######## fp_mul_seq ########
==> src/rtl/fp_pkg.sv <==
// Shared definitions for the sequential floating-point multiplier: rounding
// mode encoding, FSM states and format-derived helper functions.
package fp_pkg;

  typedef enum logic [2:0] {
    RM_RNE = 3'b000,
    RM_RTZ = 3'b001,
    RM_RDN = 3'b010,
    RM_RUP = 3'b011,
    RM_RMM = 3'b100
  } rmode_e;

  typedef enum logic [1:0] {
    ST_IDLE = 2'd0,
    ST_MUL  = 2'd1,
    ST_NORM = 2'd2,
    ST_DONE = 2'd3
  } state_e;

  function automatic int fp_bias(input int exp_w);
    return (1 << (exp_w - 1)) - 1;
  endfunction

  // Booth digits needed so that the zero-extended multiplier gives an exact unsigned product
  function automatic int fp_ndig(input int frc_w);
    return (frc_w + 3) / 2;
  endfunction

endpackage

==> src/rtl/booth_r4_enc.sv <==
// Radix-4 Booth recoder: one overlapping multiplier triplet to a signed digit
// in {-2,-1,0,+1,+2}, expressed as zero / double / negate controls.
module booth_r4_enc (
  input  logic [2:0] trip,
  output logic       zero,
  output logic       x2,
  output logic       neg
);

  always_comb begin
    zero = (trip == 3'b000) || (trip == 3'b111);
    x2   = (trip == 3'b011) || (trip == 3'b100);
    neg  = trip[2] && !zero;
  end

endmodule

==> src/rtl/fp_mul_seq.sv <==
// Sequential IEEE-style multiplier: radix-4 Booth significand product, one
// digit per cycle, then a single normalize/round cycle. Subnormals flush to zero.
module fp_mul_seq
  import fp_pkg::*;
#(
  parameter int EXP_W = 8,
  parameter int FRC_W = 23
) (
  input  logic                       clk,
  input  logic                       rst_n,
  input  logic                       in_valid,
  output logic                       in_ready,
  input  logic [1+EXP_W+FRC_W-1:0]   fp_X,
  input  logic [1+EXP_W+FRC_W-1:0]   fp_Y,
  input  logic [2:0]                 r_mode,
  output logic [1+EXP_W+FRC_W-1:0]   fp_Z,
  output logic                       ovrf,
  output logic                       udrf,
  output logic                       out_valid,
  input  logic                       out_ready
);

  localparam int W     = 1 + EXP_W + FRC_W;
  localparam int MW    = FRC_W + 1;
  localparam int PW    = 2 * MW;
  localparam int ACC_W = PW + 2;
  localparam int NDIG  = fp_ndig(FRC_W);
  localparam int MPL_W = 2 * NDIG + 1;
  localparam int EW    = EXP_W + 2;
  localparam int CNT_W = $clog2(NDIG + 1);

  localparam logic [CNT_W-1:0]      LAST_DIG = CNT_W'(NDIG - 1);
  localparam logic signed [EW-1:0]  BIAS     = EW'(fp_bias(EXP_W));
  localparam logic signed [EW-1:0]  EMAX     = EW'((1 << EXP_W) - 1);
  localparam logic [EXP_W-1:0]      EXP_ONES = '1;
  localparam logic [W-1:0]          QNAN     = {1'b0, EXP_ONES, 1'b1, {(FRC_W-1){1'b0}}};

  state_e                    state_q, state_d;
  logic [CNT_W-1:0]          cnt_q, cnt_d;
  logic [W-1:0]              z_q, z_d;
  logic                      ovrf_q, ovrf_d;
  logic                      udrf_q, udrf_d;

  logic signed [ACC_W-1:0]   acc_q, acc_d;
  logic signed [ACC_W-1:0]   mcand_q, mcand_d;
  logic [MPL_W-1:0]          mplr_q, mplr_d;
  logic signed [EW-1:0]      exp_q, exp_d;
  logic                      sign_q, sign_d;
  logic [2:0]                rmode_q, rmode_d;

  logic                      sx, sy, s_xy;
  logic [EXP_W-1:0]          ex, ey;
  logic [FRC_W-1:0]          fx, fy;
  logic                      x_nan, y_nan, x_inf, y_inf, x_zero, y_zero, is_special;
  logic [W-1:0]              special_z;

  logic                      dig_zero, dig_x2, dig_neg;
  logic signed [ACC_W-1:0]   pp_mag, pp;

  logic [PW-1:0]             prod, norm;
  logic                      hi, g_bit, r_bit, s_bit, inexact, inc;
  logic [MW-1:0]             mant;
  logic [MW:0]               mant_r;
  logic [FRC_W-1:0]          frac_r;
  logic signed [EW-1:0]      exp_r;
  logic                      ovf, udf;
  logic [W-1:0]              inf_z, maxf_z, ovf_z, norm_z;
  logic [1:0]                acc_hi_unused;

  // Operand classification
  always_comb begin
    sx     = fp_X[W-1];
    sy     = fp_Y[W-1];
    ex     = fp_X[W-2 -: EXP_W];
    ey     = fp_Y[W-2 -: EXP_W];
    fx     = fp_X[FRC_W-1:0];
    fy     = fp_Y[FRC_W-1:0];
    s_xy   = sx ^ sy;
    x_nan  = (ex == EXP_ONES) && (fx != '0);
    y_nan  = (ey == EXP_ONES) && (fy != '0);
    x_inf  = (ex == EXP_ONES) && (fx == '0);
    y_inf  = (ey == EXP_ONES) && (fy == '0);
    x_zero = (ex == '0);
    y_zero = (ey == '0);
    is_special = x_nan || y_nan || x_inf || y_inf || x_zero || y_zero;
    if (x_nan || y_nan || (x_inf && y_zero) || (y_inf && x_zero))
      special_z = QNAN;
    else if (x_inf || y_inf)
      special_z = {s_xy, EXP_ONES, {FRC_W{1'b0}}};
    else
      special_z = {s_xy, {(W-1){1'b0}}};
  end

  booth_r4_enc u_enc (
    .trip (mplr_q[2:0]),
    .zero (dig_zero),
    .x2   (dig_x2),
    .neg  (dig_neg)
  );

  // Partial product: multiplicand is pre-shifted two places per digit
  always_comb begin
    pp_mag = dig_x2 ? (mcand_q <<< 1) : mcand_q;
    pp     = dig_zero ? '0 : (dig_neg ? -pp_mag : pp_mag);
  end

  // Normalize and round the finished product
  always_comb begin
    prod          = acc_q[PW-1:0];
    acc_hi_unused = acc_q[ACC_W-1:PW];
    hi      = prod[PW-1];
    norm    = hi ? prod : {prod[PW-2:0], 1'b0};
    mant    = norm[PW-1 -: MW];
    g_bit   = norm[MW-1];
    r_bit   = norm[MW-2];
    s_bit   = |norm[MW-3:0];
    inexact = g_bit || r_bit || s_bit;
    case (rmode_q)
      RM_RTZ:  inc = 1'b0;
      RM_RDN:  inc = sign_q && inexact;
      RM_RUP:  inc = !sign_q && inexact;
      RM_RMM:  inc = g_bit;
      default: inc = g_bit && (r_bit || s_bit || mant[0]);
    endcase
    mant_r = {1'b0, mant} + {{MW{1'b0}}, inc};
    frac_r = mant_r[MW] ? mant_r[MW-1:1] : mant_r[FRC_W-1:0];
    exp_r  = exp_q + $signed({{(EW-1){1'b0}}, hi}) + $signed({{(EW-1){1'b0}}, mant_r[MW]});
    ovf    = (exp_r >= EMAX);
    udf    = exp_r[EW-1] || (exp_r == '0);
    inf_z  = {sign_q, EXP_ONES, {FRC_W{1'b0}}};
    maxf_z = {sign_q, {(EXP_W-1){1'b1}}, 1'b0, {FRC_W{1'b1}}};
    case (rmode_q)
      RM_RTZ:  ovf_z = maxf_z;
      RM_RDN:  ovf_z = sign_q ? inf_z : maxf_z;
      RM_RUP:  ovf_z = sign_q ? maxf_z : inf_z;
      default: ovf_z = inf_z;
    endcase
    if (ovf)
      norm_z = ovf_z;
    else if (udf)
      norm_z = {sign_q, {(W-1){1'b0}}};
    else
      norm_z = {sign_q, exp_r[EXP_W-1:0], frac_r};
  end

  always_comb begin
    state_d = state_q;
    cnt_d   = cnt_q;
    z_d     = z_q;
    ovrf_d  = ovrf_q;
    udrf_d  = udrf_q;
    acc_d   = acc_q;
    mcand_d = mcand_q;
    mplr_d  = mplr_q;
    exp_d   = exp_q;
    sign_d  = sign_q;
    rmode_d = rmode_q;
    case (state_q)
      ST_IDLE: begin
        if (in_valid) begin
          sign_d  = s_xy;
          rmode_d = r_mode;
          if (is_special) begin
            z_d     = special_z;
            ovrf_d  = 1'b0;
            udrf_d  = 1'b0;
            state_d = ST_DONE;
          end else begin
            acc_d   = '0;
            mcand_d = $signed({{(ACC_W-MW){1'b0}}, 1'b1, fx});
            mplr_d  = {{(MPL_W-MW-1){1'b0}}, 1'b1, fy, 1'b0};
            exp_d   = $signed({2'b00, ex}) + $signed({2'b00, ey}) - BIAS;
            cnt_d   = '0;
            state_d = ST_MUL;
          end
        end
      end
      ST_MUL: begin
        acc_d   = acc_q + pp;
        mcand_d = mcand_q <<< 2;
        mplr_d  = mplr_q >> 2;
        cnt_d   = cnt_q + CNT_W'(1);
        if (cnt_q == LAST_DIG)
          state_d = ST_NORM;
      end
      ST_NORM: begin
        z_d     = norm_z;
        ovrf_d  = ovf;
        udrf_d  = udf && !ovf;
        state_d = ST_DONE;
      end
      ST_DONE: begin
        if (out_ready)
          state_d = ST_IDLE;
      end
      default: state_d = ST_IDLE;
    endcase
  end

  always_ff @(posedge clk or negedge rst_n) begin
    if (!rst_n) begin
      state_q <= ST_IDLE;
      cnt_q   <= '0;
      z_q     <= '0;
      ovrf_q  <= 1'b0;
      udrf_q  <= 1'b0;
    end else begin
      state_q <= state_d;
      cnt_q   <= cnt_d;
      z_q     <= z_d;
      ovrf_q  <= ovrf_d;
      udrf_q  <= udrf_d;
    end
  end

  // Datapath registers carry no reset; they are always loaded before use
  always_ff @(posedge clk) begin
    acc_q   <= acc_d;
    mcand_q <= mcand_d;
    mplr_q  <= mplr_d;
    exp_q   <= exp_d;
    sign_q  <= sign_d;
    rmode_q <= rmode_d;
  end

  assign in_ready  = (state_q == ST_IDLE);
  assign out_valid = (state_q == ST_DONE);
  assign fp_Z      = z_q;
  assign ovrf      = ovrf_q;
  assign udrf      = udrf_q;

endmodule

==> config.mk <==
export PLATFORM = sky130hd
export DESIGN_NAME = fp_mul_seq
export DESIGN_NICKNAME = d
export VERILOG_FILES = /design/src/rtl/fp_pkg.sv /design/src/rtl/booth_r4_enc.sv /design/src/rtl/fp_mul_seq.sv
export SDC_FILE = /design/constraint.sdc
export NUM_CORES = 1
export LEC_CHECK = 0
export ABC_AREA = 1
export CORE_MARGIN = 4
export CORE_UTILIZATION = 35
export DETAILED_ROUTE_END_ITERATION = 10
export PLACE_DENSITY = 0.57
export RECOVER_POWER = 50
export SLEW_MARGIN = 10
export SYNTH_ARGS = -nofsm -noshare
export SYNTH_HDL_FRONTEND = slang
export SYNTH_SLANG_ARGS = --single-unit
==> constraint.sdc <==
create_clock -name clk -period 9.1 [get_ports clk]
set_input_delay 1.365 -clock clk [delete_from_list [all_inputs] [get_ports clk]]
set_output_delay 1.365 -clock clk [all_outputs]
set_load 0.02 [all_outputs]
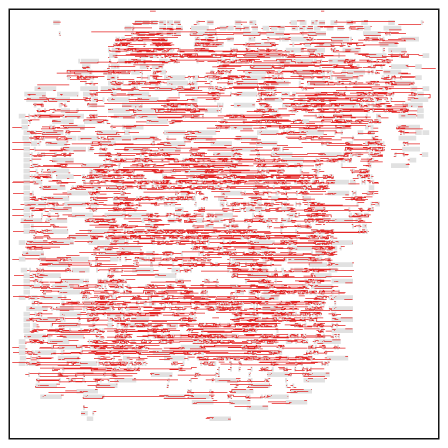
*The metal 1 layer, fp_mul_seq*
longest straight run: 74.5 µm
main direction: horizontal
nets with wire on the layer: 2,247
share of all routed wire: 46%
wire length on this layer: 20.3 mm
routed wire length: 44.56 mm
met1 Usage GRT: 26.21%

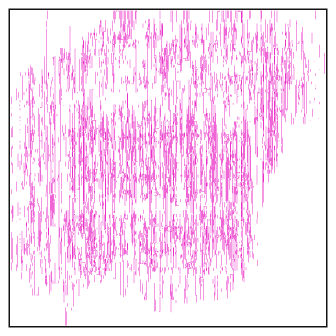
*Met2 routing, fp_mul_seq*
share of all routed wire: 46%
nets with wire on the layer: 1,897
via count: 14.25k
met2 GRT Util: 32.70%

==> flow_summary.ini <==
; implementation run metrics
[final_timing]
tightest_slew_ns = 4.096
final-max-slew-violation-count = 218
whs_ns = 0.4731
relSlewSlack_pct = -173.1

[clock_network]
clk_latency_ns = 0.46

[logic_synthesis]
syn-instance-count = 2127
ys_area_um2 = 14510

[flow_run]
max_cap_violations = 4

[hold_path]
worstHoldStart = fp_Z[16]

[finish]
drive_above_1_share_pct = 3.605
clock_cell_area_share_pct = 3.378

[critical_path]
critPathBufInv = 4

[run_status]
violations = max-capacitance violations, max-slew violations
outcome = finished, violations left
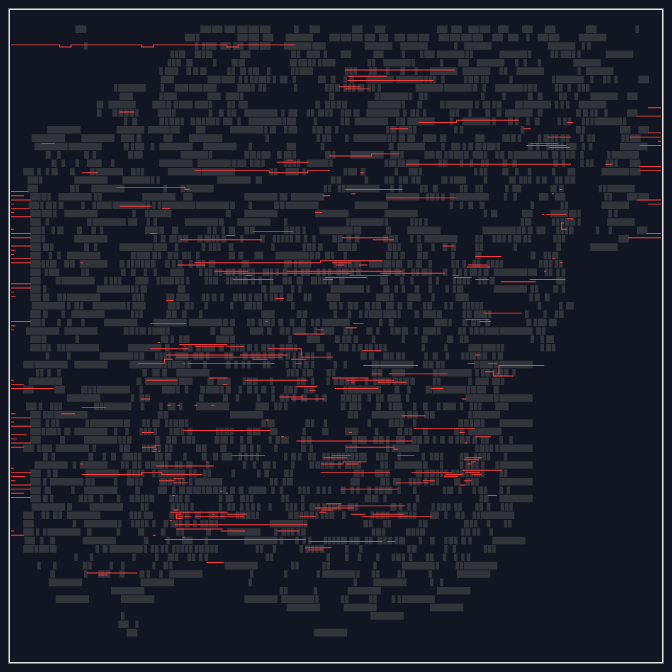
*M3 wires, fp_mul_seq*
wire length on this layer: 2,250 µm
longest straight run: 53.4 µm
main direction: horizontal
M3 GR Usage: 2.830%

## synth_stat cells (24+ instances only)
master,n,share of area [%]
inv_1,310,8.0
o21ai_0,226,7.8
a21oi_1,119,4.1
edfxtp_1,135,28
ha_1,73,6.3
nor2_1,224,5.8
clkbuf_1,28,0.72
nand4_1,42,1.8
nand2_1,583,15
nor3_1,24,0.83
dfrtp_1,40,6.9
nand3_1,103,3.6
## final timing paths
| check | endpoint | slack (ns) | cells past startpoint |
|---|---|---|---|
| setup / recovery | fp_Z[11] | 2.84 | 27 |
| hold / removal | fp_Z[16] | 0.47 | 2 |
| setup reg to reg | fp_Z[11] | 2.84 | 27 |
| hold reg to reg | fp_Z[16] | 0.47 | 2 |
| max in group asynchronous | cnt_q[3] | 6.18 | 1 |
| min in group asynchronous | fp_Z[17] | 1.60 | 1 |

######## sync ########
==> src/rtl/sync_pkg.sv <==
// Shared VGA timing constants (640x480 @ 60 Hz defaults) and sync-decode helper.
package sync_pkg;

   // Counter width for horizontal and vertical position
   localparam int CNT_W = 10;

   // Horizontal timing in pixel ticks
   localparam int H_VISIBLE_DEF = 640;
   localparam int H_FRONT_DEF   = 16;
   localparam int H_SYNC_DEF    = 96;
   localparam int H_BACK_DEF    = 48;

   // Vertical timing in lines
   localparam int V_VISIBLE_DEF = 480;
   localparam int V_FRONT_DEF   = 10;
   localparam int V_SYNC_DEF    = 2;
   localparam int V_BACK_DEF    = 33;

   // Derived totals and sync pulse windows (inclusive)
   localparam int H_TOTAL_DEF  = H_VISIBLE_DEF + H_FRONT_DEF + H_SYNC_DEF + H_BACK_DEF;
   localparam int V_TOTAL_DEF  = V_VISIBLE_DEF + V_FRONT_DEF + V_SYNC_DEF + V_BACK_DEF;
   localparam int HS_START_DEF = H_VISIBLE_DEF + H_FRONT_DEF;
   localparam int HS_END_DEF   = HS_START_DEF + H_SYNC_DEF - 1;
   localparam int VS_START_DEF = V_VISIBLE_DEF + V_FRONT_DEF;
   localparam int VS_END_DEF   = VS_START_DEF + V_SYNC_DEF - 1;

   // True when a count lies inside an inclusive window
   function automatic logic in_range(input logic [CNT_W-1:0] v,
                                     input logic [CNT_W-1:0] lo,
                                     input logic [CNT_W-1:0] hi);
      return (v >= lo) && (v <= hi);
   endfunction

endpackage

==> src/rtl/sync_tick.sv <==
// Pixel-rate tick generator: one-cycle strobe every CLK_DIV system clocks.
module pix_tick_gen #(
   parameter int CLK_DIV = 4
) (
   input  logic CLK,
   input  logic RST,
   output logic TICK
);

   localparam logic [3:0] DIV_LAST = 4'(CLK_DIV - 1);

   logic [3:0] div_q;
   logic [3:0] div_d;

   // Next divider value and tick decode; tick is high while the divider sits at its last count
   always_comb begin
      div_d = div_q + 4'd1;
      if (div_q == DIV_LAST) begin
         div_d = '0;
      end
      TICK = (div_q == DIV_LAST);
   end

   // Divider register with synchronous active-low reset
   always_ff @(posedge CLK) begin
      if (!RST) begin
         div_q <= '0;
      end else begin
         div_q <= div_d;
      end
   end

endmodule

==> src/rtl/sync.sv <==
// VGA sync generator: pixel/line counters plus registered active-low HS/VS.
module sync
   import sync_pkg::*;
#(
   parameter int H_VISIBLE = H_VISIBLE_DEF,
   parameter int H_FRONT   = H_FRONT_DEF,
   parameter int H_SYNC    = H_SYNC_DEF,
   parameter int H_BACK    = H_BACK_DEF,
   parameter int V_VISIBLE = V_VISIBLE_DEF,
   parameter int V_FRONT   = V_FRONT_DEF,
   parameter int V_SYNC    = V_SYNC_DEF,
   parameter int V_BACK    = V_BACK_DEF,
   parameter int CLK_DIV   = 4
) (
   input  logic             CLK,
   input  logic             RST,
   output logic             HS,
   output logic             VS,
   output logic [CNT_W-1:0] ADDRH,
   output logic [CNT_W-1:0] ADDRV
);

   localparam int H_TOTAL = H_VISIBLE + H_FRONT + H_SYNC + H_BACK;
   localparam int V_TOTAL = V_VISIBLE + V_FRONT + V_SYNC + V_BACK;

   localparam logic [CNT_W-1:0] H_LAST   = CNT_W'(H_TOTAL - 1);
   localparam logic [CNT_W-1:0] V_LAST   = CNT_W'(V_TOTAL - 1);
   localparam logic [CNT_W-1:0] HS_START = CNT_W'(H_VISIBLE + H_FRONT);
   localparam logic [CNT_W-1:0] HS_END   = CNT_W'(H_VISIBLE + H_FRONT + H_SYNC - 1);
   localparam logic [CNT_W-1:0] VS_START = CNT_W'(V_VISIBLE + V_FRONT);
   localparam logic [CNT_W-1:0] VS_END   = CNT_W'(V_VISIBLE + V_FRONT + V_SYNC - 1);

   logic             tick;
   logic [CNT_W-1:0] addrh_q, addrh_d;
   logic [CNT_W-1:0] addrv_q, addrv_d;
   logic             hs_q, hs_d;
   logic             vs_q, vs_d;

   pix_tick_gen #(
      .CLK_DIV (CLK_DIV)
   ) u_tick (
      .CLK  (CLK),
      .RST  (RST),
      .TICK (tick)
   );

   // Next counts on a pixel tick; syncs decode the next counts so they move with ADDRH/ADDRV
   always_comb begin
      addrh_d = addrh_q;
      addrv_d = addrv_q;
      if (tick) begin
         if (addrh_q == H_LAST) begin
            addrh_d = '0;
            if (addrv_q == V_LAST) begin
               addrv_d = '0;
            end else begin
               addrv_d = addrv_q + 1'b1;
            end
         end else begin
            addrh_d = addrh_q + 1'b1;
         end
      end
      hs_d = ~in_range(addrh_d, HS_START, HS_END);
      vs_d = ~in_range(addrv_d, VS_START, VS_END);
   end

   // Counter and sync registers; reset parks at origin with syncs inactive
   always_ff @(posedge CLK) begin
      if (!RST) begin
         addrh_q <= '0;
         addrv_q <= '0;
         hs_q    <= 1'b1;
         vs_q    <= 1'b1;
      end else begin
         addrh_q <= addrh_d;
         addrv_q <= addrv_d;
         hs_q    <= hs_d;
         vs_q    <= vs_d;
      end
   end

   assign ADDRH = addrh_q;
   assign ADDRV = addrv_q;
   assign HS    = hs_q;
   assign VS    = vs_q;

endmodule

==> config.mk <==
export PLATFORM = sky130hd
export DESIGN_NAME = sync
export DESIGN_NICKNAME = d
export VERILOG_FILES = /design/src/rtl/sync_pkg.sv /design/src/rtl/sync_tick.sv /design/src/rtl/sync.sv
export SDC_FILE = /design/constraint.sdc
export NUM_CORES = 1
export LEC_CHECK = 0
export ABC_AREA = 1
export CAP_MARGIN = 20
export CORE_UTILIZATION = 45
export CTS_CLUSTER_SIZE = 16
export DETAILED_ROUTE_END_ITERATION = 16
export PLACE_DENSITY_LB_ADDON = 0.05
export RECOVER_POWER = 25
export SYNTH_ARGS = -nofsm -noshare
export SYNTH_HDL_FRONTEND = slang
export SYNTH_SLANG_ARGS = --single-unit
==> constraint.sdc <==
create_clock -name CLK -period 2.1 [get_ports CLK]
set_clock_uncertainty 0.05 [all_clocks]
set_input_delay 0.42 -clock CLK [delete_from_list [all_inputs] [get_ports CLK]]
set_output_delay 0.42 -clock CLK [all_outputs]
set_load 0.005 [all_outputs]
==> flow_summary.ini <==
; implementation run metrics
[drt]
wl_per_cell_um = 11.49
wl_met1_mm = 1.795
ant_nets = 0
drt_pass1_iterations = 4

[finish]
areaGrowthSynthToFinish_pct = 22.08
final_util_pct = 58.63

[critical_path]
crit_chain = ha_1, nand2_4, nor2_8, nand3_4, nor2_8, inv_1, nand3_1, nor2_1, a21oi_1, nand2_1
critical_path.top_delay_family = simple AND/OR/NAND/NOR gates
cp_slowest_cell = dfxtp_1
r2r_cells = 10

[die]
rows = 20
die_h_um = 59.55

[run_status]
outcome = finished, final reports clean

[clock_network]
clk_pin_slew_worst_paths_ns = 0.15
post-cts-setup-buffers = 0
cts_tree = done
cts.path.max_buffers = 2

[logic_synthesis]
edf_count = 0
syn-num-nets = 231
ys_seq_elements = 26

[hold_path]
holdCritPathClass = flop to flop

[global_routing]
grt_use_met2_pct = 32.58
grt_usage_pct = 22.22

[flow_run]
max_cap_violations = 0

[power]
power_uw = 851.2
switchingPower_uw = 212.9

[final_timing]
setup_viol = 0
tightest_slew_ns = 0.5072

[placement]
port_buffers = 23
[layout make-up]
| cell class | instances | area, µm² | share of cell area, % |
|---|---|---|---|
| clock buffers | 4 | 36.28 | 1.995 |
| repair buffers | 27 | 260.3 | 14.31 |
| inverters | 35 | 131.4 | 7.221 |
| well taps | 44 | 55.05 | 3.026 |
| flip-flops and latches | 26 | 520.5 | 28.61 |
| multi-input cells | 161 | 815.8 | 44.84 |
[kinds of logic (layout without fill, tap and decap cells)]
kind of cell	after synthesis	after routing	share of synthesized area [%]
AND/OR/NAND/NOR	140	140	44.42
buffers and inverters	38	66	10.33
flip-flops	26	26	34.93
AND-OR/OR-AND	14	14	5.206
adder cells (fa/ha/maj)	4	4	3.359
XOR/XNOR	3	3	1.764
[through the flow]
stage	std cells	setup slack [ns]	instance area, µm²
6_report	297	0.2286	1819
5_1_grt	297	0.08579	1819
4_1_cts	297	0.2213	1819
3_5_place_dp	293	0.2480	1783
3_3_place_gp	293	0.2892	1783
2_1_floorplan	225	0.3736	1490
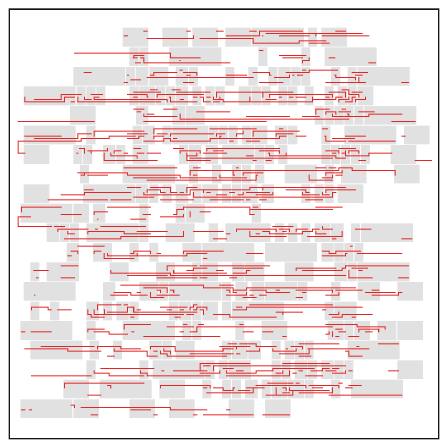
*The metal 1 layer, sync*
longest straight run: 24.4 µm
wire length on this layer: 1,800 µm
via count: 1,434
met1 Usage GRT: 33.29%
routed wire length: 3.412 mm

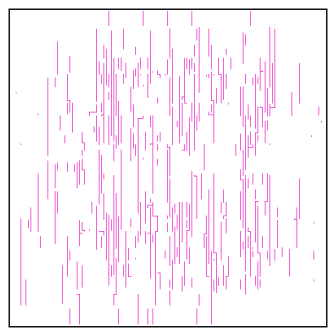
*Met2 routing, sync*
nets with wire on the layer: 193
main direction: vertical
wire length on this layer: 1,380 µm
longest straight run: 19.7 µm
share of all routed wire: 40%


######## demux_rr_scheduler ########
### The metal 1 layer, demux_rr_scheduler

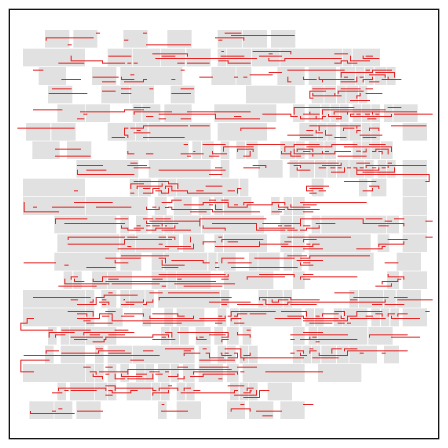
### Met2 routing, demux_rr_scheduler

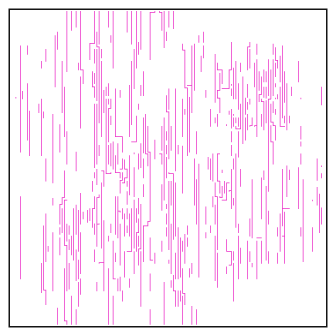
File: config.mk
export PLATFORM = sky130hd
export DESIGN_NAME = demux_rr_scheduler
export DESIGN_NICKNAME = d
export VERILOG_FILES = /design/src/rtl/demux_sched_pkg.sv /design/src/rtl/demux_rr_scheduler_rr_pick4.sv /design/src/rtl/demux_rr_scheduler.sv
export SDC_FILE = /design/constraint.sdc
export NUM_CORES = 1
export LEC_CHECK = 0
export ABC_AREA = 1
export CORE_MARGIN = 1.5
export CORE_UTILIZATION = 50
export DETAILED_ROUTE_END_ITERATION = 7
export MAX_ROUTING_LAYER = met4
export PLACE_DENSITY = 0.81
export SYNTH_ARGS = -nofsm -noshare
export SYNTH_HDL_FRONTEND = slang
export SYNTH_HIERARCHICAL = 1
export SYNTH_SLANG_ARGS = --single-unit
File: constraint.sdc
create_clock -name clk -period 3.9 [get_ports clk]
set_clock_uncertainty 0.1 [all_clocks]
set_input_delay 0.39 -clock clk [delete_from_list [all_inputs] [get_ports clk]]
set_output_delay 0.39 -clock clk [all_outputs]
set_load 0.01 [all_outputs]
File: src/rtl/demux_sched_pkg.sv
`default_nettype none
// ============================================================================
//  Module   : demux_sched_pkg
//  Purpose  : Shared types and constants for the 1-to-4 demux round-robin
//             scheduler: channel count, FSM state encoding, grant index type.
//  Ports    : none (package)
//  Revision : 1.0 - initial release
// ============================================================================
package demux_sched_pkg;

    localparam int NCH = 4;

    typedef enum logic [1:0] {
        IDLE = 2'd0,
        ARB  = 2'd1,
        XFER = 2'd2
    } state_t;

    typedef logic [1:0] grant_t;

endpackage : demux_sched_pkg
`default_nettype wire

File: src/rtl/demux_rr_scheduler_rr_pick4.sv
`default_nettype none
// ============================================================================
//  Module   : rr_pick4
//  Purpose  : Combinational round-robin picker. Scans mask starting one
//             position after `last`, wrapping 3 -> 0, and returns the first
//             eligible channel.
//  Ports    : mask  in  [3:0]  eligible channels
//             last  in  [1:0]  previously served channel
//             idx   out [1:0]  chosen channel (0 when nothing found)
//             found out        at least one channel eligible
//  Revision : 1.0 - initial release
// ============================================================================
module rr_pick4
    import demux_sched_pkg::*;
(
    input  logic [NCH-1:0] mask,
    input  grant_t         last,
    output grant_t         idx,
    output logic           found
);

    grant_t w_cand;

    // Offsets 1..4 from last; offset 4 wraps back onto last itself so a lone
    // eligible channel is re-granted.
    always_comb begin
        idx    = '0;
        found  = 1'b0;
        w_cand = '0;
        for (int k = 1; k <= NCH; k++) begin
            w_cand = last + grant_t'(k);
            if (!found && mask[w_cand]) begin
                idx   = w_cand;
                found = 1'b1;
            end
        end
    end

endmodule : rr_pick4
`default_nettype wire

File: src/rtl/demux_rr_scheduler.sv
`default_nettype none
// ============================================================================
//  Module   : demux_rr_scheduler
//  Purpose  : Buffers one producer word and offers it to one of 4 consumers
//             in round-robin order, driving the tristate demux select and
//             enable. A channel that stalls for TIMEOUT cycles is skipped and
//             the word is re-offered to the next eligible channel.
//  Ports    : clk, rst_n          clock, async active-low reset
//             ch_mask  in  [3:0]  channel eligibility (sampled in ARB)
//             in_valid/in_data/in_ready   producer handshake
//             ch_ready in  [3:0]  consumer ready
//             ch_valid out [3:0]  one-hot valid to granted channel
//             ch_data  out [W]    buffered word
//             sel/en   out        demux select / data enable
//             busy     out        scheduler not idle
//             skip_cnt out [CNT_W] saturating timeout-skip count
//  Revision : 1.0 - initial release
// ============================================================================
module demux_rr_scheduler
    import demux_sched_pkg::*;
#(
    parameter int W       = 8,
    parameter int TIMEOUT = 16,
    parameter int CNT_W   = 8
) (
    input  logic             clk,
    input  logic             rst_n,
    input  logic [NCH-1:0]   ch_mask,
    input  logic             in_valid,
    input  logic [W-1:0]     in_data,
    output logic             in_ready,
    input  logic [NCH-1:0]   ch_ready,
    output logic [NCH-1:0]   ch_valid,
    output logic [W-1:0]     ch_data,
    output logic [1:0]       sel,
    output logic             en,
    output logic             busy,
    output logic [CNT_W-1:0] skip_cnt
);

    localparam int WAIT_W = $clog2(TIMEOUT);

    state_t            r_state;
    state_t            w_state_next;
    logic [W-1:0]      r_buf;
    grant_t            r_sel;
    grant_t            r_last;
    logic [WAIT_W-1:0] r_wait;
    logic [CNT_W-1:0]  r_skip;

    grant_t            w_pick_idx;
    logic              w_pick_found;
    logic              w_grant_ready;
    logic              w_timeout;

    rr_pick4 u_pick (
        .mask  (ch_mask),
        .last  (r_last),
        .idx   (w_pick_idx),
        .found (w_pick_found)
    );

    // Only the granted channel's ready matters; others are ignored.
    assign w_grant_ready = ch_ready[r_sel];
    // Wait counter starts at 0 on entry to XFER, so reaching TIMEOUT-1 means
    // the channel has been offered the word for TIMEOUT cycles.
    assign w_timeout     = (r_wait == WAIT_W'(TIMEOUT - 1));

    always_ff @(posedge clk or negedge rst_n) begin
        if (!rst_n) begin
            r_state <= IDLE;
        end else begin
            r_state <= w_state_next;
        end
    end

    always_comb begin
        w_state_next = r_state;
        in_ready     = 1'b0;
        en           = 1'b0;
        busy         = 1'b1;
        ch_valid     = '0;
        case (r_state)
            IDLE: begin
                in_ready = 1'b1;
                busy     = 1'b0;
                if (in_valid) begin
                    w_state_next = ARB;
                end
            end
            ARB: begin
                if (w_pick_found) begin
                    w_state_next = XFER;
                end
            end
            XFER: begin
                en           = 1'b1;
                ch_valid     = NCH'(1) << r_sel;
                if (w_grant_ready) begin
                    w_state_next = IDLE;
                end else if (w_timeout) begin
                    w_state_next = ARB;
                end
            end
            default: begin
                w_state_next = IDLE;
            end
        endcase
    end

    always_ff @(posedge clk or negedge rst_n) begin
        if (!rst_n) begin
            r_buf  <= '0;
            r_sel  <= '0;
            r_last <= 2'd3;
            r_wait <= '0;
            r_skip <= '0;
        end else begin
            case (r_state)
                IDLE: begin
                    if (in_valid) begin
                        r_buf <= in_data;
                    end
                end
                ARB: begin
                    if (w_pick_found) begin
                        r_sel  <= w_pick_idx;
                        r_wait <= '0;
                    end
                end
                XFER: begin
                    if (w_grant_ready) begin
                        r_last <= r_sel;
                    end else if (w_timeout) begin
                        r_last <= r_sel;
                        if (r_skip != {CNT_W{1'b1}}) begin
                            r_skip <= r_skip + 1'b1;
                        end
                    end else begin
                        r_wait <= r_wait + 1'b1;
                    end
                end
                default: ;
            endcase
        end
    end

    assign ch_data  = r_buf;
    assign sel      = r_sel;
    assign skip_cnt = r_skip;

endmodule : demux_rr_scheduler
`default_nettype wire

==> flow_summary.ini <==
; implementation run metrics
[final_timing]
worst_slack_ns = 1.533
final-max-slew-violation-count = 0
relSlewSlack_pct = 75.94

[drt]
via_per_inst = 5.216
wl_met1_mm = 1.788
drt_iter0_drc = 148
wl_per_cell_um = 12.31

[finish]
seq_area_share_pct = 28.45
fillerInstances = 274

[clock_network]
cts.hold.buffers_added = 0
cts.htree.levels = 1
cts-resized-gates = 0

[run_status]
outcome = finished, final reports clean

[global_routing]
top_usage_layer = met2

[logic_synthesis]
synthMostInstantiatedCell = nand2_1

[die]
die_h_um = 62.72

[critical_path]
end_kind = primary output
## Picture notes: 'The metal 1 layer' of demux_rr_scheduler
wire length on this layer: 1,790 µm
share of all routed wire: 46%
main direction: horizontal
nets with wire on the layer: 258
longest straight run: 19.8 µm
routed wire length: 3.878 mm
via count: 1,643
met1 Usage GRT: 26.88%

## Picture notes: 'Met2 routing' of demux_rr_scheduler
nets with wire on the layer: 229
longest straight run: 22.4 µm
met2 GRT Util: 36.02%

==> stage by stage <==
step                      hold WS, ns  cell area, µm²
final                          0.3011            2296
after global routing           0.3264            2296
after CTS                      0.3152            2296
after detailed placement       0.3848            2260
after global placement         0.3782            2260
after floorplan             -0.005591            1783
==> cells in the final DEF, fill, tap and decap left out <==
cell type        count
nand2_1             77
clkdlybuf4s50_1     43
nand3_1             25
dfrtp_1             24
inv_1               15
nand4_1             10
nor2_1               8
nand2_2              7
a21oi_1              7
mux2_2               6
nand2_4              5
inv_2                4
nor2_8               4
nor3_1               4
nand3_2              4
o21ai_0              4
nand3_4              3
clkbuf_4             3
nor2_4               2
xor2_1               2
mux2_1               2
ha_1                 2
dfstp_2              2
inv_6                1
inv_4                1
nand3b_1             1
clkbuf_8             1
buf_4                1
o21a_1               1
==> kinds of logic (layout without fill, tap and decap cells) <==
logic type | after synthesis | after routing | synth area share [%]
multiplexers | 8 | 8 | 5.052
AND/OR/NAND/NOR | 150 | 150 | 46.53
buffers and inverters | 23 | 69 | 5.895
XOR/XNOR | 2 | 2 | 0.9826
flip-flops | 26 | 26 | 36.63
AND-OR/OR-AND | 12 | 12 | 3.509
adder cells (fa/ha/maj) | 2 | 2 | 1.403

######## freq_meter ########
### Track usage over the die, freq_meter

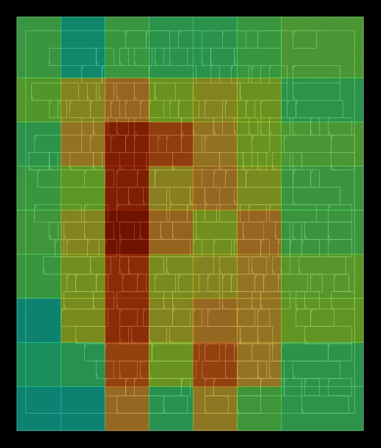
--- src/rtl/freq_meter.sv ---
// freq_meter: measures the period of a slow, asynchronous square wave in clk cycles.
//   Ports: clk, rst (sync, active-high); start requests one measurement (taken in IDLE only);
//   sig_in is the asynchronous signal; busy is high during ARM/MEASURE/DONE;
//   period holds the last result; valid and timeout are one-cycle pulses.
//   Build option FREQ_METER_AVG_EN: average four back-to-back periods into one result.
module freq_meter #(
  parameter int CNT_W       = 16,
  parameter int TIMEOUT     = 65535,
  parameter int SYNC_STAGES = 2
) (
  input  logic             clk,
  input  logic             rst,
  input  logic             start,
  input  logic             sig_in,
  output logic             busy,
  output logic [CNT_W-1:0] period,
  output logic             valid,
  output logic             timeout
);

  typedef enum logic [1:0] {IDLE, ARM, MEASURE, DONE} state_t;

  // Last counter value a phase may reach before it gives up.
  localparam logic [CNT_W-1:0] CNT_LAST = CNT_W'(TIMEOUT - 1);

  state_t                 state;
  logic [SYNC_STAGES-1:0] sync;
  logic                   prev;
  logic [CNT_W-1:0]       cnt;
  logic [CNT_W-1:0]       cnt_inc;
  logic                   rise;

  // Synchronizer chain followed by a one-cycle history register for edge detection.
  always_ff @(posedge clk) begin
    if (rst) begin
      sync <= '0;
      prev <= 1'b0;
    end else begin
      sync <= {sync[SYNC_STAGES-2:0], sig_in};
      prev <= sync[SYNC_STAGES-1];
    end
  end

  assign rise    = sync[SYNC_STAGES-1] & ~prev;
  // Safe from overflow: the timeout limit stops cnt at TIMEOUT-1 <= 2^CNT_W-2.
  assign cnt_inc = cnt + CNT_W'(1);

`ifdef FREQ_METER_AVG_EN
  logic [CNT_W+1:0] acc;
  logic [1:0]       idx;
  logic [CNT_W+1:0] acc_sum;

  // Running sum including the period that the current rise is closing.
  assign acc_sum = acc + {2'b00, cnt_inc};
`endif

  // The result is written straight into period when MEASURE ends, so period and
  // valid both become visible in the DONE cycle.
  always_ff @(posedge clk) begin
    if (rst) begin
      state   <= IDLE;
      cnt     <= '0;
      period  <= '0;
      valid   <= 1'b0;
      timeout <= 1'b0;
      busy    <= 1'b0;
`ifdef FREQ_METER_AVG_EN
      acc     <= '0;
      idx     <= '0;
`endif
    end else begin
      valid   <= 1'b0;
      timeout <= 1'b0;
      case (state)
        IDLE: begin
          if (start) begin
            state <= ARM;
            cnt   <= '0;
            busy  <= 1'b1;
          end
        end
        ARM: begin
          if (rise) begin
            state <= MEASURE;
            cnt   <= '0;
`ifdef FREQ_METER_AVG_EN
            acc   <= '0;
            idx   <= '0;
`endif
          end else if (cnt == CNT_LAST) begin
            state   <= IDLE;
            timeout <= 1'b1;
            busy    <= 1'b0;
          end else begin
            cnt <= cnt_inc;
          end
        end
        MEASURE: begin
          // A rise on the final counting cycle still completes the period.
          if (rise) begin
`ifdef FREQ_METER_AVG_EN
            if (idx == 2'd3) begin
              period <= CNT_W'(acc_sum >> 2);
              valid  <= 1'b1;
              state  <= DONE;
            end else begin
              acc <= acc_sum;
              idx <= idx + 2'd1;
              cnt <= '0;
            end
`else
            period <= cnt_inc;
            valid  <= 1'b1;
            state  <= DONE;
`endif
          end else if (cnt == CNT_LAST) begin
            state   <= IDLE;
            timeout <= 1'b1;
            busy    <= 1'b0;
          end else begin
            cnt <= cnt_inc;
          end
        end
        DONE: begin
          state <= IDLE;
          busy  <= 1'b0;
        end
        default: begin
          state <= IDLE;
          busy  <= 1'b0;
        end
      endcase
    end
  end

endmodule
--- config.mk ---
export PLATFORM = sky130hd
export DESIGN_NAME = freq_meter
export DESIGN_NICKNAME = d
export VERILOG_FILES = /design/src/rtl/freq_meter.sv
export SDC_FILE = /design/constraint.sdc
export NUM_CORES = 1
export LEC_CHECK = 0
export CORE_ASPECT_RATIO = 1.2
export CORE_UTILIZATION = 59
export CTS_CLUSTER_SIZE = 14
export DETAILED_ROUTE_END_ITERATION = 12
export PLACE_DENSITY = 0.87
export SYNTH_ARGS = -nofsm -noshare
export SYNTH_HDL_FRONTEND = slang
export SYNTH_SLANG_ARGS = --single-unit
--- constraint.sdc ---
create_clock -name clk -period 3.2 [get_ports clk]
set_clock_uncertainty 0.05 [all_clocks]
set_input_delay 0.8 -clock clk [delete_from_list [all_inputs] [get_ports clk]]
set_output_delay 0.8 -clock clk [all_outputs]
set_load 0.005 [all_outputs]
==> flow_summary.ini <==
; implementation run metrics
[global_routing]
grt_pass1_vias = 1433
grt_overflow = 0

[flow_run]
max_cap_violations = 0

[critical_path]
r2r_cells = 8
setup.worst_path.end = cnt[11]
crit_required_ns = 3.37

[clock_network]
cts.htree.levels = 2
cts_root_buf = clkbuf_4
cts.path.max_buffers = 2
cts.hold.buffers_added = 0

[run_status]
outcome = finished, final reports clean

[logic_synthesis]
ys_area_um2 = 1934
synth_stat.cells = 212
ys_sh_adder_pct = 4.528
synthMuxAreaShare_pct = 1.035
yosysUniqueCellTypes = 38

[power]
power_uw = 940.5
leakage_nw = 0.7276

[final_timing]
period_used_pct = 72.57
finalSetupTns_ns = 0
fin_crit_ns = 2.322

[die]
fp_util_pct = 62.74
fp.dieW_um = 54.27
die_area_um2 = 3513
## Picture notes: 'Track usage over the die' of freq_meter
final core utilization: 72.44%
Total GRT Usage: 24.46%
met2 GRT Util: 38.57%
DR WL/cell: 13.62 µm
met1 Usage GRT: 29.59%

-- how the worst min path moves through the flow --
stage	from	to	depth (start not counted)
after floorplan	sync[0]	sync[1]	1
after global placement	sync[0]	sync[1]	1
after detailed placement	sync[0]	sync[1]	1
after CTS	sync[0]	sync[1]	1
after global routing	sync[0]	sync[1]	1
final	sync[0]	sync[1]	1
-- cell usage in the layout (no fill, tap or decap), types with 6 or more instances in the layout --
cell type and n:
dfxtp_1 40, nor2_1 39, clkdlybuf4s50_1 22, xnor2_1 20, a211oi_1 15, nand2_1 9
xor2_1 7, ha_1 7, nand4_1 6
-- where the power goes --
part | internal, mW | switching [mW] | total, mW
clock | 0.163 | 0.166 | 0.329
sequential | 0.508 | 0.0108 | 0.519
combinational | 0.0396 | 0.0530 | 0.0925
total | 0.711 | 0.230 | 0.940
-- worst max-delay path, cell delays in order --
cell and delay, ns:
clkdlybuf4s50_1 0.45, nor2b_1 0.09, or3_1 0.36, buf_4 0.22, nor4_1 0.34, xnor2_1 0.17, nor2_1 0.05
-- layer usage --
metal  share of wire (%)  wire (µm)
met4                 2.2         81
met1                  43       1566
met2                  50       1830
met3                 4.7        171
met5                   0          0

######## fetch_unit_flat ########
### The metal 1 layer, fetch_unit_flat

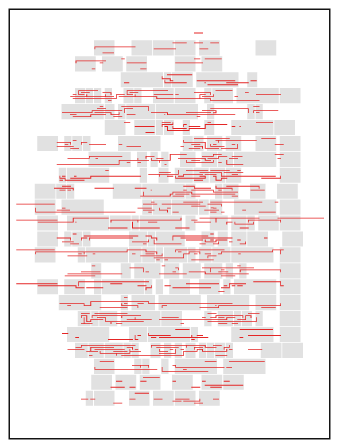
### Met2 routing, fetch_unit_flat

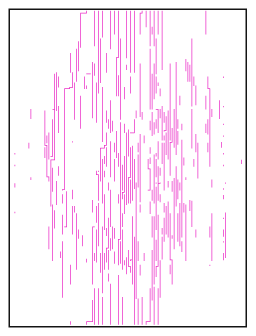
**config.mk**
```make
export PLATFORM = sky130hd
export DESIGN_NAME = fetch_unit_flat
export DESIGN_NICKNAME = d
export VERILOG_FILES = /design/src/rtl/cpu_pkg.sv /design/src/rtl/fetch_unit_if.sv /design/src/rtl/fetch_unit_program_counter.sv /design/src/rtl/fetch_unit.sv /design/src/flat_wrapper.sv
export SDC_FILE = /design/constraint.sdc
export NUM_CORES = 1
export LEC_CHECK = 0
export ABC_CLOCK_PERIOD_IN_PS = 5900
export CORE_ASPECT_RATIO = 1.4
export CORE_MARGIN = 4
export CORE_UTILIZATION = 44
export CTS_CLUSTER_DIAMETER = 120
export DETAILED_ROUTE_END_ITERATION = 10
export PLACE_DENSITY = 0.87
export SYNTH_ARGS = -nofsm -noshare
export SYNTH_HDL_FRONTEND = slang
export SYNTH_HIERARCHICAL = 1
export SYNTH_SLANG_ARGS = --single-unit
```
**constraint.sdc**
```tcl
create_clock -name clk -period 5.9 [get_ports clk]
set_clock_uncertainty 0.05 [all_clocks]
set_input_delay 1.18 -clock clk [delete_from_list [all_inputs] [get_ports clk]]
set_output_delay 1.18 -clock clk [all_outputs]
set_load 0.02 [all_outputs]
```
**src/rtl/cpu_pkg.sv**
```systemverilog
// Shared CPU definitions: opcode encodings, fetch FSM states and
// instruction field positions used by fetch and control units.
package cpu_pkg;

  localparam logic [3:0] OP_NOP  = 4'b0000;
  localparam logic [3:0] OP_MOV  = 4'b0001;
  localparam logic [3:0] OP_ADD  = 4'b0010;
  localparam logic [3:0] OP_SUB  = 4'b0011;
  localparam logic [3:0] OP_AND  = 4'b0100;
  localparam logic [3:0] OP_OR   = 4'b0101;
  localparam logic [3:0] OP_XOR  = 4'b0110;
  localparam logic [3:0] OP_NOT  = 4'b0111;
  localparam logic [3:0] OP_SHL  = 4'b1000;
  localparam logic [3:0] OP_SHR  = 4'b1001;
  localparam logic [3:0] OP_LT   = 4'b1010;
  localparam logic [3:0] OP_EQ   = 4'b1011;
  localparam logic [3:0] OP_JMP  = 4'b1100;
  localparam logic [3:0] OP_HALT = 4'b1111;

  typedef enum logic [2:0] {
    ST_IDLE,
    ST_REQ,
    ST_WAIT,
    ST_ISSUE,
    ST_HALTED
  } fetch_state_e;

  localparam int unsigned OPC_LSB = 12;
  localparam int unsigned DST_LSB = 8;
  localparam int unsigned SRC_LSB = 4;
  localparam int unsigned IMM_LSB = 0;
  localparam int unsigned REG_W   = 4;
  localparam int unsigned IMM_W   = 8;

endpackage

```
**src/rtl/fetch_unit_if.sv**
```systemverilog
// ROM bus plus control-unit issue handshake; master side is the fetch unit.
interface fetch_unit_if #(
  parameter int unsigned ADDR_W  = 8,
  parameter int unsigned INSTR_W = 16
);
  logic [ADDR_W-1:0]  rom_address;
  logic               rom_read_enable;
  logic [INSTR_W-1:0] rom_data;
  logic               instr_valid;
  logic               stall;
  logic [3:0]         opcode;
  logic [3:0]         dst;
  logic [3:0]         src;
  logic [7:0]         imm;
  logic [ADDR_W-1:0]  pc;

  modport master (
    output rom_address, rom_read_enable, instr_valid, opcode, dst, src, imm, pc,
    input  rom_data, stall
  );

  modport slave (
    input  rom_address, rom_read_enable, instr_valid, opcode, dst, src, imm, pc,
    output rom_data, stall
  );
endinterface

```
**src/rtl/fetch_unit_program_counter.sv**
```systemverilog
// Program counter register: load has priority over increment, wraps modulo 2^ADDR_W.
module program_counter #(
  parameter int unsigned       ADDR_W   = 8,
  parameter logic [ADDR_W-1:0] RESET_PC = '0
) (
  input  logic              clk,
  input  logic              rst,
  input  logic              load,
  input  logic [ADDR_W-1:0] load_val,
  input  logic              inc,
  output logic [ADDR_W-1:0] pc
);
  logic [ADDR_W-1:0] pc_q, pc_d;

  always_comb begin
    pc_d = pc_q;
    if (load) begin
      pc_d = load_val;
    end else if (inc) begin
      pc_d = pc_q + ADDR_W'(1);
    end
  end

  always_ff @(posedge clk) begin
    if (rst) begin
      pc_q <= RESET_PC;
    end else begin
      pc_q <= pc_d;
    end
  end

  assign pc = pc_q;
endmodule

```
**src/rtl/fetch_unit.sv**
```systemverilog
// Instruction fetch stage: PC/ROM sequencing, instruction register, field
// decode and valid/stall issue to the control unit; resolves JMP and HALT.
module fetch_unit
  import cpu_pkg::*;
#(
  parameter int unsigned       ADDR_W   = 8,
  parameter int unsigned       INSTR_W  = 16,
  parameter logic [ADDR_W-1:0] RESET_PC = '0
) (
  input  logic          clk,
  input  logic          rst,
  input  logic          start,
  output logic          busy,
  output logic          halted,
  fetch_unit_if.master  bus
);
  fetch_state_e       state_q, state_d;
  logic [INSTR_W-1:0] ir_q, ir_d;
  logic               pc_load, pc_inc;
  logic               rom_re, valid;
  logic [ADDR_W-1:0]  pc_val;
  logic [3:0]         opc;
  logic [IMM_W-1:0]   imm_f;

  assign opc   = ir_q[OPC_LSB +: REG_W];
  assign imm_f = ir_q[IMM_LSB +: IMM_W];

  program_counter #(
    .ADDR_W   (ADDR_W),
    .RESET_PC (RESET_PC)
  ) u_pc (
    .clk      (clk),
    .rst      (rst),
    .load     (pc_load),
    .load_val (ADDR_W'(imm_f)),
    .inc      (pc_inc),
    .pc       (pc_val)
  );

  always_ff @(posedge clk) begin
    if (rst) begin
      state_q <= ST_IDLE;
      ir_q    <= '0;
    end else begin
      state_q <= state_d;
      ir_q    <= ir_d;
    end
  end

  always_comb begin
    state_d = state_q;
    ir_d    = ir_q;
    pc_load = 1'b0;
    pc_inc  = 1'b0;
    rom_re  = 1'b0;
    valid   = 1'b0;
    unique case (state_q)
      ST_IDLE: begin
        if (start) state_d = ST_REQ;
      end
      ST_REQ: begin
        rom_re  = 1'b1;
        state_d = ST_WAIT;
      end
      ST_WAIT: begin
        ir_d    = bus.rom_data;
        state_d = ST_ISSUE;
      end
      ST_ISSUE: begin
        valid = 1'b1;
        // Control flow resolves here on acceptance; PC is untouched while stalled.
        if (!bus.stall) begin
          if (opc == OP_HALT) begin
            state_d = ST_HALTED;
          end else begin
            pc_load = (opc == OP_JMP);
            pc_inc  = (opc != OP_JMP);
            state_d = ST_REQ;
          end
        end
      end
      ST_HALTED: begin
        state_d = ST_HALTED;
      end
      default: begin
        state_d = ST_IDLE;
      end
    endcase
  end

  assign bus.rom_address     = pc_val;
  assign bus.rom_read_enable = rom_re;
  assign bus.instr_valid     = valid;
  assign bus.opcode          = opc;
  assign bus.dst             = ir_q[DST_LSB +: REG_W];
  assign bus.src             = ir_q[SRC_LSB +: REG_W];
  assign bus.imm             = imm_f;
  assign bus.pc              = pc_val;
  assign busy                = (state_q != ST_IDLE) && (state_q != ST_HALTED);
  assign halted              = (state_q == ST_HALTED);
endmodule

```
**src/flat_wrapper.sv**
```systemverilog
// flat-port wrapper written by rule: the top's interface ports become plain ports
module fetch_unit_flat import cpu_pkg::*;
#(
  parameter int unsigned       ADDR_W   = 8,
  parameter int unsigned       INSTR_W  = 16,
  parameter logic [ADDR_W-1:0] RESET_PC = '0
)
  (clk, rst, start, busy, halted, bus_rom_address, bus_rom_read_enable, bus_instr_valid, bus_opcode, bus_dst, bus_src, bus_imm, bus_pc, bus_rom_data, bus_stall);
  fetch_unit_if #(.ADDR_W(ADDR_W), .INSTR_W(INSTR_W)) bus_i ();
  input  logic clk;
  input  logic rst;
  input  logic start;
  output logic busy;
  output logic halted;
  output wire logic [$bits(bus_i.rom_address)-1:0] bus_rom_address;
  output wire logic [$bits(bus_i.rom_read_enable)-1:0] bus_rom_read_enable;
  output wire logic [$bits(bus_i.instr_valid)-1:0] bus_instr_valid;
  output wire logic [$bits(bus_i.opcode)-1:0] bus_opcode;
  output wire logic [$bits(bus_i.dst)-1:0] bus_dst;
  output wire logic [$bits(bus_i.src)-1:0] bus_src;
  output wire logic [$bits(bus_i.imm)-1:0] bus_imm;
  output wire logic [$bits(bus_i.pc)-1:0] bus_pc;
  input wire logic [$bits(bus_i.rom_data)-1:0] bus_rom_data;
  input wire logic [$bits(bus_i.stall)-1:0] bus_stall;
  assign bus_rom_address = bus_i.rom_address;
  assign bus_rom_read_enable = bus_i.rom_read_enable;
  assign bus_instr_valid = bus_i.instr_valid;
  assign bus_opcode = bus_i.opcode;
  assign bus_dst = bus_i.dst;
  assign bus_src = bus_i.src;
  assign bus_imm = bus_i.imm;
  assign bus_pc = bus_i.pc;
  assign bus_i.rom_data = bus_rom_data;
  assign bus_i.stall = bus_stall;
  fetch_unit #(.ADDR_W(ADDR_W), .INSTR_W(INSTR_W), .RESET_PC(RESET_PC)) u_core (.clk(clk), .rst(rst), .start(start), .busy(busy), .halted(halted), .bus(bus_i));
endmodule
```
==> flow_summary.ini <==
; implementation run metrics
[clock_network]
post-cts-setup-buffers = 0
cts_root_buf = clkbuf_8

[die]
core_um2 = 2878
rows = 23

[global_routing]
grt_pass1_wl_mm = 4.974

[power]
p_comb_share_pct = 19.7

[critical_path]
crit_chain = clkdlybuf4s50_1, nand4bb_1, a31oi_1, or3b_1, or4_1, o211ai_1
critical_path.top_delay_family = simple AND/OR/NAND/NOR gates
cpPeakStageDelay_ns = 0.61

[run_status]
outcome = finished, final reports clean

[logic_synthesis]
synth.largest_area_cell = dfxtp_1
ys_seq_elements = 27

[finish]
multi_input_comb_cells = 110
stdcell_count = 241

[hold_path]
whs_path_depth = 2
worstHoldStart = u_core/ir_q[8]
Notes on 'The metal 1 layer' of fetch_unit_flat above:
wire length on this layer: 1,250 µm
share of all routed wire: 41%
main direction: horizontal
routed wire length: 3.083 mm
met1 Usage GRT: 18.73%
via count: 1,234

Notes on 'Met2 routing' of fetch_unit_flat above:
wire length on this layer: 1,640 µm
longest straight run: 27.0 µm
nets with wire on the layer: 190
met2 GRT Util: 29.56%

==> stage by stage <==
stage	power, mW	utilization (%)
after floorplan	0.2452	-
after global placement	0.2771	63.43
after detailed placement	0.2780	63.43
after CTS	0.3791	65.00
after global routing	0.3913	65.00
final	0.3746	65.00
==> registers in the layout, indices dropped and copies added, names as in the netlist <==
signal	cells
u_core/ir_q	16
u_core/u_pc/pc	8
u_core/state_q	3
==> cell families after synthesis <==
kind of cell,Yosys count,synth area share [%]
compound gates,32,14.56
xor+xnor,5,3.286
fa+ha+maj,1,0.9388
buf+inv,24,12.68
flops,27,40.56
mux,3,2.347
simple gates,69,25.63
==> worst paths after layout <==
path | end | slack, ns
worst min-delay path | u_core/ir_q[8] | 0.41
worst min register to register | u_core/ir_q[8] | 0.41
worst max-delay path | u_core/u_pc/pc[7] | 2.54
worst max register to register | u_core/u_pc/pc[7] | 3.48
==> layer usage <==
layer / up-vias / share of wire [%]
met4: 0 / 1.3
met3: 2 / 4.9
li1: 629 / -
met2: 33 / 53
met1: 570 / 41
met5: - / 0

######## shift_mix ########
File: config.mk
export PLATFORM = sky130hd
export DESIGN_NAME = shift_mix
export DESIGN_NICKNAME = d
export VERILOG_FILES = /design/src/rtl/shift_mix.sv
export SDC_FILE = /design/constraint.sdc
export NUM_CORES = 2
export LEC_CHECK = 0
export ABC_AREA = 1
export CAP_MARGIN = 20
export CORE_MARGIN = 8
export CORE_UTILIZATION = 48
export DETAILED_ROUTE_END_ITERATION = 10
export GPL_TIMING_DRIVEN = 0
export PLACE_DENSITY_LB_ADDON = 0.12
export SYNTH_ARGS = -nofsm -noshare
export SYNTH_HDL_FRONTEND = slang
export SYNTH_SLANG_ARGS = --single-unit
File: constraint.sdc
create_clock -name clk -period 1.7 [get_ports clk]
set_input_delay 0.255 -clock clk [delete_from_list [all_inputs] [get_ports clk]]
set_output_delay 0.255 -clock clk [all_outputs]
set_load 0.02 [all_outputs]
File: src/rtl/shift_mix.sv
// shift_mix: AES ShiftRows followed by MixColumns on NO_BLOCKS independent
// 128-bit states. It is a two-stage valid/ready pipeline.
//   stage 1 registers the ShiftRows result together with last and valid.
//   stage 2 registers the MixColumns result, or the ShiftRows result
//   unchanged when the beat is flagged as the final round.
// Each stage advances when it is empty or when the stage after it drains.
// A full pipeline can therefore accept a beat and release a beat in the
// same cycle without losing either one.
module shift_mix #(
  parameter int DATA_WIDTH = 512,
  parameter int NO_BLOCKS  = DATA_WIDTH >> 7
) (
  input  logic                  clk,
  input  logic                  reset,
  input  logic                  valid_in,
  output logic                  ready_in,
  input  logic                  last_in,
  input  logic [DATA_WIDTH-1:0] data_in,
  output logic                  valid_out,
  input  logic                  ready_out,
  output logic                  last_out,
  output logic [DATA_WIDTH-1:0] data_out
);

  localparam int BLK_W = 128;

  // GF(2^8) multiply by 2, reduced by x^8 + x^4 + x^3 + x + 1.
  function automatic logic [7:0] xtime(input logic [7:0] b);
    return {b[6:0], 1'b0} ^ (8'h1b & {8{b[7]}});
  endfunction

  // The output byte in row r, column c comes from column (c + r) mod 4
  // of the same row.
  function automatic logic [BLK_W-1:0] shift_rows(input logic [BLK_W-1:0] s);
    logic [BLK_W-1:0] t;
    t = '0;
    for (int c = 0; c < 4; c++) begin
      for (int r = 0; r < 4; r++) begin
        t[8*(4*c+r) +: 8] = s[8*(4*((c+r)%4)+r) +: 8];
      end
    end
    return t;
  endfunction

  // One column. a0 is row 0 and sits in the low byte.
  function automatic logic [31:0] mix_column(input logic [31:0] col);
    logic [7:0] a0, a1, a2, a3;
    logic [7:0] u0, u1, u2, u3;
    a0 = col[7:0];
    a1 = col[15:8];
    a2 = col[23:16];
    a3 = col[31:24];
    // Multiplying by 3 is done as xtime(a) ^ a.
    u0 = xtime(a0) ^ xtime(a1) ^ a1 ^ a2 ^ a3;
    u1 = a0 ^ xtime(a1) ^ xtime(a2) ^ a2 ^ a3;
    u2 = a0 ^ a1 ^ xtime(a2) ^ xtime(a3) ^ a3;
    u3 = xtime(a0) ^ a0 ^ a1 ^ a2 ^ xtime(a3);
    return {u3, u2, u1, u0};
  endfunction

  function automatic logic [BLK_W-1:0] mix_columns(input logic [BLK_W-1:0] t);
    logic [BLK_W-1:0] u;
    u = '0;
    for (int c = 0; c < 4; c++) begin
      u[32*c +: 32] = mix_column(t[32*c +: 32]);
    end
    return u;
  endfunction

  logic                  v1;
  logic                  v2;
  logic                  en1;
  logic                  en2;
  logic                  s1_last;
  logic [DATA_WIDTH-1:0] s1_data;
  logic [DATA_WIDTH-1:0] sr_data;
  logic [DATA_WIDTH-1:0] mc_data;
  logic [DATA_WIDTH-1:0] s2_next;

  // Bytes never move across a block boundary. Each block gets its own
  // copy of the round logic.
  for (genvar b = 0; b < NO_BLOCKS; b++) begin : g_blk
    assign sr_data[BLK_W*b +: BLK_W] = shift_rows(data_in[BLK_W*b +: BLK_W]);
    assign mc_data[BLK_W*b +: BLK_W] = mix_columns(s1_data[BLK_W*b +: BLK_W]);
  end

  // Handshake: each stage advances when it is empty or when the stage after it drains.
  always_comb begin
    en2      = ~v2 | ready_out;
    en1      = ~v1 | en2;
    ready_in = en1;
    s2_next  = s1_last ? s1_data : mc_data;
  end

  // Stage 1: capture the ShiftRows result of an accepted beat.
  always_ff @(posedge clk) begin
    if (!reset) begin
      v1      <= 1'b0;
      s1_last <= 1'b0;
      s1_data <= '0;
    end else if (en1) begin
      v1      <= valid_in & ready_in;
      s1_last <= last_in;
      s1_data <= sr_data;
    end
  end

  // Stage 2: capture MixColumns, or bypass it for the final round. It holds while stalled.
  always_ff @(posedge clk) begin
    if (!reset) begin
      v2       <= 1'b0;
      last_out <= 1'b0;
      data_out <= '0;
    end else if (en2) begin
      v2       <= v1;
      last_out <= s1_last;
      data_out <= s2_next;
    end
  end

  assign valid_out = v2;

endmodule

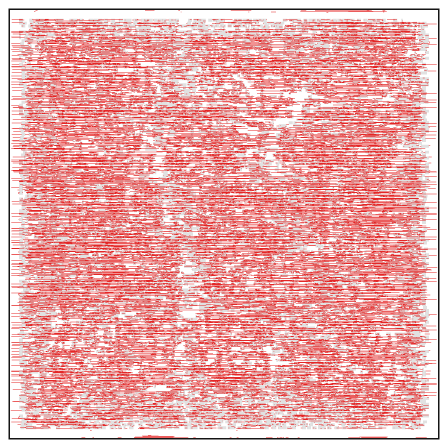
*The metal 1 layer, shift_mix*
wire length on this layer: 131 mm
share of all routed wire: 39%

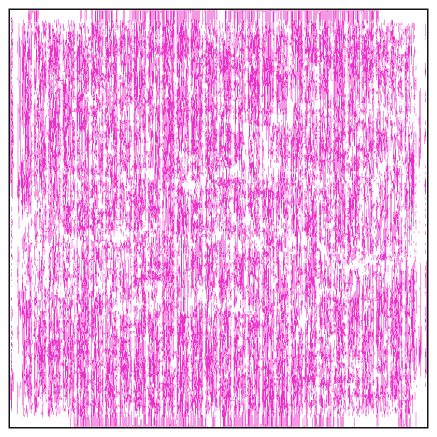
*Met2 routing, shift_mix*
wire length on this layer: 141 mm
share of all routed wire: 42%
longest straight run: 149 µm
main direction: vertical
routed wire length: 338.4 mm
met2 GRT Util: 60.07%
via count: 86.57k

==> flow_summary.ini <==
; implementation run metrics
[run_status]
outcome = finished, violations left
violations = negative setup slack

[logic_synthesis]
syn_area_um2 = 69700
synthMostInstantiatedCell = nand2_1
synth_stat.cells = 12280
top_logic_kind = simple AND/OR/NAND/NOR gates
syn-num-nets = 12800

[clock_network]
cts_root_buf = clkbuf_16
cts-resized-gates = 438
cts.path.max_buffers = 3
post-cts-setup-buffers = 21

[final_timing]
setup_viol = 1500
worst_slack_ns = -0.5276
final-max-slew-violation-count = 0

[power]
comb_power_mw = 24.8
p_seq_mw = 28.4
p_int_mw = 49.79

[drt]
drt_pass1_iterations = 8
met2_length_mm = 140.7

[critical_path]
critical_path_class = flop to primary output
critical_path.top_delay_family = buffers and inverters
r2r_cells = 9

[global_routing]
grt_pass1_vias = 78060

[die]
die_h_um = 397.1

[hold_path]
worstHoldStart = data_in[101]
## final cells by class
type,instances,area (µm²),share of cell area [%]
clock inverter,48,496.7,0.5647
clock buffer,156,3264,3.711
tap,1917,2399,2.727
multi-input combinational,9189,40970,46.58
timing repair buffer,1077,10740,12.22
inverter,1221,4594,5.223
buffer,842,4776,5.430
antenna,30,75.07,0.08535
sequential,1028,20630,23.46
## how the worst max path moves through the flow
stage	endpoint	slack, ns	cells after the start
2_1_floorplan	s1_data[273]	0.16	9
3_5_place_dp	s1_data[282]	-1.90	6
4_1_cts	ready_in	-0.56	7
3_3_place_gp	s1_data[280]	-1.97	6
6_report	ready_in	-0.53	7
5_1_grt	data_out[180]	-0.54	9
## stage by stage
step / instance area (µm²) / utilization, % / setup TNS, ns / cells / hold WS (ns)
after global routing: 87920 / 60.69 / -479.82 / 15500 / 0.05705
final: 87960 / 60.72 / -431.59 / 15510 / 0.05406
after global placement: 82420 / 56.89 / -1403.54 / 15230 / 0.4512
after CTS: 87500 / 60.40 / -471.99 / 15470 / 0.01318
after floorplan: 69700 / - / 0 / 12280 / 0.3890
after detailed placement: 82550 / 56.99 / -1310.98 / 15240 / 0.4528

######## mem_access_ctrl ########
### The metal 1 layer, mem_access_ctrl

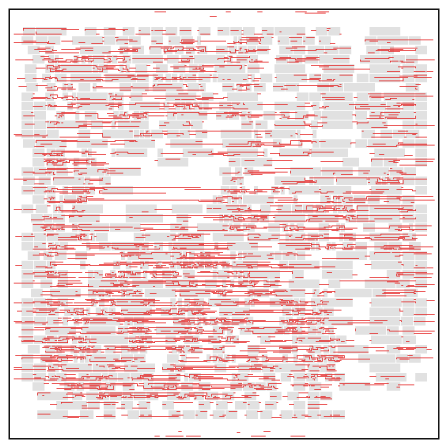
### Met2 routing, mem_access_ctrl

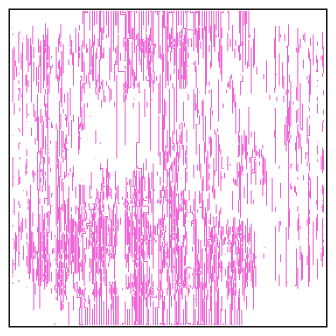
[src/rtl/risc_mem_pkg.sv]
// Shared types and constants for the multi-channel SRAM access controller.
// Latency: n/a (types, parameters and a width helper only).
// Backpressure: n/a.
package risc_mem_pkg;

    // Default parameter values for the controller.
    localparam int DEF_DATA_W = 32;
    localparam int DEF_ADDR_W = 32;
    localparam int DEF_NCH    = 2;
    localparam int DEF_RD_LAT = 1;
    localparam int DEF_LEN_W  = 4;

    // SRAM enables are active-low.
    localparam logic MEM_EN_ON  = 1'b0;
    localparam logic MEM_EN_OFF = 1'b1;

    typedef enum logic [1:0] {
        ST_IDLE  = 2'd0,
        ST_ISSUE = 2'd1,
        ST_DRAIN = 2'd2
    } state_t;

    // Width of a channel index; a single channel still needs one bit.
    function automatic int ptr_w(input int n);
        return (n > 1) ? $clog2(n) : 1;
    endfunction

endpackage

[src/rtl/rr_arbiter.sv]
// Round-robin arbiter: one-hot grant to the first requester after ptr.
// Latency: combinational.
// Backpressure: none; grant is only meaningful when the caller samples it.
//
// Ports:
//   req   - per-channel request vector
//   ptr   - index of the last granted channel; search starts at ptr+1
//   grant - one-hot winner, all zero when no request is present
module rr_arbiter
    import risc_mem_pkg::*;
#(
    parameter int NCH = DEF_NCH
) (
    input  logic [NCH-1:0]          req,
    input  logic [ptr_w(NCH)-1:0]   ptr,
    output logic [NCH-1:0]          grant
);

    logic found;

    // Walk priority slots ptr+1, ptr+2, ... ptr+NCH (mod NCH); first hit wins.
    always_comb begin
        grant = '0;
        found = 1'b0;
        for (int k = 1; k <= NCH; k++) begin
            for (int j = 0; j < NCH; j++) begin
                if (!found && req[j] && (((int'(ptr) + k) % NCH) == j)) begin
                    grant[j] = 1'b1;
                    found    = 1'b1;
                end
            end
        end
    end

endmodule

[src/rtl/mem_access_ctrl.sv]
// Multi-channel SRAM access controller: RR arbitration, single-word writes, burst reads.
// Latency: gnt and first address 1 cycle after pick; read data RD_LAT+1 cycles after its address cycle.
// Backpressure: requesters hold req until gnt; new requests are only arbitrated in IDLE.
//
// Ports:
//   clk, rst_n                      - clock, async active-low reset
//   req/we/addr/len/wdata           - per-channel request, op, start address, burst len-1, write data
//   gnt/rvalid/done                 - per-channel accept, read-word and completion pulses
//   rdata                           - shared read data, valid with any rvalid bit
//   mem_cen/mem_wen/mem_oen         - active-low SRAM enables
//   mem_addr/mem_datain/mem_dataout - SRAM address, write data, read data
module mem_access_ctrl
    import risc_mem_pkg::*;
#(
    parameter int DATA_W = DEF_DATA_W,
    parameter int ADDR_W = DEF_ADDR_W,
    parameter int NCH    = DEF_NCH,
    parameter int RD_LAT = DEF_RD_LAT,
    parameter int LEN_W  = DEF_LEN_W
) (
    input  logic                  clk,
    input  logic                  rst_n,
    input  logic [NCH-1:0]        req,
    input  logic [NCH-1:0]        we,
    input  logic [NCH*ADDR_W-1:0] addr,
    input  logic [NCH*LEN_W-1:0]  len,
    input  logic [NCH*DATA_W-1:0] wdata,
    output logic [NCH-1:0]        gnt,
    output logic [NCH-1:0]        rvalid,
    output logic [DATA_W-1:0]     rdata,
    output logic [NCH-1:0]        done,
    output logic                  mem_cen,
    output logic                  mem_wen,
    output logic                  mem_oen,
    output logic [ADDR_W-1:0]     mem_addr,
    output logic [DATA_W-1:0]     mem_datain,
    input  logic [DATA_W-1:0]     mem_dataout
);

    localparam int PTR_W = ptr_w(NCH);

    state_t              state;
    logic [NCH-1:0]      owner;      // one-hot owner of the current transaction
    logic [PTR_W-1:0]    ptr;        // last granted channel
    logic                we_l;
    logic [LEN_W-1:0]    len_l;
    logic [LEN_W-1:0]    cnt;        // index of the word in the current address cycle
    logic [RD_LAT-1:0]   rd_pipe;    // stage i set => a read address cycle was i+1 cycles ago
    logic [RD_LAT-1:0]   last_pipe;  // marks the final word of the burst in rd_pipe

    logic [NCH-1:0]      arb_gnt;
    logic [PTR_W-1:0]    win_idx;
    logic                win_we;
    logic [ADDR_W-1:0]   win_addr;
    logic [LEN_W-1:0]    win_len;
    logic [DATA_W-1:0]   win_wdata;

    logic                issue_rd;
    logic                issue_last;

    rr_arbiter #(.NCH(NCH)) u_arb (
        .req   (req),
        .ptr   (ptr),
        .grant (arb_gnt)
    );

    // Select the winner's request fields.
    always_comb begin
        win_idx   = '0;
        win_we    = 1'b0;
        win_addr  = '0;
        win_len   = '0;
        win_wdata = '0;
        for (int j = 0; j < NCH; j++) begin
            if (arb_gnt[j]) begin
                win_idx   = PTR_W'(j);
                win_we    = we[j];
                win_addr  = addr[j*ADDR_W +: ADDR_W];
                win_len   = len[j*LEN_W +: LEN_W];
                win_wdata = wdata[j*DATA_W +: DATA_W];
            end
        end
    end

    assign issue_rd   = (state == ST_ISSUE) && !we_l;
    assign issue_last = issue_rd && (cnt == len_l);

    always_ff @(posedge clk or negedge rst_n) begin
        if (!rst_n) begin
            state      <= ST_IDLE;
            owner      <= '0;
            ptr        <= PTR_W'(NCH - 1);
            we_l       <= 1'b0;
            len_l      <= '0;
            cnt        <= '0;
            rd_pipe    <= '0;
            last_pipe  <= '0;
            gnt        <= '0;
            rvalid     <= '0;
            done       <= '0;
            rdata      <= '0;
            mem_cen    <= MEM_EN_OFF;
            mem_wen    <= MEM_EN_OFF;
            mem_oen    <= MEM_EN_OFF;
            mem_addr   <= '0;
            mem_datain <= '0;
        end else begin
            gnt    <= '0;
            rvalid <= '0;
            done   <= '0;

            // Read return pipeline: the top stage holds a word whose SRAM data is on
            // mem_dataout this cycle, so it is registered out now.
            rd_pipe[0]   <= issue_rd;
            last_pipe[0] <= issue_last;
            for (int i = 1; i < RD_LAT; i++) begin
                rd_pipe[i]   <= rd_pipe[i-1];
                last_pipe[i] <= last_pipe[i-1];
            end
            if (rd_pipe[RD_LAT-1]) begin
                rdata  <= mem_dataout;
                rvalid <= owner;
                if (last_pipe[RD_LAT-1]) begin
                    done <= owner;
                end
            end

            case (state)
                ST_IDLE: begin
                    if (|req) begin
                        owner    <= arb_gnt;
                        ptr      <= win_idx;
                        we_l     <= win_we;
                        len_l    <= win_len;
                        cnt      <= '0;
                        gnt      <= arb_gnt;
                        mem_cen  <= MEM_EN_ON;
                        mem_addr <= win_addr;
                        if (win_we) begin
                            mem_wen    <= MEM_EN_ON;
                            mem_datain <= win_wdata;
                        end else begin
                            mem_oen <= MEM_EN_ON;
                        end
                        state <= ST_ISSUE;
                    end
                end

                ST_ISSUE: begin
                    if (we_l) begin
                        mem_cen <= MEM_EN_OFF;
                        mem_wen <= MEM_EN_OFF;
                        done    <= owner;
                        state   <= ST_DRAIN;
                    end else if (cnt == len_l) begin
                        mem_cen <= MEM_EN_OFF;
                        mem_oen <= MEM_EN_OFF;
                        state   <= ST_DRAIN;
                    end else begin
                        cnt      <= cnt + LEN_W'(1);
                        mem_addr <= mem_addr + ADDR_W'(1);
                    end
                end

                ST_DRAIN: begin
                    // Leave once nothing is in flight below the return stage; a word in
                    // the top stage is being delivered in this same cycle.
                    if ((rd_pipe << 1) == '0) begin
                        state <= ST_IDLE;
                    end
                end

                default: state <= ST_IDLE;
            endcase
        end
    end

endmodule
[config.mk]
export PLATFORM = sky130hd
export DESIGN_NAME = mem_access_ctrl
export DESIGN_NICKNAME = d
export VERILOG_FILES = /design/src/rtl/risc_mem_pkg.sv /design/src/rtl/rr_arbiter.sv /design/src/rtl/mem_access_ctrl.sv
export SDC_FILE = /design/constraint.sdc
export NUM_CORES = 1
export LEC_CHECK = 0
export CAP_MARGIN = 10
export CORE_MARGIN = 3
export CORE_UTILIZATION = 42
export CTS_CLUSTER_SIZE = 28
export DETAILED_ROUTE_END_ITERATION = 16
export GPL_TIMING_DRIVEN = 0
export PLACE_DENSITY = 0.82
export SYNTH_ARGS = -nofsm -noshare
export SYNTH_HDL_FRONTEND = slang
export SYNTH_SLANG_ARGS = --single-unit
[constraint.sdc]
create_clock -name clk -period 2.3 [get_ports clk]
set_input_delay 0.345 -clock clk [delete_from_list [all_inputs] [get_ports clk]]
set_output_delay 0.345 -clock clk [all_outputs]
set_load 0.02 [all_outputs]
==> flow_summary.ini <==
; implementation run metrics
[run_status]
outcome = finished, final reports clean

[critical_path]
critical_path_class = flop to flop

[finish]
num_antenna_cells = 0
seq_cells = 121
inverters_excl_clock = 4
nClkBuffers = 21
drive_above_1_share_pct = 11.84
buf_share_pct = 31.47

[drt]
drt_iter0_drc = 476
wl_met1_mm = 8.108
wl_per_cell_um = 19.84

[global_routing]
grt_pass1_vias = 6300
grt_pass1_wl_mm = 33.01
grt_overflow = 0
antenna_found_initial = 0

[logic_synthesis]
yosys.area.top_type_share_pct = 49.65
ys_seq_share_pct = 51.43
area_leaders = dfrtp_1, mux2_2, a21oi_1
syn_area_um2 = 5897

[power]
p_comb_share_pct = 51.1
comb_power_mw = 7.38
p_int_mw = 8.652

[clock_network]
post-cts-setup-buffers = 0

[hold_path]
holdCritPathClass = input port to async pin

[final_timing]
tightest_slew_ns = 0.8521
relSlewSlack_pct = 42.67

[die]
fp.dieW_um = 124.5
rows = 42
About 'The metal 1 layer' of mem_access_ctrl:
wire length on this layer: 8,110 µm
main direction: horizontal
nets with wire on the layer: 913

About 'Met2 routing' of mem_access_ctrl:
nets with wire on the layer: 915
share of all routed wire: 49%
main direction: vertical

[layout by cell type (no fill, tap or decap), types with 3 or more instances in the layout]
cell	n
xnor2_1	4
clkbuf_16	17
and3_1	8
buf_2	10
nand4_1	14
and2_1	9
a221o_1	10
a2bb2oi_1	7
clkbuf_2	5
buf_4	3
a31oi_1	6
o22a_1	14
nand2_1	17
dfstp_2	4
o21a_1	4
a21oi_1	64
nand3_1	10
nor2_1	63
bufinv_16	5
clkdlybuf4s50_1	277
dfrtp_1	117
o21ai_0	13
and4_1	3
a221oi_1	24
buf_1	5
clkbuf_8	3
a21o_1	7
nor3_1	3
mux2_2	33
a211oi_1	4
nand2b_1	3
clkbuf_1	21
inv_1	3
a22oi_1	34
[path summary, 6_finish.rpt]
| kind | end | start | depth (start not counted) | slack (ns) |
|---|---|---|---|---|
| max in group asynchronous | mem_oen | rst_n | 3 | 1.16 |
| min in group clk | mem_cen | mem_cen | 2 | 0.48 |
| min | mem_addr[12] | rst_n | 2 | 0.38 |
| min reg2reg | mem_cen | mem_cen | 2 | 0.48 |
| max | mem_addr[9] | state[1] | 5 | 0.11 |
| max reg2reg | mem_addr[9] | state[1] | 5 | 0.11 |

######## rf_writeback_arbiter_flat ########
==> src/rtl/rf_writeback_arbiter_if.sv <==
// Writeback bundle between the requesters, the arbiter and the register file write port.
// The requester side (master) drives the src_* lines and wb_hold; the arbiter (slave) drives ready and the RF port.
interface rf_writeback_arbiter_if #(
  parameter int N_SRC  = 3,
  parameter int DATA_W = 32,
  parameter int ADDR_W = 5
);
  logic [N_SRC-1:0]        src_valid;
  logic [N_SRC*ADDR_W-1:0] src_reg;
  logic [N_SRC*DATA_W-1:0] src_data;
  logic [N_SRC-1:0]        src_ready;
  logic                    wb_hold;
  logic                    RegWrite;
  logic [ADDR_W-1:0]       Write_register;
  logic [DATA_W-1:0]       Write_data;
  logic [2:0]              grant_id;
  logic [15:0]             wb_count;

  modport master (
    output src_valid, src_reg, src_data, wb_hold,
    input  src_ready, RegWrite, Write_register, Write_data, grant_id, wb_count
  );

  modport slave (
    input  src_valid, src_reg, src_data, wb_hold,
    output src_ready, RegWrite, Write_register, Write_data, grant_id, wb_count
  );
endinterface

==> src/rtl/rf_writeback_arbiter.sv <==
// Round-robin share of the register file write port among N_SRC writeback requesters.
// Grant is combinational; the granted write reaches the RF port one cycle later.
module rf_writeback_arbiter #(
  parameter int N_SRC  = 3,
  parameter int DATA_W = 32,
  parameter int ADDR_W = 5
) (
  input  logic                  clk,
  input  logic                  reset,
  rf_writeback_arbiter_if.slave bus
);
  localparam int PTR_W = $clog2(N_SRC);

  logic [PTR_W-1:0]  rr_ptr_q, rr_ptr_d;
  logic              reg_write_q, reg_write_d;
  logic [ADDR_W-1:0] write_register_q, write_register_d;
  logic [DATA_W-1:0] write_data_q, write_data_d;
  logic [2:0]        grant_id_q, grant_id_d;
  logic [15:0]       wb_count_q, wb_count_d;

  logic              found;
  logic              hs;
  logic [PTR_W-1:0]  gnt;
  logic [PTR_W:0]    cand;
  logic [N_SRC-1:0]  src_ready_c;
  logic [ADDR_W-1:0] sel_reg;
  logic [DATA_W-1:0] sel_data;

  // Search upward from rr_ptr with wrap; one extra bit keeps the sum from overflowing before the wrap.
  always_comb begin
    found = 1'b0;
    gnt   = '0;
    cand  = '0;
    for (int k = 0; k < N_SRC; k++) begin
      cand = {1'b0, rr_ptr_q} + (PTR_W+1)'(k);
      if (cand >= (PTR_W+1)'(N_SRC)) begin
        cand = cand - (PTR_W+1)'(N_SRC);
      end
      if (!found && bus.src_valid[cand[PTR_W-1:0]]) begin
        found = 1'b1;
        gnt   = cand[PTR_W-1:0];
      end
    end
  end

  assign hs       = found & ~bus.wb_hold;
  assign sel_reg  = bus.src_reg[int'(gnt)*ADDR_W +: ADDR_W];
  assign sel_data = bus.src_data[int'(gnt)*DATA_W +: DATA_W];

  always_comb begin
    src_ready_c = '0;
    if (hs) begin
      src_ready_c[gnt] = 1'b1;
    end
  end

  // Register-0 writes still consume the grant and advance the pointer, but never pulse RegWrite.
  always_comb begin
    rr_ptr_d         = rr_ptr_q;
    reg_write_d      = 1'b0;
    write_register_d = write_register_q;
    write_data_d     = write_data_q;
    grant_id_d       = grant_id_q;
    if (hs) begin
      reg_write_d      = (sel_reg != '0);
      write_register_d = sel_reg;
      write_data_d     = sel_data;
      grant_id_d       = 3'(gnt);
      rr_ptr_d         = (gnt == PTR_W'(N_SRC - 1)) ? '0 : gnt + PTR_W'(1);
    end
    wb_count_d = wb_count_q + 16'(reg_write_d);
  end

  always_ff @(posedge clk or posedge reset) begin
    if (reset) begin
      rr_ptr_q         <= '0;
      reg_write_q      <= 1'b0;
      write_register_q <= '0;
      write_data_q     <= '0;
      grant_id_q       <= '0;
      wb_count_q       <= '0;
    end else begin
      rr_ptr_q         <= rr_ptr_d;
      reg_write_q      <= reg_write_d;
      write_register_q <= write_register_d;
      write_data_q     <= write_data_d;
      grant_id_q       <= grant_id_d;
      wb_count_q       <= wb_count_d;
    end
  end

  assign bus.src_ready      = src_ready_c;
  assign bus.RegWrite       = reg_write_q;
  assign bus.Write_register = write_register_q;
  assign bus.Write_data     = write_data_q;
  assign bus.grant_id       = grant_id_q;
  assign bus.wb_count       = wb_count_q;
endmodule

==> src/flat_wrapper.sv <==
// flat-port wrapper written by rule: the top's interface ports become plain ports
module rf_writeback_arbiter_flat 
#(
  parameter int N_SRC  = 3,
  parameter int DATA_W = 32,
  parameter int ADDR_W = 5
)
  (clk, reset, bus_src_valid, bus_src_reg, bus_src_data, bus_wb_hold, bus_src_ready, bus_RegWrite, bus_Write_register, bus_Write_data, bus_grant_id, bus_wb_count);
  rf_writeback_arbiter_if #(.N_SRC(N_SRC), .DATA_W(DATA_W), .ADDR_W(ADDR_W)) bus_i ();
  input  logic clk;
  input  logic reset;
  input wire logic [$bits(bus_i.src_valid)-1:0] bus_src_valid;
  input wire logic [$bits(bus_i.src_reg)-1:0] bus_src_reg;
  input wire logic [$bits(bus_i.src_data)-1:0] bus_src_data;
  input wire logic [$bits(bus_i.wb_hold)-1:0] bus_wb_hold;
  output wire logic [$bits(bus_i.src_ready)-1:0] bus_src_ready;
  output wire logic [$bits(bus_i.RegWrite)-1:0] bus_RegWrite;
  output wire logic [$bits(bus_i.Write_register)-1:0] bus_Write_register;
  output wire logic [$bits(bus_i.Write_data)-1:0] bus_Write_data;
  output wire logic [$bits(bus_i.grant_id)-1:0] bus_grant_id;
  output wire logic [$bits(bus_i.wb_count)-1:0] bus_wb_count;
  assign bus_i.src_valid = bus_src_valid;
  assign bus_i.src_reg = bus_src_reg;
  assign bus_i.src_data = bus_src_data;
  assign bus_i.wb_hold = bus_wb_hold;
  assign bus_src_ready = bus_i.src_ready;
  assign bus_RegWrite = bus_i.RegWrite;
  assign bus_Write_register = bus_i.Write_register;
  assign bus_Write_data = bus_i.Write_data;
  assign bus_grant_id = bus_i.grant_id;
  assign bus_wb_count = bus_i.wb_count;
  rf_writeback_arbiter #(.N_SRC(N_SRC), .DATA_W(DATA_W), .ADDR_W(ADDR_W)) u_core (.clk(clk), .reset(reset), .bus(bus_i));
endmodule
==> config.mk <==
export PLATFORM = sky130hd
export DESIGN_NAME = rf_writeback_arbiter_flat
export DESIGN_NICKNAME = d
export VERILOG_FILES = /design/src/rtl/rf_writeback_arbiter_if.sv /design/src/rtl/rf_writeback_arbiter.sv /design/src/flat_wrapper.sv
export SDC_FILE = /design/constraint.sdc
export NUM_CORES = 1
export LEC_CHECK = 0
export CAP_MARGIN = 20
export CORE_MARGIN = 2
export CORE_UTILIZATION = 37
export CTS_CLUSTER_SIZE = 14
export DETAILED_ROUTE_END_ITERATION = 8
export PLACE_DENSITY = 0.78
export SLEW_MARGIN = 20
export SYNTH_ARGS = -nofsm -noshare
export SYNTH_HDL_FRONTEND = slang
export SYNTH_SLANG_ARGS = --single-unit
export TNS_END_PERCENT = 20
==> constraint.sdc <==
create_clock -name clk -period 3.5 [get_ports clk]
set_clock_uncertainty 0.15 [all_clocks]
set_input_delay 0.875 -clock clk [delete_from_list [all_inputs] [get_ports clk]]
set_output_delay 0.875 -clock clk [all_outputs]
set_load 0.03 [all_outputs]
==> flow_summary.ini <==
; implementation run metrics
[run_status]
outcome = finished, violations left
violations = negative setup slack

[logic_synthesis]
syn-num-nets = 470
ys_sh_simple_pct = 12.52
ys_seq_share_pct = 41.86

[die]
rows = 35

[drt]
via_per_inst = 4.990
route.met3.wl_um = 725
wl_met1_mm = 4.161

[power]
leakage_nw = 2.733

[final_timing]
rsz0062_at_grt = yes
worst_slack_ns = -0.1360
setup_viol = 7
final-max-slew-violation-count = 0

[critical_path]
critical_path_class = flop to flop
cp_slowest_cell = dfrtp_2

[placement]
dp.cells = 647

[hold_path]
holdCritPathClass = flop to flop
hold_end = u_core.bus.grant_id[1]

[clock_network]
cts_buffers = 9
clk_latency_ns = 0.34

[global_routing]
top_usage_layer = met2
[state kept, by name (all words and copies together), names as in the netlist]
signal,count
u_core.bus.Write_data,32
u_core.bus.wb_count,16
u_core.bus.Write_register,5
u_core.bus.grant_id,2
u_core.rr_ptr_q,2
u_core.bus.RegWrite,1
[cells in the mapped netlist (3+ instances only)]
master and count:
clkbuf_1 9, o21ai_0 37, buf_6 3, buf_4 4, a21o_1 4, nand2b_1 6, xnor2_1 9, mux2i_1 39
dfrtp_1 58, xor2_1 5, nor2_1 12, and2_1 3, inv_1 5, and3_1 7, ha_1 6, mux2_2 32
nor2b_1 3, nand2_1 48, buf_2 7, o21ai_1 8, nand3_1 9
[report_power, final]
group / total, mW / internal, mW / leakage, nW / switching (mW)
clock network: 0.611 / 0.327 / 0.0954 / 0.284
logic: 3.89 / 1.96 / 1.91 / 1.93
registers: 1.13 / 0.952 / 0.728 / 0.177
[layout make-up]
type                       count  area (µm²)
clock inverter                 7       68.82
clock buffer                   9       123.9
tap                          111       138.9
fill                         746        3052
inverter                       5       18.77
timing repair buffer         229        2225
sequential                    58        1453
multi-input combinational    261        2073
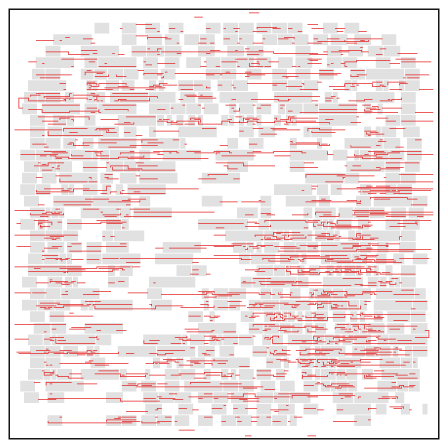
*The metal 1 layer, rf_writeback_arbiter_flat*
longest straight run: 39.1 µm
main direction: horizontal
share of all routed wire: 40%

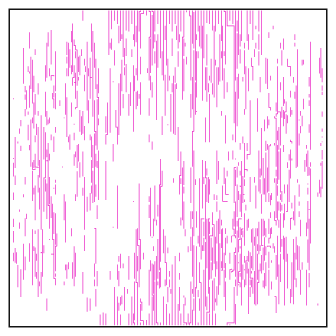
*Met2 routing, rf_writeback_arbiter_flat*
longest straight run: 37.4 µm
share of all routed wire: 51%
nets with wire on the layer: 603
wire length on this layer: 5,400 µm
main direction: vertical

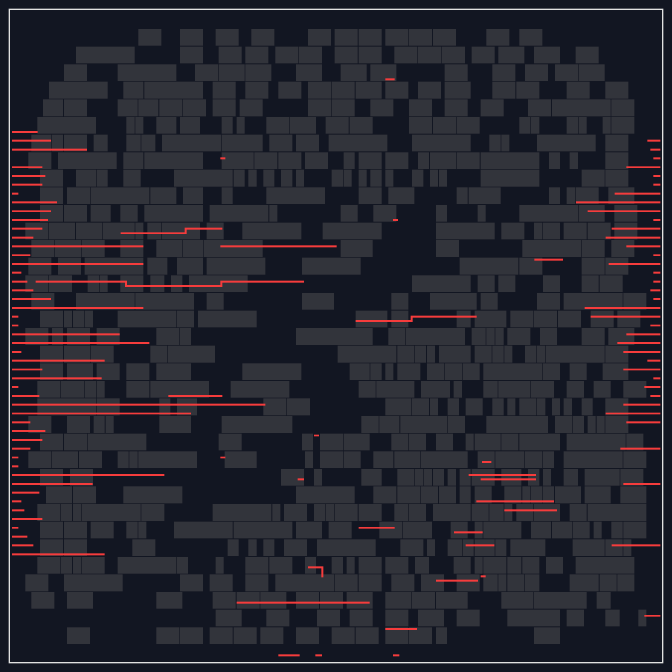
*M3 wires, rf_writeback_arbiter_flat*
wire length on this layer: 726 µm
main direction: horizontal
nets with wire on the layer: 100
routed wire length: 10.50 mm
M3 GR Usage: 6.865%
via count: 3,393


######## nes_pad_emulator ########
===== config.mk =====
export PLATFORM = sky130hd
export DESIGN_NAME = nes_pad_emulator
export DESIGN_NICKNAME = d
export VERILOG_FILES = /design/src/rtl/nes_pad_emulator.sv
export SDC_FILE = /design/constraint.sdc
export NUM_CORES = 1
export LEC_CHECK = 0
export CAP_MARGIN = 20
export CORE_MARGIN = 4
export CORE_UTILIZATION = 59
export CTS_CLUSTER_DIAMETER = 200
export DETAILED_ROUTE_END_ITERATION = 8
export PLACE_DENSITY = 0.82
export SLEW_MARGIN = 15
export SYNTH_ARGS = -nofsm -noshare
export SYNTH_HDL_FRONTEND = slang
export SYNTH_SLANG_ARGS = --single-unit

===== constraint.sdc =====
create_clock -name clk -period 3.6 [get_ports clk]
set_clock_uncertainty 0.15 [all_clocks]
set_input_delay 0.36 -clock clk [delete_from_list [all_inputs] [get_ports clk]]
set_output_delay 0.36 -clock clk [all_outputs]
set_load 0.02 [all_outputs]

===== src/rtl/nes_pad_emulator.sv =====
// nes_pad_emulator
//   Emulates one NES standard joypad (4021-style parallel-in/serial-out) from
//   eight board push-buttons.  Buttons are synchronised, debounced on a slow
//   sample tick, passed through the opposing-direction filter and presented
//   on an active-low serial line driven by the controller interface's latch
//   and per-port clock.
//
// Ports
//   clk        system clock
//   rst        asynchronous active-high reset
//   btn_raw    [7:0] raw buttons, 1 = pressed
//              (0 A, 1 B, 2 Select, 3 Start, 4 Up, 5 Down, 6 Left, 7 Right)
//   pad_latch  parallel-load strobe, synchronous to clk
//   pad_clk    read clock, idles high, low while the CPU samples a bit
//   pad_data   serial line, 0 = current bit pressed
//   btn_state  [7:0] debounced, filtered buttons, 1 = pressed

// Per-button debouncer: the state bit only follows the synchronised input
// after STABLE_SAMPLES consecutive ticks that all disagree with it.
module nes_pad_debounce #(
  parameter int STABLE_SAMPLES = 4
) (
  input  logic clk,
  input  logic rst,
  input  logic tick,
  input  logic sync_in,
  output logic db_out
);

  logic [3:0] cnt_q, cnt_d;
  logic       db_q, db_d;

  always_comb begin
    cnt_d = cnt_q;
    db_d  = db_q;
    if (tick) begin
      if (sync_in != db_q) begin
        if (cnt_q + 4'd1 == 4'(STABLE_SAMPLES)) begin
          db_d  = sync_in;
          cnt_d = 4'd0;
        end else begin
          cnt_d = cnt_q + 4'd1;
        end
      end else begin
        // any agreeing sample restarts the run
        cnt_d = 4'd0;
      end
    end
  end

  always_ff @(posedge clk or posedge rst) begin
    if (rst) begin
      cnt_q <= 4'd0;
      db_q  <= 1'b0;
    end else begin
      cnt_q <= cnt_d;
      db_q  <= db_d;
    end
  end

  assign db_out = db_q;

endmodule

module nes_pad_emulator #(
  parameter int TICK_DIV       = 50000,
  parameter int STABLE_SAMPLES = 4,
  parameter int BLOCK_OPPOSING = 1,
  parameter int FILL_LEVEL     = 0
) (
  input  logic       clk,
  input  logic       rst,
  input  logic [7:0] btn_raw,
  input  logic       pad_latch,
  input  logic       pad_clk,
  output logic       pad_data,
  output logic [7:0] btn_state
);

  localparam int NUM_BTN = 8;
  localparam int TW      = $clog2(TICK_DIV);

  // ---------------------------------------------------------------------------
  // Two-flop synchroniser for the asynchronous buttons
  // ---------------------------------------------------------------------------
  logic [NUM_BTN-1:0] sync1_q, sync1_d;
  logic [NUM_BTN-1:0] sync2_q, sync2_d;

  always_comb begin
    sync1_d = btn_raw;
    sync2_d = sync1_q;
  end

  always_ff @(posedge clk or posedge rst) begin
    if (rst) begin
      sync1_q <= '0;
      sync2_q <= '0;
    end else begin
      sync1_q <= sync1_d;
      sync2_q <= sync2_d;
    end
  end

  // ---------------------------------------------------------------------------
  // Debounce sample tick: one-cycle pulse every TICK_DIV clocks
  // ---------------------------------------------------------------------------
  logic [TW-1:0] tick_cnt_q, tick_cnt_d;
  logic          tick;

  assign tick = (tick_cnt_q == TW'(TICK_DIV - 1));

  always_comb begin
    tick_cnt_d = tick ? '0 : tick_cnt_q + TW'(1);
  end

  always_ff @(posedge clk or posedge rst) begin
    if (rst) tick_cnt_q <= '0;
    else     tick_cnt_q <= tick_cnt_d;
  end

  // ---------------------------------------------------------------------------
  // Per-button debouncers
  // ---------------------------------------------------------------------------
  logic [NUM_BTN-1:0] db;

  for (genvar b = 0; b < NUM_BTN; b++) begin : g_db
    nes_pad_debounce #(
      .STABLE_SAMPLES (STABLE_SAMPLES)
    ) u_db (
      .clk     (clk),
      .rst     (rst),
      .tick    (tick),
      .sync_in (sync2_q[b]),
      .db_out  (db[b])
    );
  end

  // ---------------------------------------------------------------------------
  // Opposing-direction filter, registered for the debug/LED output
  // ---------------------------------------------------------------------------
  logic [NUM_BTN-1:0] btn_state_q, btn_state_d;

  always_comb begin
    btn_state_d = db;
    if (BLOCK_OPPOSING != 0) begin
      if (db[4] && db[5]) btn_state_d[5:4] = 2'b00;  // Up + Down
      if (db[6] && db[7]) btn_state_d[7:6] = 2'b00;  // Left + Right
    end
  end

  always_ff @(posedge clk or posedge rst) begin
    if (rst) btn_state_q <= '0;
    else     btn_state_q <= btn_state_d;
  end

  assign btn_state = btn_state_q;

  // ---------------------------------------------------------------------------
  // 4021-style shift register holding line levels (0 = pressed).
  // The load is level-sensitive so buttons stay live while the latch is high,
  // and shifting happens on pad_clk returning high so the low phase presents
  // the current bit.
  // ---------------------------------------------------------------------------
  logic               pad_clk_q, pad_clk_d;
  logic               pad_latch_q, pad_latch_d;
  logic [NUM_BTN-1:0] sreg_q, sreg_d;
  logic               clk_rise;

  assign clk_rise = pad_clk & ~pad_clk_q;

  always_comb begin
    pad_clk_d   = pad_clk;
    pad_latch_d = pad_latch;
    sreg_d      = sreg_q;
    if (pad_latch) begin
      sreg_d = ~btn_state_q;
    end else if (clk_rise) begin
      sreg_d = {1'(FILL_LEVEL), sreg_q[NUM_BTN-1:1]};
    end
  end

  always_ff @(posedge clk or posedge rst) begin
    if (rst) begin
      pad_clk_q   <= 1'b1;
      pad_latch_q <= 1'b0;
      sreg_q      <= '1;
    end else begin
      pad_clk_q   <= pad_clk_d;
      pad_latch_q <= pad_latch_d;
      sreg_q      <= sreg_d;
    end
  end

  assign pad_data = sreg_q[0];

  // pad_latch_q is kept as a delayed copy of the strobe for debug probing.
  logic unused_ok;
  assign unused_ok = pad_latch_q;

endmodule


==> flow_summary.ini <==
; implementation run metrics
[finish]
largest_cell_class = flip-flops and latches
areaGrowthSynthToFinish_pct = 12.25
seq_cells = 89

[power]
p_seq_mw = 1.02
power_clock_uw = 834
p_int_mw = 1.499
comb_power_uw = 51.0

[logic_synthesis]
synthMuxAreaShare_pct = 5.029
syn-num-nets = 392

[final_timing]
period_used_pct = 67.11
rsz0062_at_grt = no
hold_viol_final = 0
whs_ns = 0.2013
worst_slack_ns = 1.184

[global_routing]
gr-usage-met1_pct = 24.33

[clock_network]
post-cts-setup-buffers = 0
numClockSinks = 89

[critical_path]
end_kind = flop

[hold_path]
hold_end = sync2_q[2]

[drt]
route.met3.wl_um = 255

[run_status]
outcome = finished, final reports clean

[placement]
placed_cell_area_um2 = 4303

[die]
n_tap_cell = 77
[sequential cells by signal, summed over array words and instances (netlist names)]
| register | flops |
|---|---|
| g_db.u_db.cnt_q | 32 |
| tick_cnt_q | 16 |
| btn_state | 8 |
| g_db.u_db.db_out | 8 |
| sreg_q | 8 |
| sync1_q | 8 |
| sync2_q | 8 |
| pad_clk_q | 1 |
[layout by cell type, fill, tap and decap left out, types with 2 or more instances in the layout]
cell type / n
a21o_1: 2
a21oi_1: 12
a22o_1: 3
a31oi_1: 2
a32o_1: 2
and2_1: 3
and4bb_2: 2
buf_4: 2
bufinv_16: 3
clkbuf_8: 9
clkdlybuf4s50_1: 20
clkinv_4: 2
dfrtp_1: 80
dfstp_2: 9
ha_1: 13
inv_1: 8
inv_6: 2
mux2_2: 15
mux2i_1: 2
nand2_1: 43
nand2b_1: 10
nand3_1: 24
nand4_1: 4
nor2_1: 29
nor2b_1: 8
nor3_1: 6
nor3b_1: 2
nor4_1: 2
o211ai_1: 2
o21ai_0: 23
o22ai_1: 4
o31ai_2: 2
o41ai_1: 5
or2_2: 3
xnor2_1: 9
xor2_1: 13
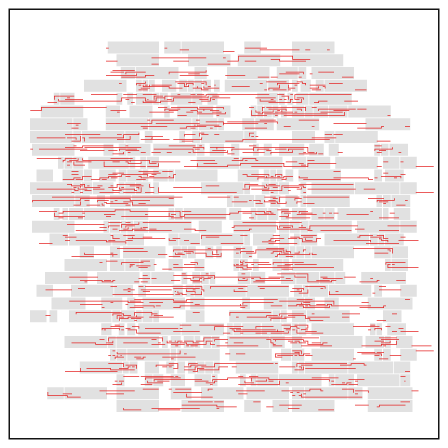
*The metal 1 layer, nes_pad_emulator*
nets with wire on the layer: 377
wire length on this layer: 3,140 µm
share of all routed wire: 46%

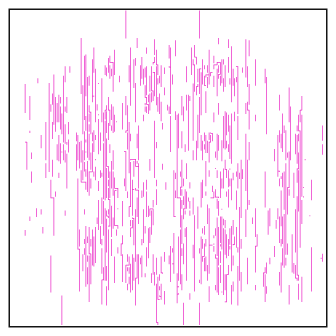
*Met2 routing, nes_pad_emulator*
longest straight run: 33.5 µm
wire length on this layer: 3,370 µm
nets with wire on the layer: 352
main direction: vertical
via count: 2,727
met2 GRT Util: 29.34%


######## gf_inv_8_front ########
`src/rtl/gf_inv_8_front.sv`:
```
// gf_inv_8_front: input stage of the pipelined GF(2^8) inverter used by the
// composite-field S-box. It splits a normal-basis byte into a = [7:4] and
// b = [3:0], then registers {a, b, c} where c = nu*(a^b)^2 ^ a*b. The next
// stage feeds c to gf_inv_4 and keeps a and b for its multiply.
//
// GF(2^4) normal basis: {B, B^2, B^4, B^8} with B^5 = 1, so the element
// 4'hF is the unit. Bit map: [3]=B, [2]=B^2, [1]=B^4, [0]=B^8=B^3. With this
// map, squaring is a rotate right by one bit. The scale constant is nu = B.
//
// Parameters:
//   REG_INPUT  1: byte register S1 ahead of the arithmetic (latency 2)
//              0: arithmetic works directly on in_data (latency 1)
// Optional feature:
//   GF_INV_8_FRONT_SKID_EN  one-entry input skid buffer. With it, in_ready
//                           is !skid_valid and has no path from out_ready.
// Ports:
//   clk, rst_n          clock, asynchronous active-low reset
//   flush               synchronous clear of every valid bit
//   in_valid/in_ready   input handshake, in_data = {a, b}
//   out_valid/out_ready output handshake for out_a, out_b, out_c
module gf_inv_8_front #(
  parameter int unsigned REG_INPUT = 1
) (
  input  logic       clk,
  input  logic       rst_n,
  input  logic       flush,
  input  logic       in_valid,
  output logic       in_ready,
  input  logic [7:0] in_data,
  output logic       out_valid,
  input  logic       out_ready,
  output logic [3:0] out_a,
  output logic [3:0] out_b,
  output logic [3:0] out_c
);

  localparam int unsigned NIB_W  = 4;
  localparam int unsigned BYTE_W = 8;

  typedef struct packed {
    logic [NIB_W-1:0] a;
    logic [NIB_W-1:0] b;
    logic [NIB_W-1:0] c;
  } front_t;

  // nu * s^2 with nu = B. In exponent terms, s^2 moves B^e to B^(2e) and
  // nu moves it on to B^(2e+1). B^2 contributes B^5 = 1, the all-ones element.
  function automatic logic [NIB_W-1:0] gf_sq_scl_4(input logic [NIB_W-1:0] s);
    logic e1, e2, e3, e4;
    e1 = s[3]; e2 = s[2]; e4 = s[1]; e3 = s[0];
    return {e2, e3 ^ e2, e4 ^ e2, e1 ^ e2};
  endfunction

  // Normal-basis multiply. The product of B^i and B^j is B^((i+j) mod 5).
  // Term pairs whose exponents sum to 0 mod 5 give the unit, so z is added
  // to every coordinate.
  function automatic logic [NIB_W-1:0] gf_muls_4(input logic [NIB_W-1:0] x,
                                                  input logic [NIB_W-1:0] y);
    logic x1, x2, x3, x4, y1, y2, y3, y4, z, p1, p2, p3, p4;
    x1 = x[3]; x2 = x[2]; x4 = x[1]; x3 = x[0];
    y1 = y[3]; y2 = y[2]; y4 = y[1]; y3 = y[0];
    z  = (x1 & y4) ^ (x4 & y1) ^ (x2 & y3) ^ (x3 & y2);
    p1 = (x2 & y4) ^ (x4 & y2) ^ (x3 & y3) ^ z;
    p2 = (x1 & y1) ^ (x3 & y4) ^ (x4 & y3) ^ z;
    p3 = (x1 & y2) ^ (x2 & y1) ^ (x4 & y4) ^ z;
    p4 = (x1 & y3) ^ (x3 & y1) ^ (x2 & y2) ^ z;
    return {p1, p2, p4, p3};
  endfunction

  logic              s1_vld_q, s1_vld_d;
  logic [BYTE_W-1:0] s1_data_q, s1_data_d;
  logic              s2_vld_q, s2_vld_d;
  front_t            s2_q, s2_d;
`ifdef GF_INV_8_FRONT_SKID_EN
  logic              skid_vld_q, skid_vld_d;
  logic [BYTE_W-1:0] skid_data_q, skid_data_d;
  logic              in_acc;
`endif

  logic              s2_accept, src_vld, src_ready, src_take;
  logic              fe_vld, fe_room, fe_adv, s1_load;
  logic [BYTE_W-1:0] src_data, fe_data;
  logic [NIB_W-1:0]  fe_a, fe_b, fe_c;

  // Handshake chain, stage loads and the c arithmetic.
  always_comb begin
    s2_accept = !s2_vld_q || out_ready;

`ifdef GF_INV_8_FRONT_SKID_EN
    // A held skid byte is older than in_data, so it goes first.
    src_vld  = skid_vld_q || in_valid;
    src_data = skid_vld_q ? skid_data_q : in_data;
`else
    src_vld  = in_valid;
    src_data = in_data;
`endif

    // fe_* is whatever feeds the arithmetic: S1 or the raw source.
    if (REG_INPUT != 0) begin
      fe_vld  = s1_vld_q;
      fe_data = s1_data_q;
      fe_room = !s1_vld_q || s2_accept;
    end else begin
      fe_vld  = src_vld;
      fe_data = src_data;
      fe_room = s2_accept;
    end

    src_ready = !flush && fe_room;
    src_take  = src_vld && src_ready;
    fe_adv    = fe_vld && s2_accept && !flush;
    s1_load   = (REG_INPUT != 0) && src_take;

    s1_vld_d  = s1_vld_q;
    s1_data_d = s1_data_q;
    if (flush)        s1_vld_d = 1'b0;
    else if (s1_load) s1_vld_d = 1'b1;
    else if (fe_adv)  s1_vld_d = 1'b0;
    if (s1_load) s1_data_d = src_data;

    fe_a = fe_data[BYTE_W-1:NIB_W];
    fe_b = fe_data[NIB_W-1:0];
    fe_c = gf_sq_scl_4(fe_a ^ fe_b) ^ gf_muls_4(fe_a, fe_b);

    s2_vld_d = s2_vld_q;
    s2_d     = s2_q;
    if (flush)                      s2_vld_d = 1'b0;
    else if (fe_adv)                s2_vld_d = 1'b1;
    else if (s2_vld_q && out_ready) s2_vld_d = 1'b0;
    if (fe_adv) s2_d = '{a: fe_a, b: fe_b, c: fe_c};

`ifdef GF_INV_8_FRONT_SKID_EN
    in_ready    = !skid_vld_q && !flush;
    in_acc      = in_valid && in_ready;
    skid_vld_d  = skid_vld_q;
    skid_data_d = skid_data_q;
    if (flush) begin
      skid_vld_d = 1'b0;
    end else if (skid_vld_q) begin
      if (src_ready) skid_vld_d = 1'b0;
    end else if (in_acc && !src_ready) begin
      skid_vld_d  = 1'b1;
      skid_data_d = in_data;
    end
`else
    in_ready = src_ready;
`endif
  end

  // Pipeline state.
  always_ff @(posedge clk or negedge rst_n) begin
    if (!rst_n) begin
      s1_vld_q    <= 1'b0;
      s1_data_q   <= '0;
      s2_vld_q    <= 1'b0;
      s2_q        <= '0;
`ifdef GF_INV_8_FRONT_SKID_EN
      skid_vld_q  <= 1'b0;
      skid_data_q <= '0;
`endif
    end else begin
      s1_vld_q    <= s1_vld_d;
      s1_data_q   <= s1_data_d;
      s2_vld_q    <= s2_vld_d;
      s2_q        <= s2_d;
`ifdef GF_INV_8_FRONT_SKID_EN
      skid_vld_q  <= skid_vld_d;
      skid_data_q <= skid_data_d;
`endif
    end
  end

  assign out_valid = s2_vld_q;
  assign out_a     = s2_q.a;
  assign out_b     = s2_q.b;
  assign out_c     = s2_q.c;

endmodule

```
`config.mk`:
```
export PLATFORM = sky130hd
export DESIGN_NAME = gf_inv_8_front
export DESIGN_NICKNAME = d
export VERILOG_FILES = /design/src/rtl/gf_inv_8_front.sv
export SDC_FILE = /design/constraint.sdc
export NUM_CORES = 1
export LEC_CHECK = 0
export CAP_MARGIN = 15
export CORE_UTILIZATION = 52
export DETAILED_ROUTE_END_ITERATION = 6
export PLACE_DENSITY = 0.81
export RECOVER_POWER = 25
export REMOVE_ABC_BUFFERS = 1
export SYNTH_ARGS = -nofsm -noshare
export SYNTH_HDL_FRONTEND = slang
export SYNTH_SLANG_ARGS = --single-unit
```
`constraint.sdc`:
```
create_clock -name clk -period 2.6 [get_ports clk]
set_input_delay 0.78 -clock clk [delete_from_list [all_inputs] [get_ports clk]]
set_output_delay 0.78 -clock clk [all_outputs]
set_load 0.01 [all_outputs]
```
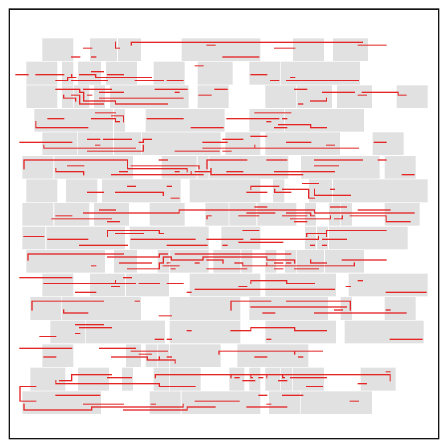
*The metal 1 layer, gf_inv_8_front*
main direction: horizontal
share of all routed wire: 43%

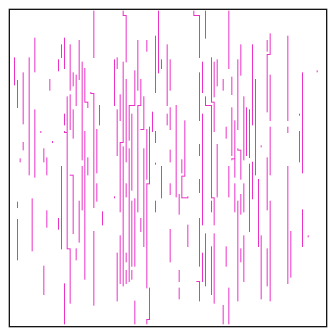
*Met2 routing, gf_inv_8_front*
main direction: vertical
wire length on this layer: 1,130 µm
share of all routed wire: 53%
nets with wire on the layer: 120
met2 GRT Util: 36.53%
routed wire length: 2.152 mm
via count: 742

==> flow_summary.ini <==
; implementation run metrics
[power]
leakage_nw = 0.7347
switchingPower_uw = 382.9
maxPowerGroup = combinational logic

[critical_path]
end_kind = primary output
critPathBufInv = 2
r2r_start = fe_data[2]

[drt]
drt_iter0_drc = 8

[placement]
post-dp-hpwl_mm = 1.556
port_buffers = 26

[finish]
num_antenna_cells = 0
area.sequential_um2 = 550.5

[die]
n_tap_cell = 27

[logic_synthesis]
compound_area_share_pct = 2.564
yosys.area.top_type_share_pct = 47.01
syn_area_um2 = 1171

[run_status]
outcome = finished, final reports clean

[final_timing]
setup_viol = 0
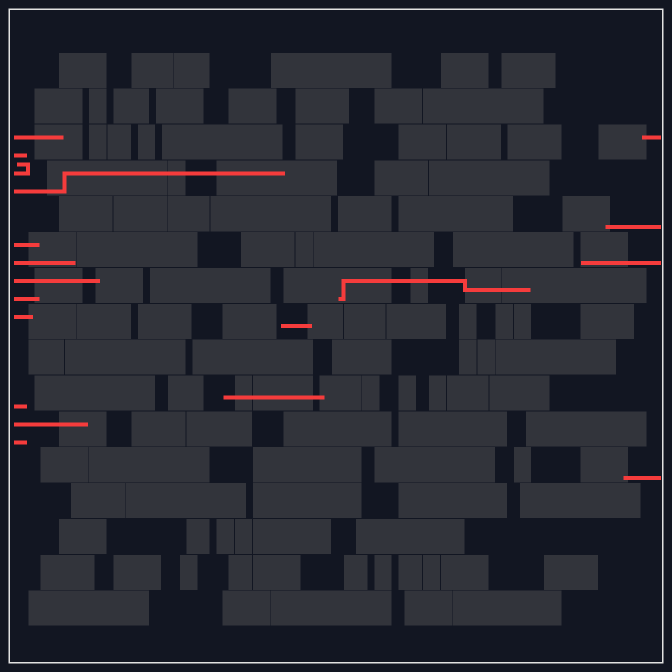
*M3 wires, gf_inv_8_front*
longest straight run: 16.6 µm
nets with wire on the layer: 17
main direction: horizontal
wire length on this layer: 88.7 µm

-- stage by stage --
step                      hold WS (ns)  setup WS (ns)  cell area (µm²)  total power [mW]
after floorplan                 0.4844         0.7533             1155            0.9190
after global placement          0.4686        -0.2438             1471             1.122
after detailed placement        0.4791        -0.3154             1471             1.144
after CTS                       0.5101        0.03852             1529             1.412
after global routing            0.5381        0.01231             1533             1.480
final                           0.5026        0.04673             1533             1.395
-- what timing repair did --
item	CTS	global route
gates resized	4	0
buffers inserted	0	1
pin swaps	0	1
endpoints found under the setup margin	1	1
-- per-layer routing --
layer | global-route usage (%) | vias to the layer above | part of all wire (%)
met5 | 0 | - | 0
met4 | 5.714 | 0 | 0.51
met3 | 6.481 | 2 | 4.1
met2 | 36.53 | 20 | 53
met1 | 25.68 | 361 | 43
li1 | - | 359 | -
-- worst reg2reg max path: stages (launching register included) --
cell     delay, ns
dfrtp_1       0.49
ha_1          0.37
xor2_2        0.32
xnor3_1       0.38
o21ai_1       0.17
-- synthesized netlist by cell type, drive strengths merged --
library cell and n:
nor2 3, nor2b 1, buf 2, nand2 17, xnor3 9, mux2 16
o21ai 4, dfrtp 22, xor2 4, ha 4, or3b 1, a21oi 2

######## shift_unit_p_flat ########
### The metal 1 layer, shift_unit_p_flat

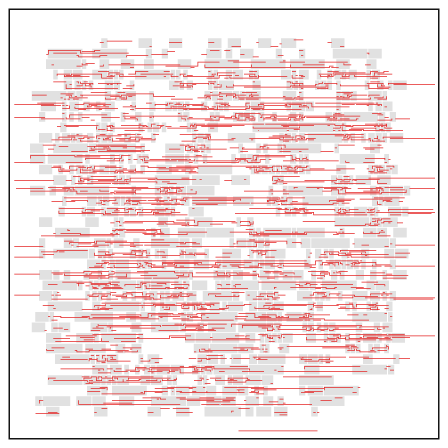
### Met2 routing, shift_unit_p_flat

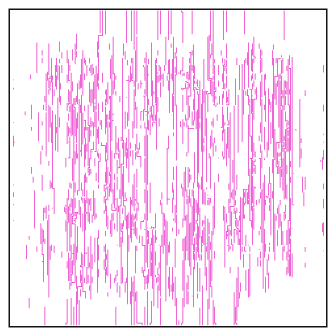
### M3 wires, shift_unit_p_flat

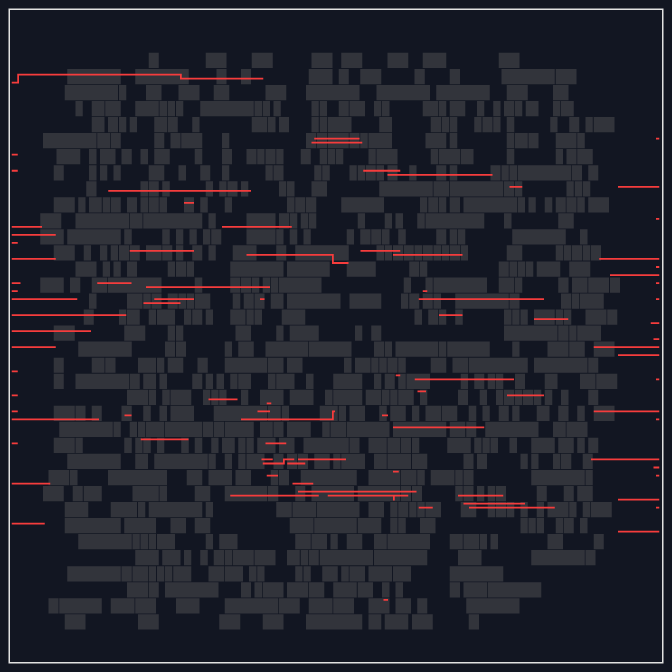
File: src/rtl/shift_unit_p_if.sv
// Bus bundle for shift_unit_p: direct-mode controls, command handshake and
// register outputs. The master drives controls; the shifter is the slave.
//
// Handshake: start is a one-cycle strobe sampled only while busy=0.
// The command is accepted on that edge. busy stays high for exactly amt
// cycles, and done pulses for one cycle when the result is final in Q.
// A new start may be issued during the done cycle.
interface shift_unit_p_if #(
  parameter int WIDTH = 32,
  parameter int AMT_W = $clog2(WIDTH)
);
  logic             S1;
  logic             S0;
  logic             SR;
  logic             SL;
  logic [WIDTH-1:0] PData;
  logic             start;
  logic [2:0]       op;
  logic [AMT_W-1:0] amt;
  logic [WIDTH-1:0] Q;
  logic             cout;
  logic             busy;
  logic             done;
  logic [1:0]       state;

  modport master (
    output S1, S0, SR, SL, PData, start, op, amt,
    input  Q, cout, busy, done, state
  );

  modport slave (
    input  S1, S0, SR, SL, PData, start, op, amt,
    output Q, cout, busy, done, state
  );
endinterface

File: src/rtl/shift_unit_p.sv
// 74LS194-style shift register with hold/shift-right/shift-left/load direct
// modes, plus a command mode that loads an operand and shifts it one bit per
// clock by a programmed amount (SLL/SRL/SRA/ROL/ROR/serial-fill).
module shift_unit_p #(
  parameter int WIDTH = 32,
  parameter int AMT_W = $clog2(WIDTH)
) (
  input logic           clk,
  input logic           clear_n,
  shift_unit_p_if.slave bus
);

  typedef enum logic [1:0] {
    IDLE = 2'd0,
    RUN  = 2'd1,
    DONE = 2'd2
  } state_t;

  state_t           state;
  state_t           state_nx;
  logic [WIDTH-1:0] q;
  logic             cout;
  logic [2:0]       op_r;
  logic [AMT_W-1:0] cnt;
  logic             busy;
  logic             done;

  // One-bit shift result and outgoing bit for the latched command.
  logic [WIDTH-1:0] run_q;
  logic             run_cout;

  // State register.
  always_ff @(posedge clk or negedge clear_n) begin
    if (!clear_n) state <= IDLE;
    else          state <= state_nx;
  end

  // Next-state: a start in IDLE/DONE wins over the direct modes; RUN ends on
  // the shift that consumes the last count.
  always_comb begin
    state_nx = IDLE;
    case (state)
      IDLE, DONE: begin
        if (bus.start) state_nx = (bus.amt != '0) ? RUN : DONE;
        else           state_nx = IDLE;
      end
      RUN:     state_nx = (cnt == AMT_W'(1)) ? DONE : RUN;
      default: state_nx = IDLE;
    endcase
  end

  // Outputs are pure decodes of the state register.
  always_comb begin
    busy = 1'b0;
    done = 1'b0;
    case (state)
      RUN:     busy = 1'b1;
      DONE:    done = 1'b1;
      default: ;
    endcase
  end

  // Single-step shift for each command op; reserved op holds Q and cout.
  always_comb begin
    run_q    = q;
    run_cout = cout;
    case (op_r)
      3'b000: begin run_q = {q[WIDTH-2:0], 1'b0};     run_cout = q[WIDTH-1]; end
      3'b001: begin run_q = {1'b0, q[WIDTH-1:1]};     run_cout = q[0];       end
      3'b010: begin run_q = {q[WIDTH-1], q[WIDTH-1:1]}; run_cout = q[0];     end
      3'b011: begin run_q = {q[WIDTH-2:0], q[WIDTH-1]}; run_cout = q[WIDTH-1]; end
      3'b100: begin run_q = {q[0], q[WIDTH-1:1]};     run_cout = q[0];       end
      3'b101: begin run_q = {q[WIDTH-2:0], bus.SL};   run_cout = q[WIDTH-1]; end
      3'b110: begin run_q = {bus.SR, q[WIDTH-1:1]};   run_cout = q[0];       end
      default: begin run_q = q;                       run_cout = cout;       end
    endcase
  end

  // Datapath: command load or direct mode outside RUN, counted shifts in RUN.
  always_ff @(posedge clk or negedge clear_n) begin
    if (!clear_n) begin
      q    <= '0;
      cout <= 1'b0;
      op_r <= 3'b000;
      cnt  <= '0;
    end else if (state == RUN) begin
      q    <= run_q;
      cout <= run_cout;
      cnt  <= cnt - AMT_W'(1);
    end else if (bus.start) begin
      q    <= bus.PData;
      op_r <= bus.op;
      cnt  <= bus.amt;
      cout <= 1'b0;
    end else begin
      case ({bus.S1, bus.S0})
        2'b01: begin
          q    <= {bus.SR, q[WIDTH-1:1]};
          cout <= q[0];
        end
        2'b10: begin
          q    <= {q[WIDTH-2:0], bus.SL};
          cout <= q[WIDTH-1];
        end
        2'b11: begin
          q    <= bus.PData;
          cout <= 1'b0;
        end
        default: ;
      endcase
    end
  end

  assign bus.Q     = q;
  assign bus.cout  = cout;
  assign bus.busy  = busy;
  assign bus.done  = done;
  assign bus.state = state;

endmodule

File: src/flat_wrapper.sv
// flat-port wrapper written by rule: the top's interface ports become plain ports
module shift_unit_p_flat 
#(
  parameter int WIDTH = 32,
  parameter int AMT_W = $clog2(WIDTH)
)
  (clk, clear_n, bus_S1, bus_S0, bus_SR, bus_SL, bus_PData, bus_start, bus_op, bus_amt, bus_Q, bus_cout, bus_busy, bus_done, bus_state);
  shift_unit_p_if #(.WIDTH(WIDTH), .AMT_W(AMT_W)) bus_i ();
  input logic clk;
  input logic clear_n;
  input wire logic [$bits(bus_i.S1)-1:0] bus_S1;
  input wire logic [$bits(bus_i.S0)-1:0] bus_S0;
  input wire logic [$bits(bus_i.SR)-1:0] bus_SR;
  input wire logic [$bits(bus_i.SL)-1:0] bus_SL;
  input wire logic [$bits(bus_i.PData)-1:0] bus_PData;
  input wire logic [$bits(bus_i.start)-1:0] bus_start;
  input wire logic [$bits(bus_i.op)-1:0] bus_op;
  input wire logic [$bits(bus_i.amt)-1:0] bus_amt;
  output wire logic [$bits(bus_i.Q)-1:0] bus_Q;
  output wire logic [$bits(bus_i.cout)-1:0] bus_cout;
  output wire logic [$bits(bus_i.busy)-1:0] bus_busy;
  output wire logic [$bits(bus_i.done)-1:0] bus_done;
  output wire logic [$bits(bus_i.state)-1:0] bus_state;
  assign bus_i.S1 = bus_S1;
  assign bus_i.S0 = bus_S0;
  assign bus_i.SR = bus_SR;
  assign bus_i.SL = bus_SL;
  assign bus_i.PData = bus_PData;
  assign bus_i.start = bus_start;
  assign bus_i.op = bus_op;
  assign bus_i.amt = bus_amt;
  assign bus_Q = bus_i.Q;
  assign bus_cout = bus_i.cout;
  assign bus_busy = bus_i.busy;
  assign bus_done = bus_i.done;
  assign bus_state = bus_i.state;
  shift_unit_p #(.WIDTH(WIDTH), .AMT_W(AMT_W)) u_core (.clk(clk), .clear_n(clear_n), .bus(bus_i));
endmodule
File: config.mk
export PLATFORM = sky130hd
export DESIGN_NAME = shift_unit_p_flat
export DESIGN_NICKNAME = d
export VERILOG_FILES = /design/src/rtl/shift_unit_p_if.sv /design/src/rtl/shift_unit_p.sv /design/src/flat_wrapper.sv
export SDC_FILE = /design/constraint.sdc
export NUM_CORES = 1
export LEC_CHECK = 0
export ABC_AREA = 1
export CELL_PAD_IN_SITES_DETAIL_PLACEMENT = 0
export CELL_PAD_IN_SITES_GLOBAL_PLACEMENT = 1
export CORE_MARGIN = 5
export CORE_UTILIZATION = 34
export CTS_CLUSTER_SIZE = 40
export DETAILED_ROUTE_END_ITERATION = 7
export HOLD_SLACK_MARGIN = 0.03
export PLACE_DENSITY_LB_ADDON = 0.1
export SETUP_SLACK_MARGIN = 0.2
export SLEW_MARGIN = 20
export SYNTH_ARGS = -nofsm -noshare
export SYNTH_HDL_FRONTEND = slang
export SYNTH_SLANG_ARGS = --single-unit
File: constraint.sdc
create_clock -name clk -period 1.5 [get_ports clk]
set_input_delay 0.3 -clock clk [delete_from_list [all_inputs] [get_ports clk]]
set_output_delay 0.3 -clock clk [all_outputs]
set_load 0.02 [all_outputs]
==> flow_summary.ini <==
; implementation run metrics
[drt]
route.detailed.drc = 0

[power]
p_int_mw = 6.343
leakage_nw = 2.857
switchingPower_mw = 5.982

[clock_network]
cts_root_buf = clkbuf_8
cts.htree.levels = 2

[global_routing]
antenna_found_initial = 0
grt_pass1_wl_mm = 21.09

[logic_synthesis]
syn_area_um2 = 3438
ys_seq_elements = 43
synth.largest_area_cell = dfrtp_1
compound_area_share_pct = 6.405
synth_stat.cells = 568

[die]
die_h_um = 110.6
rows = 36

[finish]
finalNetCount = 775
comb_area_share_pct = 41.37
comb_area_um2 = 2326
areaGrowthSynthToFinish_pct = 63.54
inverters_excl_clock = 33
num_antenna_cells = 0

[hold_path]
holdCritPathClass = input port to async pin

[run_status]
outcome = finished, final reports clean

[placement]
port_buffers = 83

[critical_path]
setup.worst_path.end = u_core.bus.Q[0]

[final_timing]
tightest_slew_ns = 0.2626
Notes on 'The metal 1 layer' of shift_unit_p_flat above:
longest straight run: 52.9 µm
main direction: horizontal
wire length on this layer: 5,990 µm

Notes on 'Met2 routing' of shift_unit_p_flat above:
longest straight run: 51.7 µm
wire length on this layer: 6,400 µm

Notes on 'M3 wires' of shift_unit_p_flat above:
longest straight run: 27.6 µm
main direction: horizontal
nets with wire on the layer: 78
wire length on this layer: 603 µm
share of all routed wire: 4.6%
routed wire length: 13.15 mm
via count: 4,359

==> power groups by stage <==
stage,Sequential (mW),Clock (mW),Combinational (mW)
after floorplan,2.95,0,4.04
after global placement,2.18,0,8.04
after detailed placement,2.18,0,8.13
after CTS,2.15,0.885,8.70
after global routing,2.24,0.919,10.2
final,2.17,0.864,9.29
==> cell families after synthesis <==
kind of cell / after synthesis
AND-OR/OR-AND: 38
XOR/XNOR: 2
adder cells (fa/ha/maj): 4
buffers and inverters: 66
flip-flops: 43
AND/OR/NAND/NOR: 415
==> metrics by stage <==
step | utilization [%] | worst slack (ns)
after global routing | 57.26 | -0.05309
after global placement | 50.20 | -0.4656
final | 57.26 | 0.008438
after CTS | 54.35 | 0.03622
after detailed placement | 50.20 | -0.4953
after floorplan | - | 0.1610
==> registers in the layout, indices dropped and copies added, names as in the netlist <==
signal / flops
u_core.cnt: 5
u_core.bus.Q: 32
u_core.bus.state: 2
u_core.bus.cout: 1
u_core.op_r: 3
==> worst max-delay path, delay by kind of cell, from the launching register on <==
family,cells,cell delay (ns)
compound gates,1,0.04
buf+inv,4,0.45
flops,1,0.46
simple gates,5,0.42


==> layout pictures side by side <==
Track usage over the die.
panel A
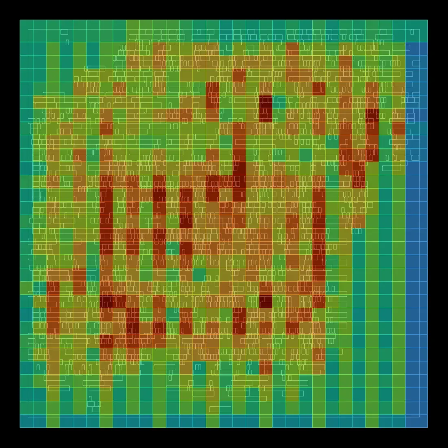
panel B
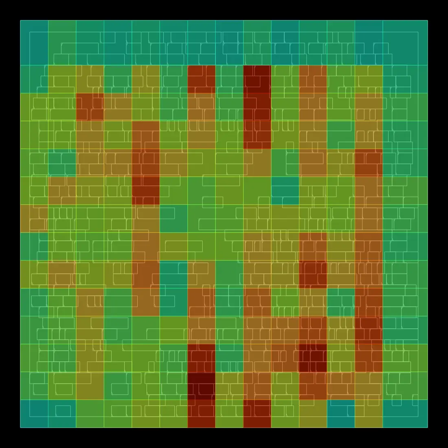
panel C
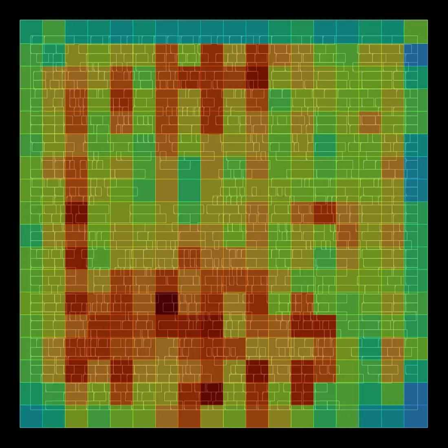
panel D
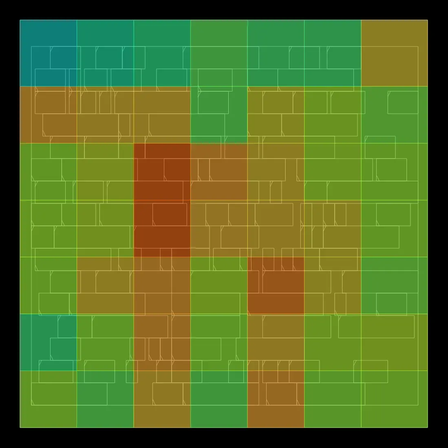
panel E
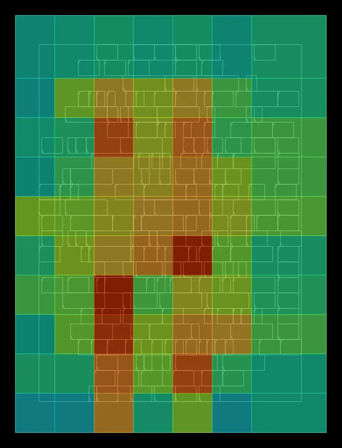
panel F
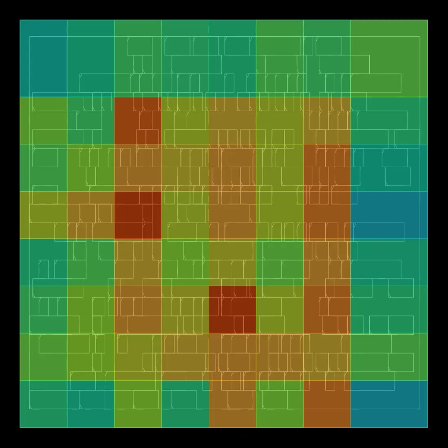
- fetch_unit_flat = panel E
- fp_mul_seq = panel A
- sync = panel F
- mem_access_ctrl = panel C
- gf_inv_8_front = panel D
- rf_writeback_arbiter_flat = panel B


==> notes/layouts.md <==
Pictures saved along the way, in no particular order.

Sequential cells colored by netlist name.
image #1
The bar under the picture is 20 µm long. Other cells in gray.
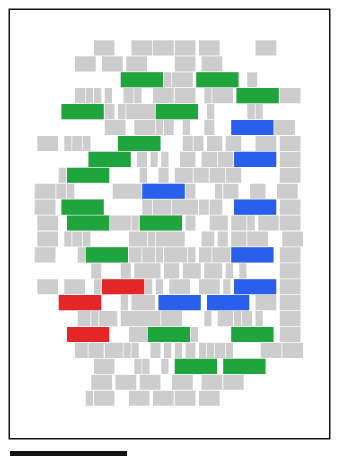
image #2
The bar under the picture is 20 µm long. Other sequential cells in the stronger gray, the rest of the logic in the fainter gray.
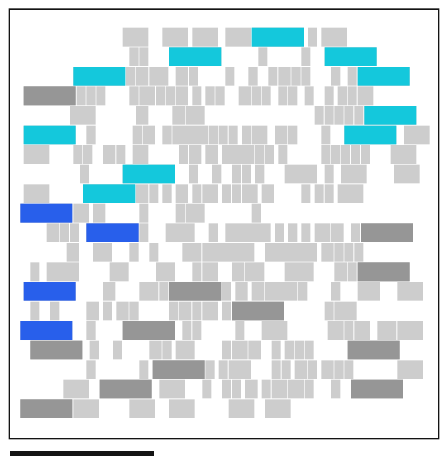
image #3
The bar under the picture is 20 µm long. Other sequential cells in the stronger gray, the rest of the logic in the fainter gray.
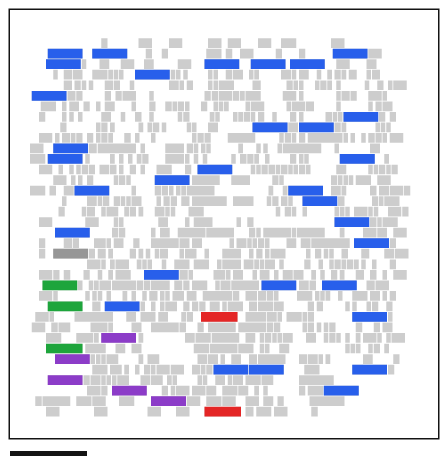
image #4
The bar under the picture is 20 µm long. Other sequential cells in the stronger gray, the rest of the logic in the fainter gray.
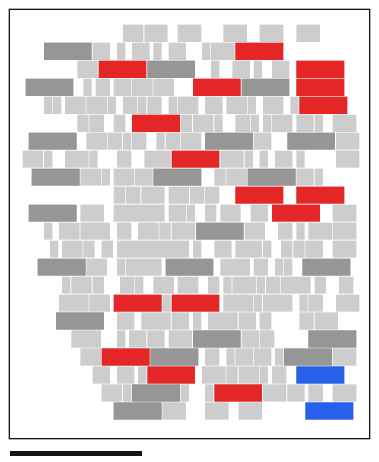
image #5
The bar under the picture is 10 µm long. Other sequential cells in the stronger gray, the rest of the logic in the fainter gray.
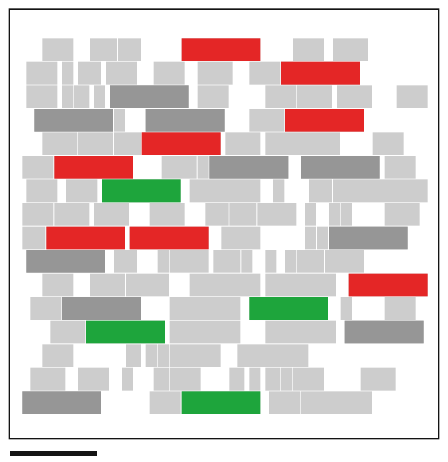
image #6
The bar under the picture is 20 µm long. Other sequential cells in the stronger gray, the rest of the logic in the fainter gray.
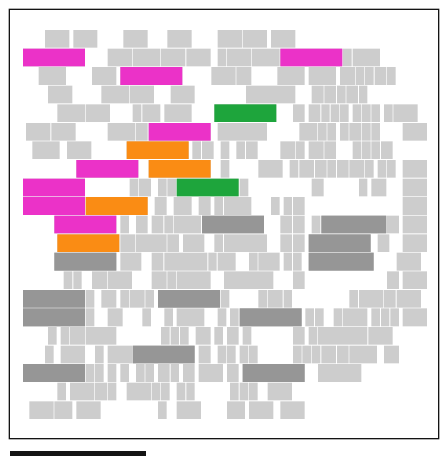
- most cells: image #3
- image #3 = shift_unit_p_flat
- image #6 = demux_rr_scheduler
- image #2 = sync
- image #1 = fetch_unit_flat
- image #5 = gf_inv_8_front
- image #4 = freq_meter

Key to image #4:
legend:
  sync:
    color: blue
    placed_flops: 2
  period:
    color: red
    placed_flops: 16

Power figures rest on the tool's default switching activity, not on a simulated workload.
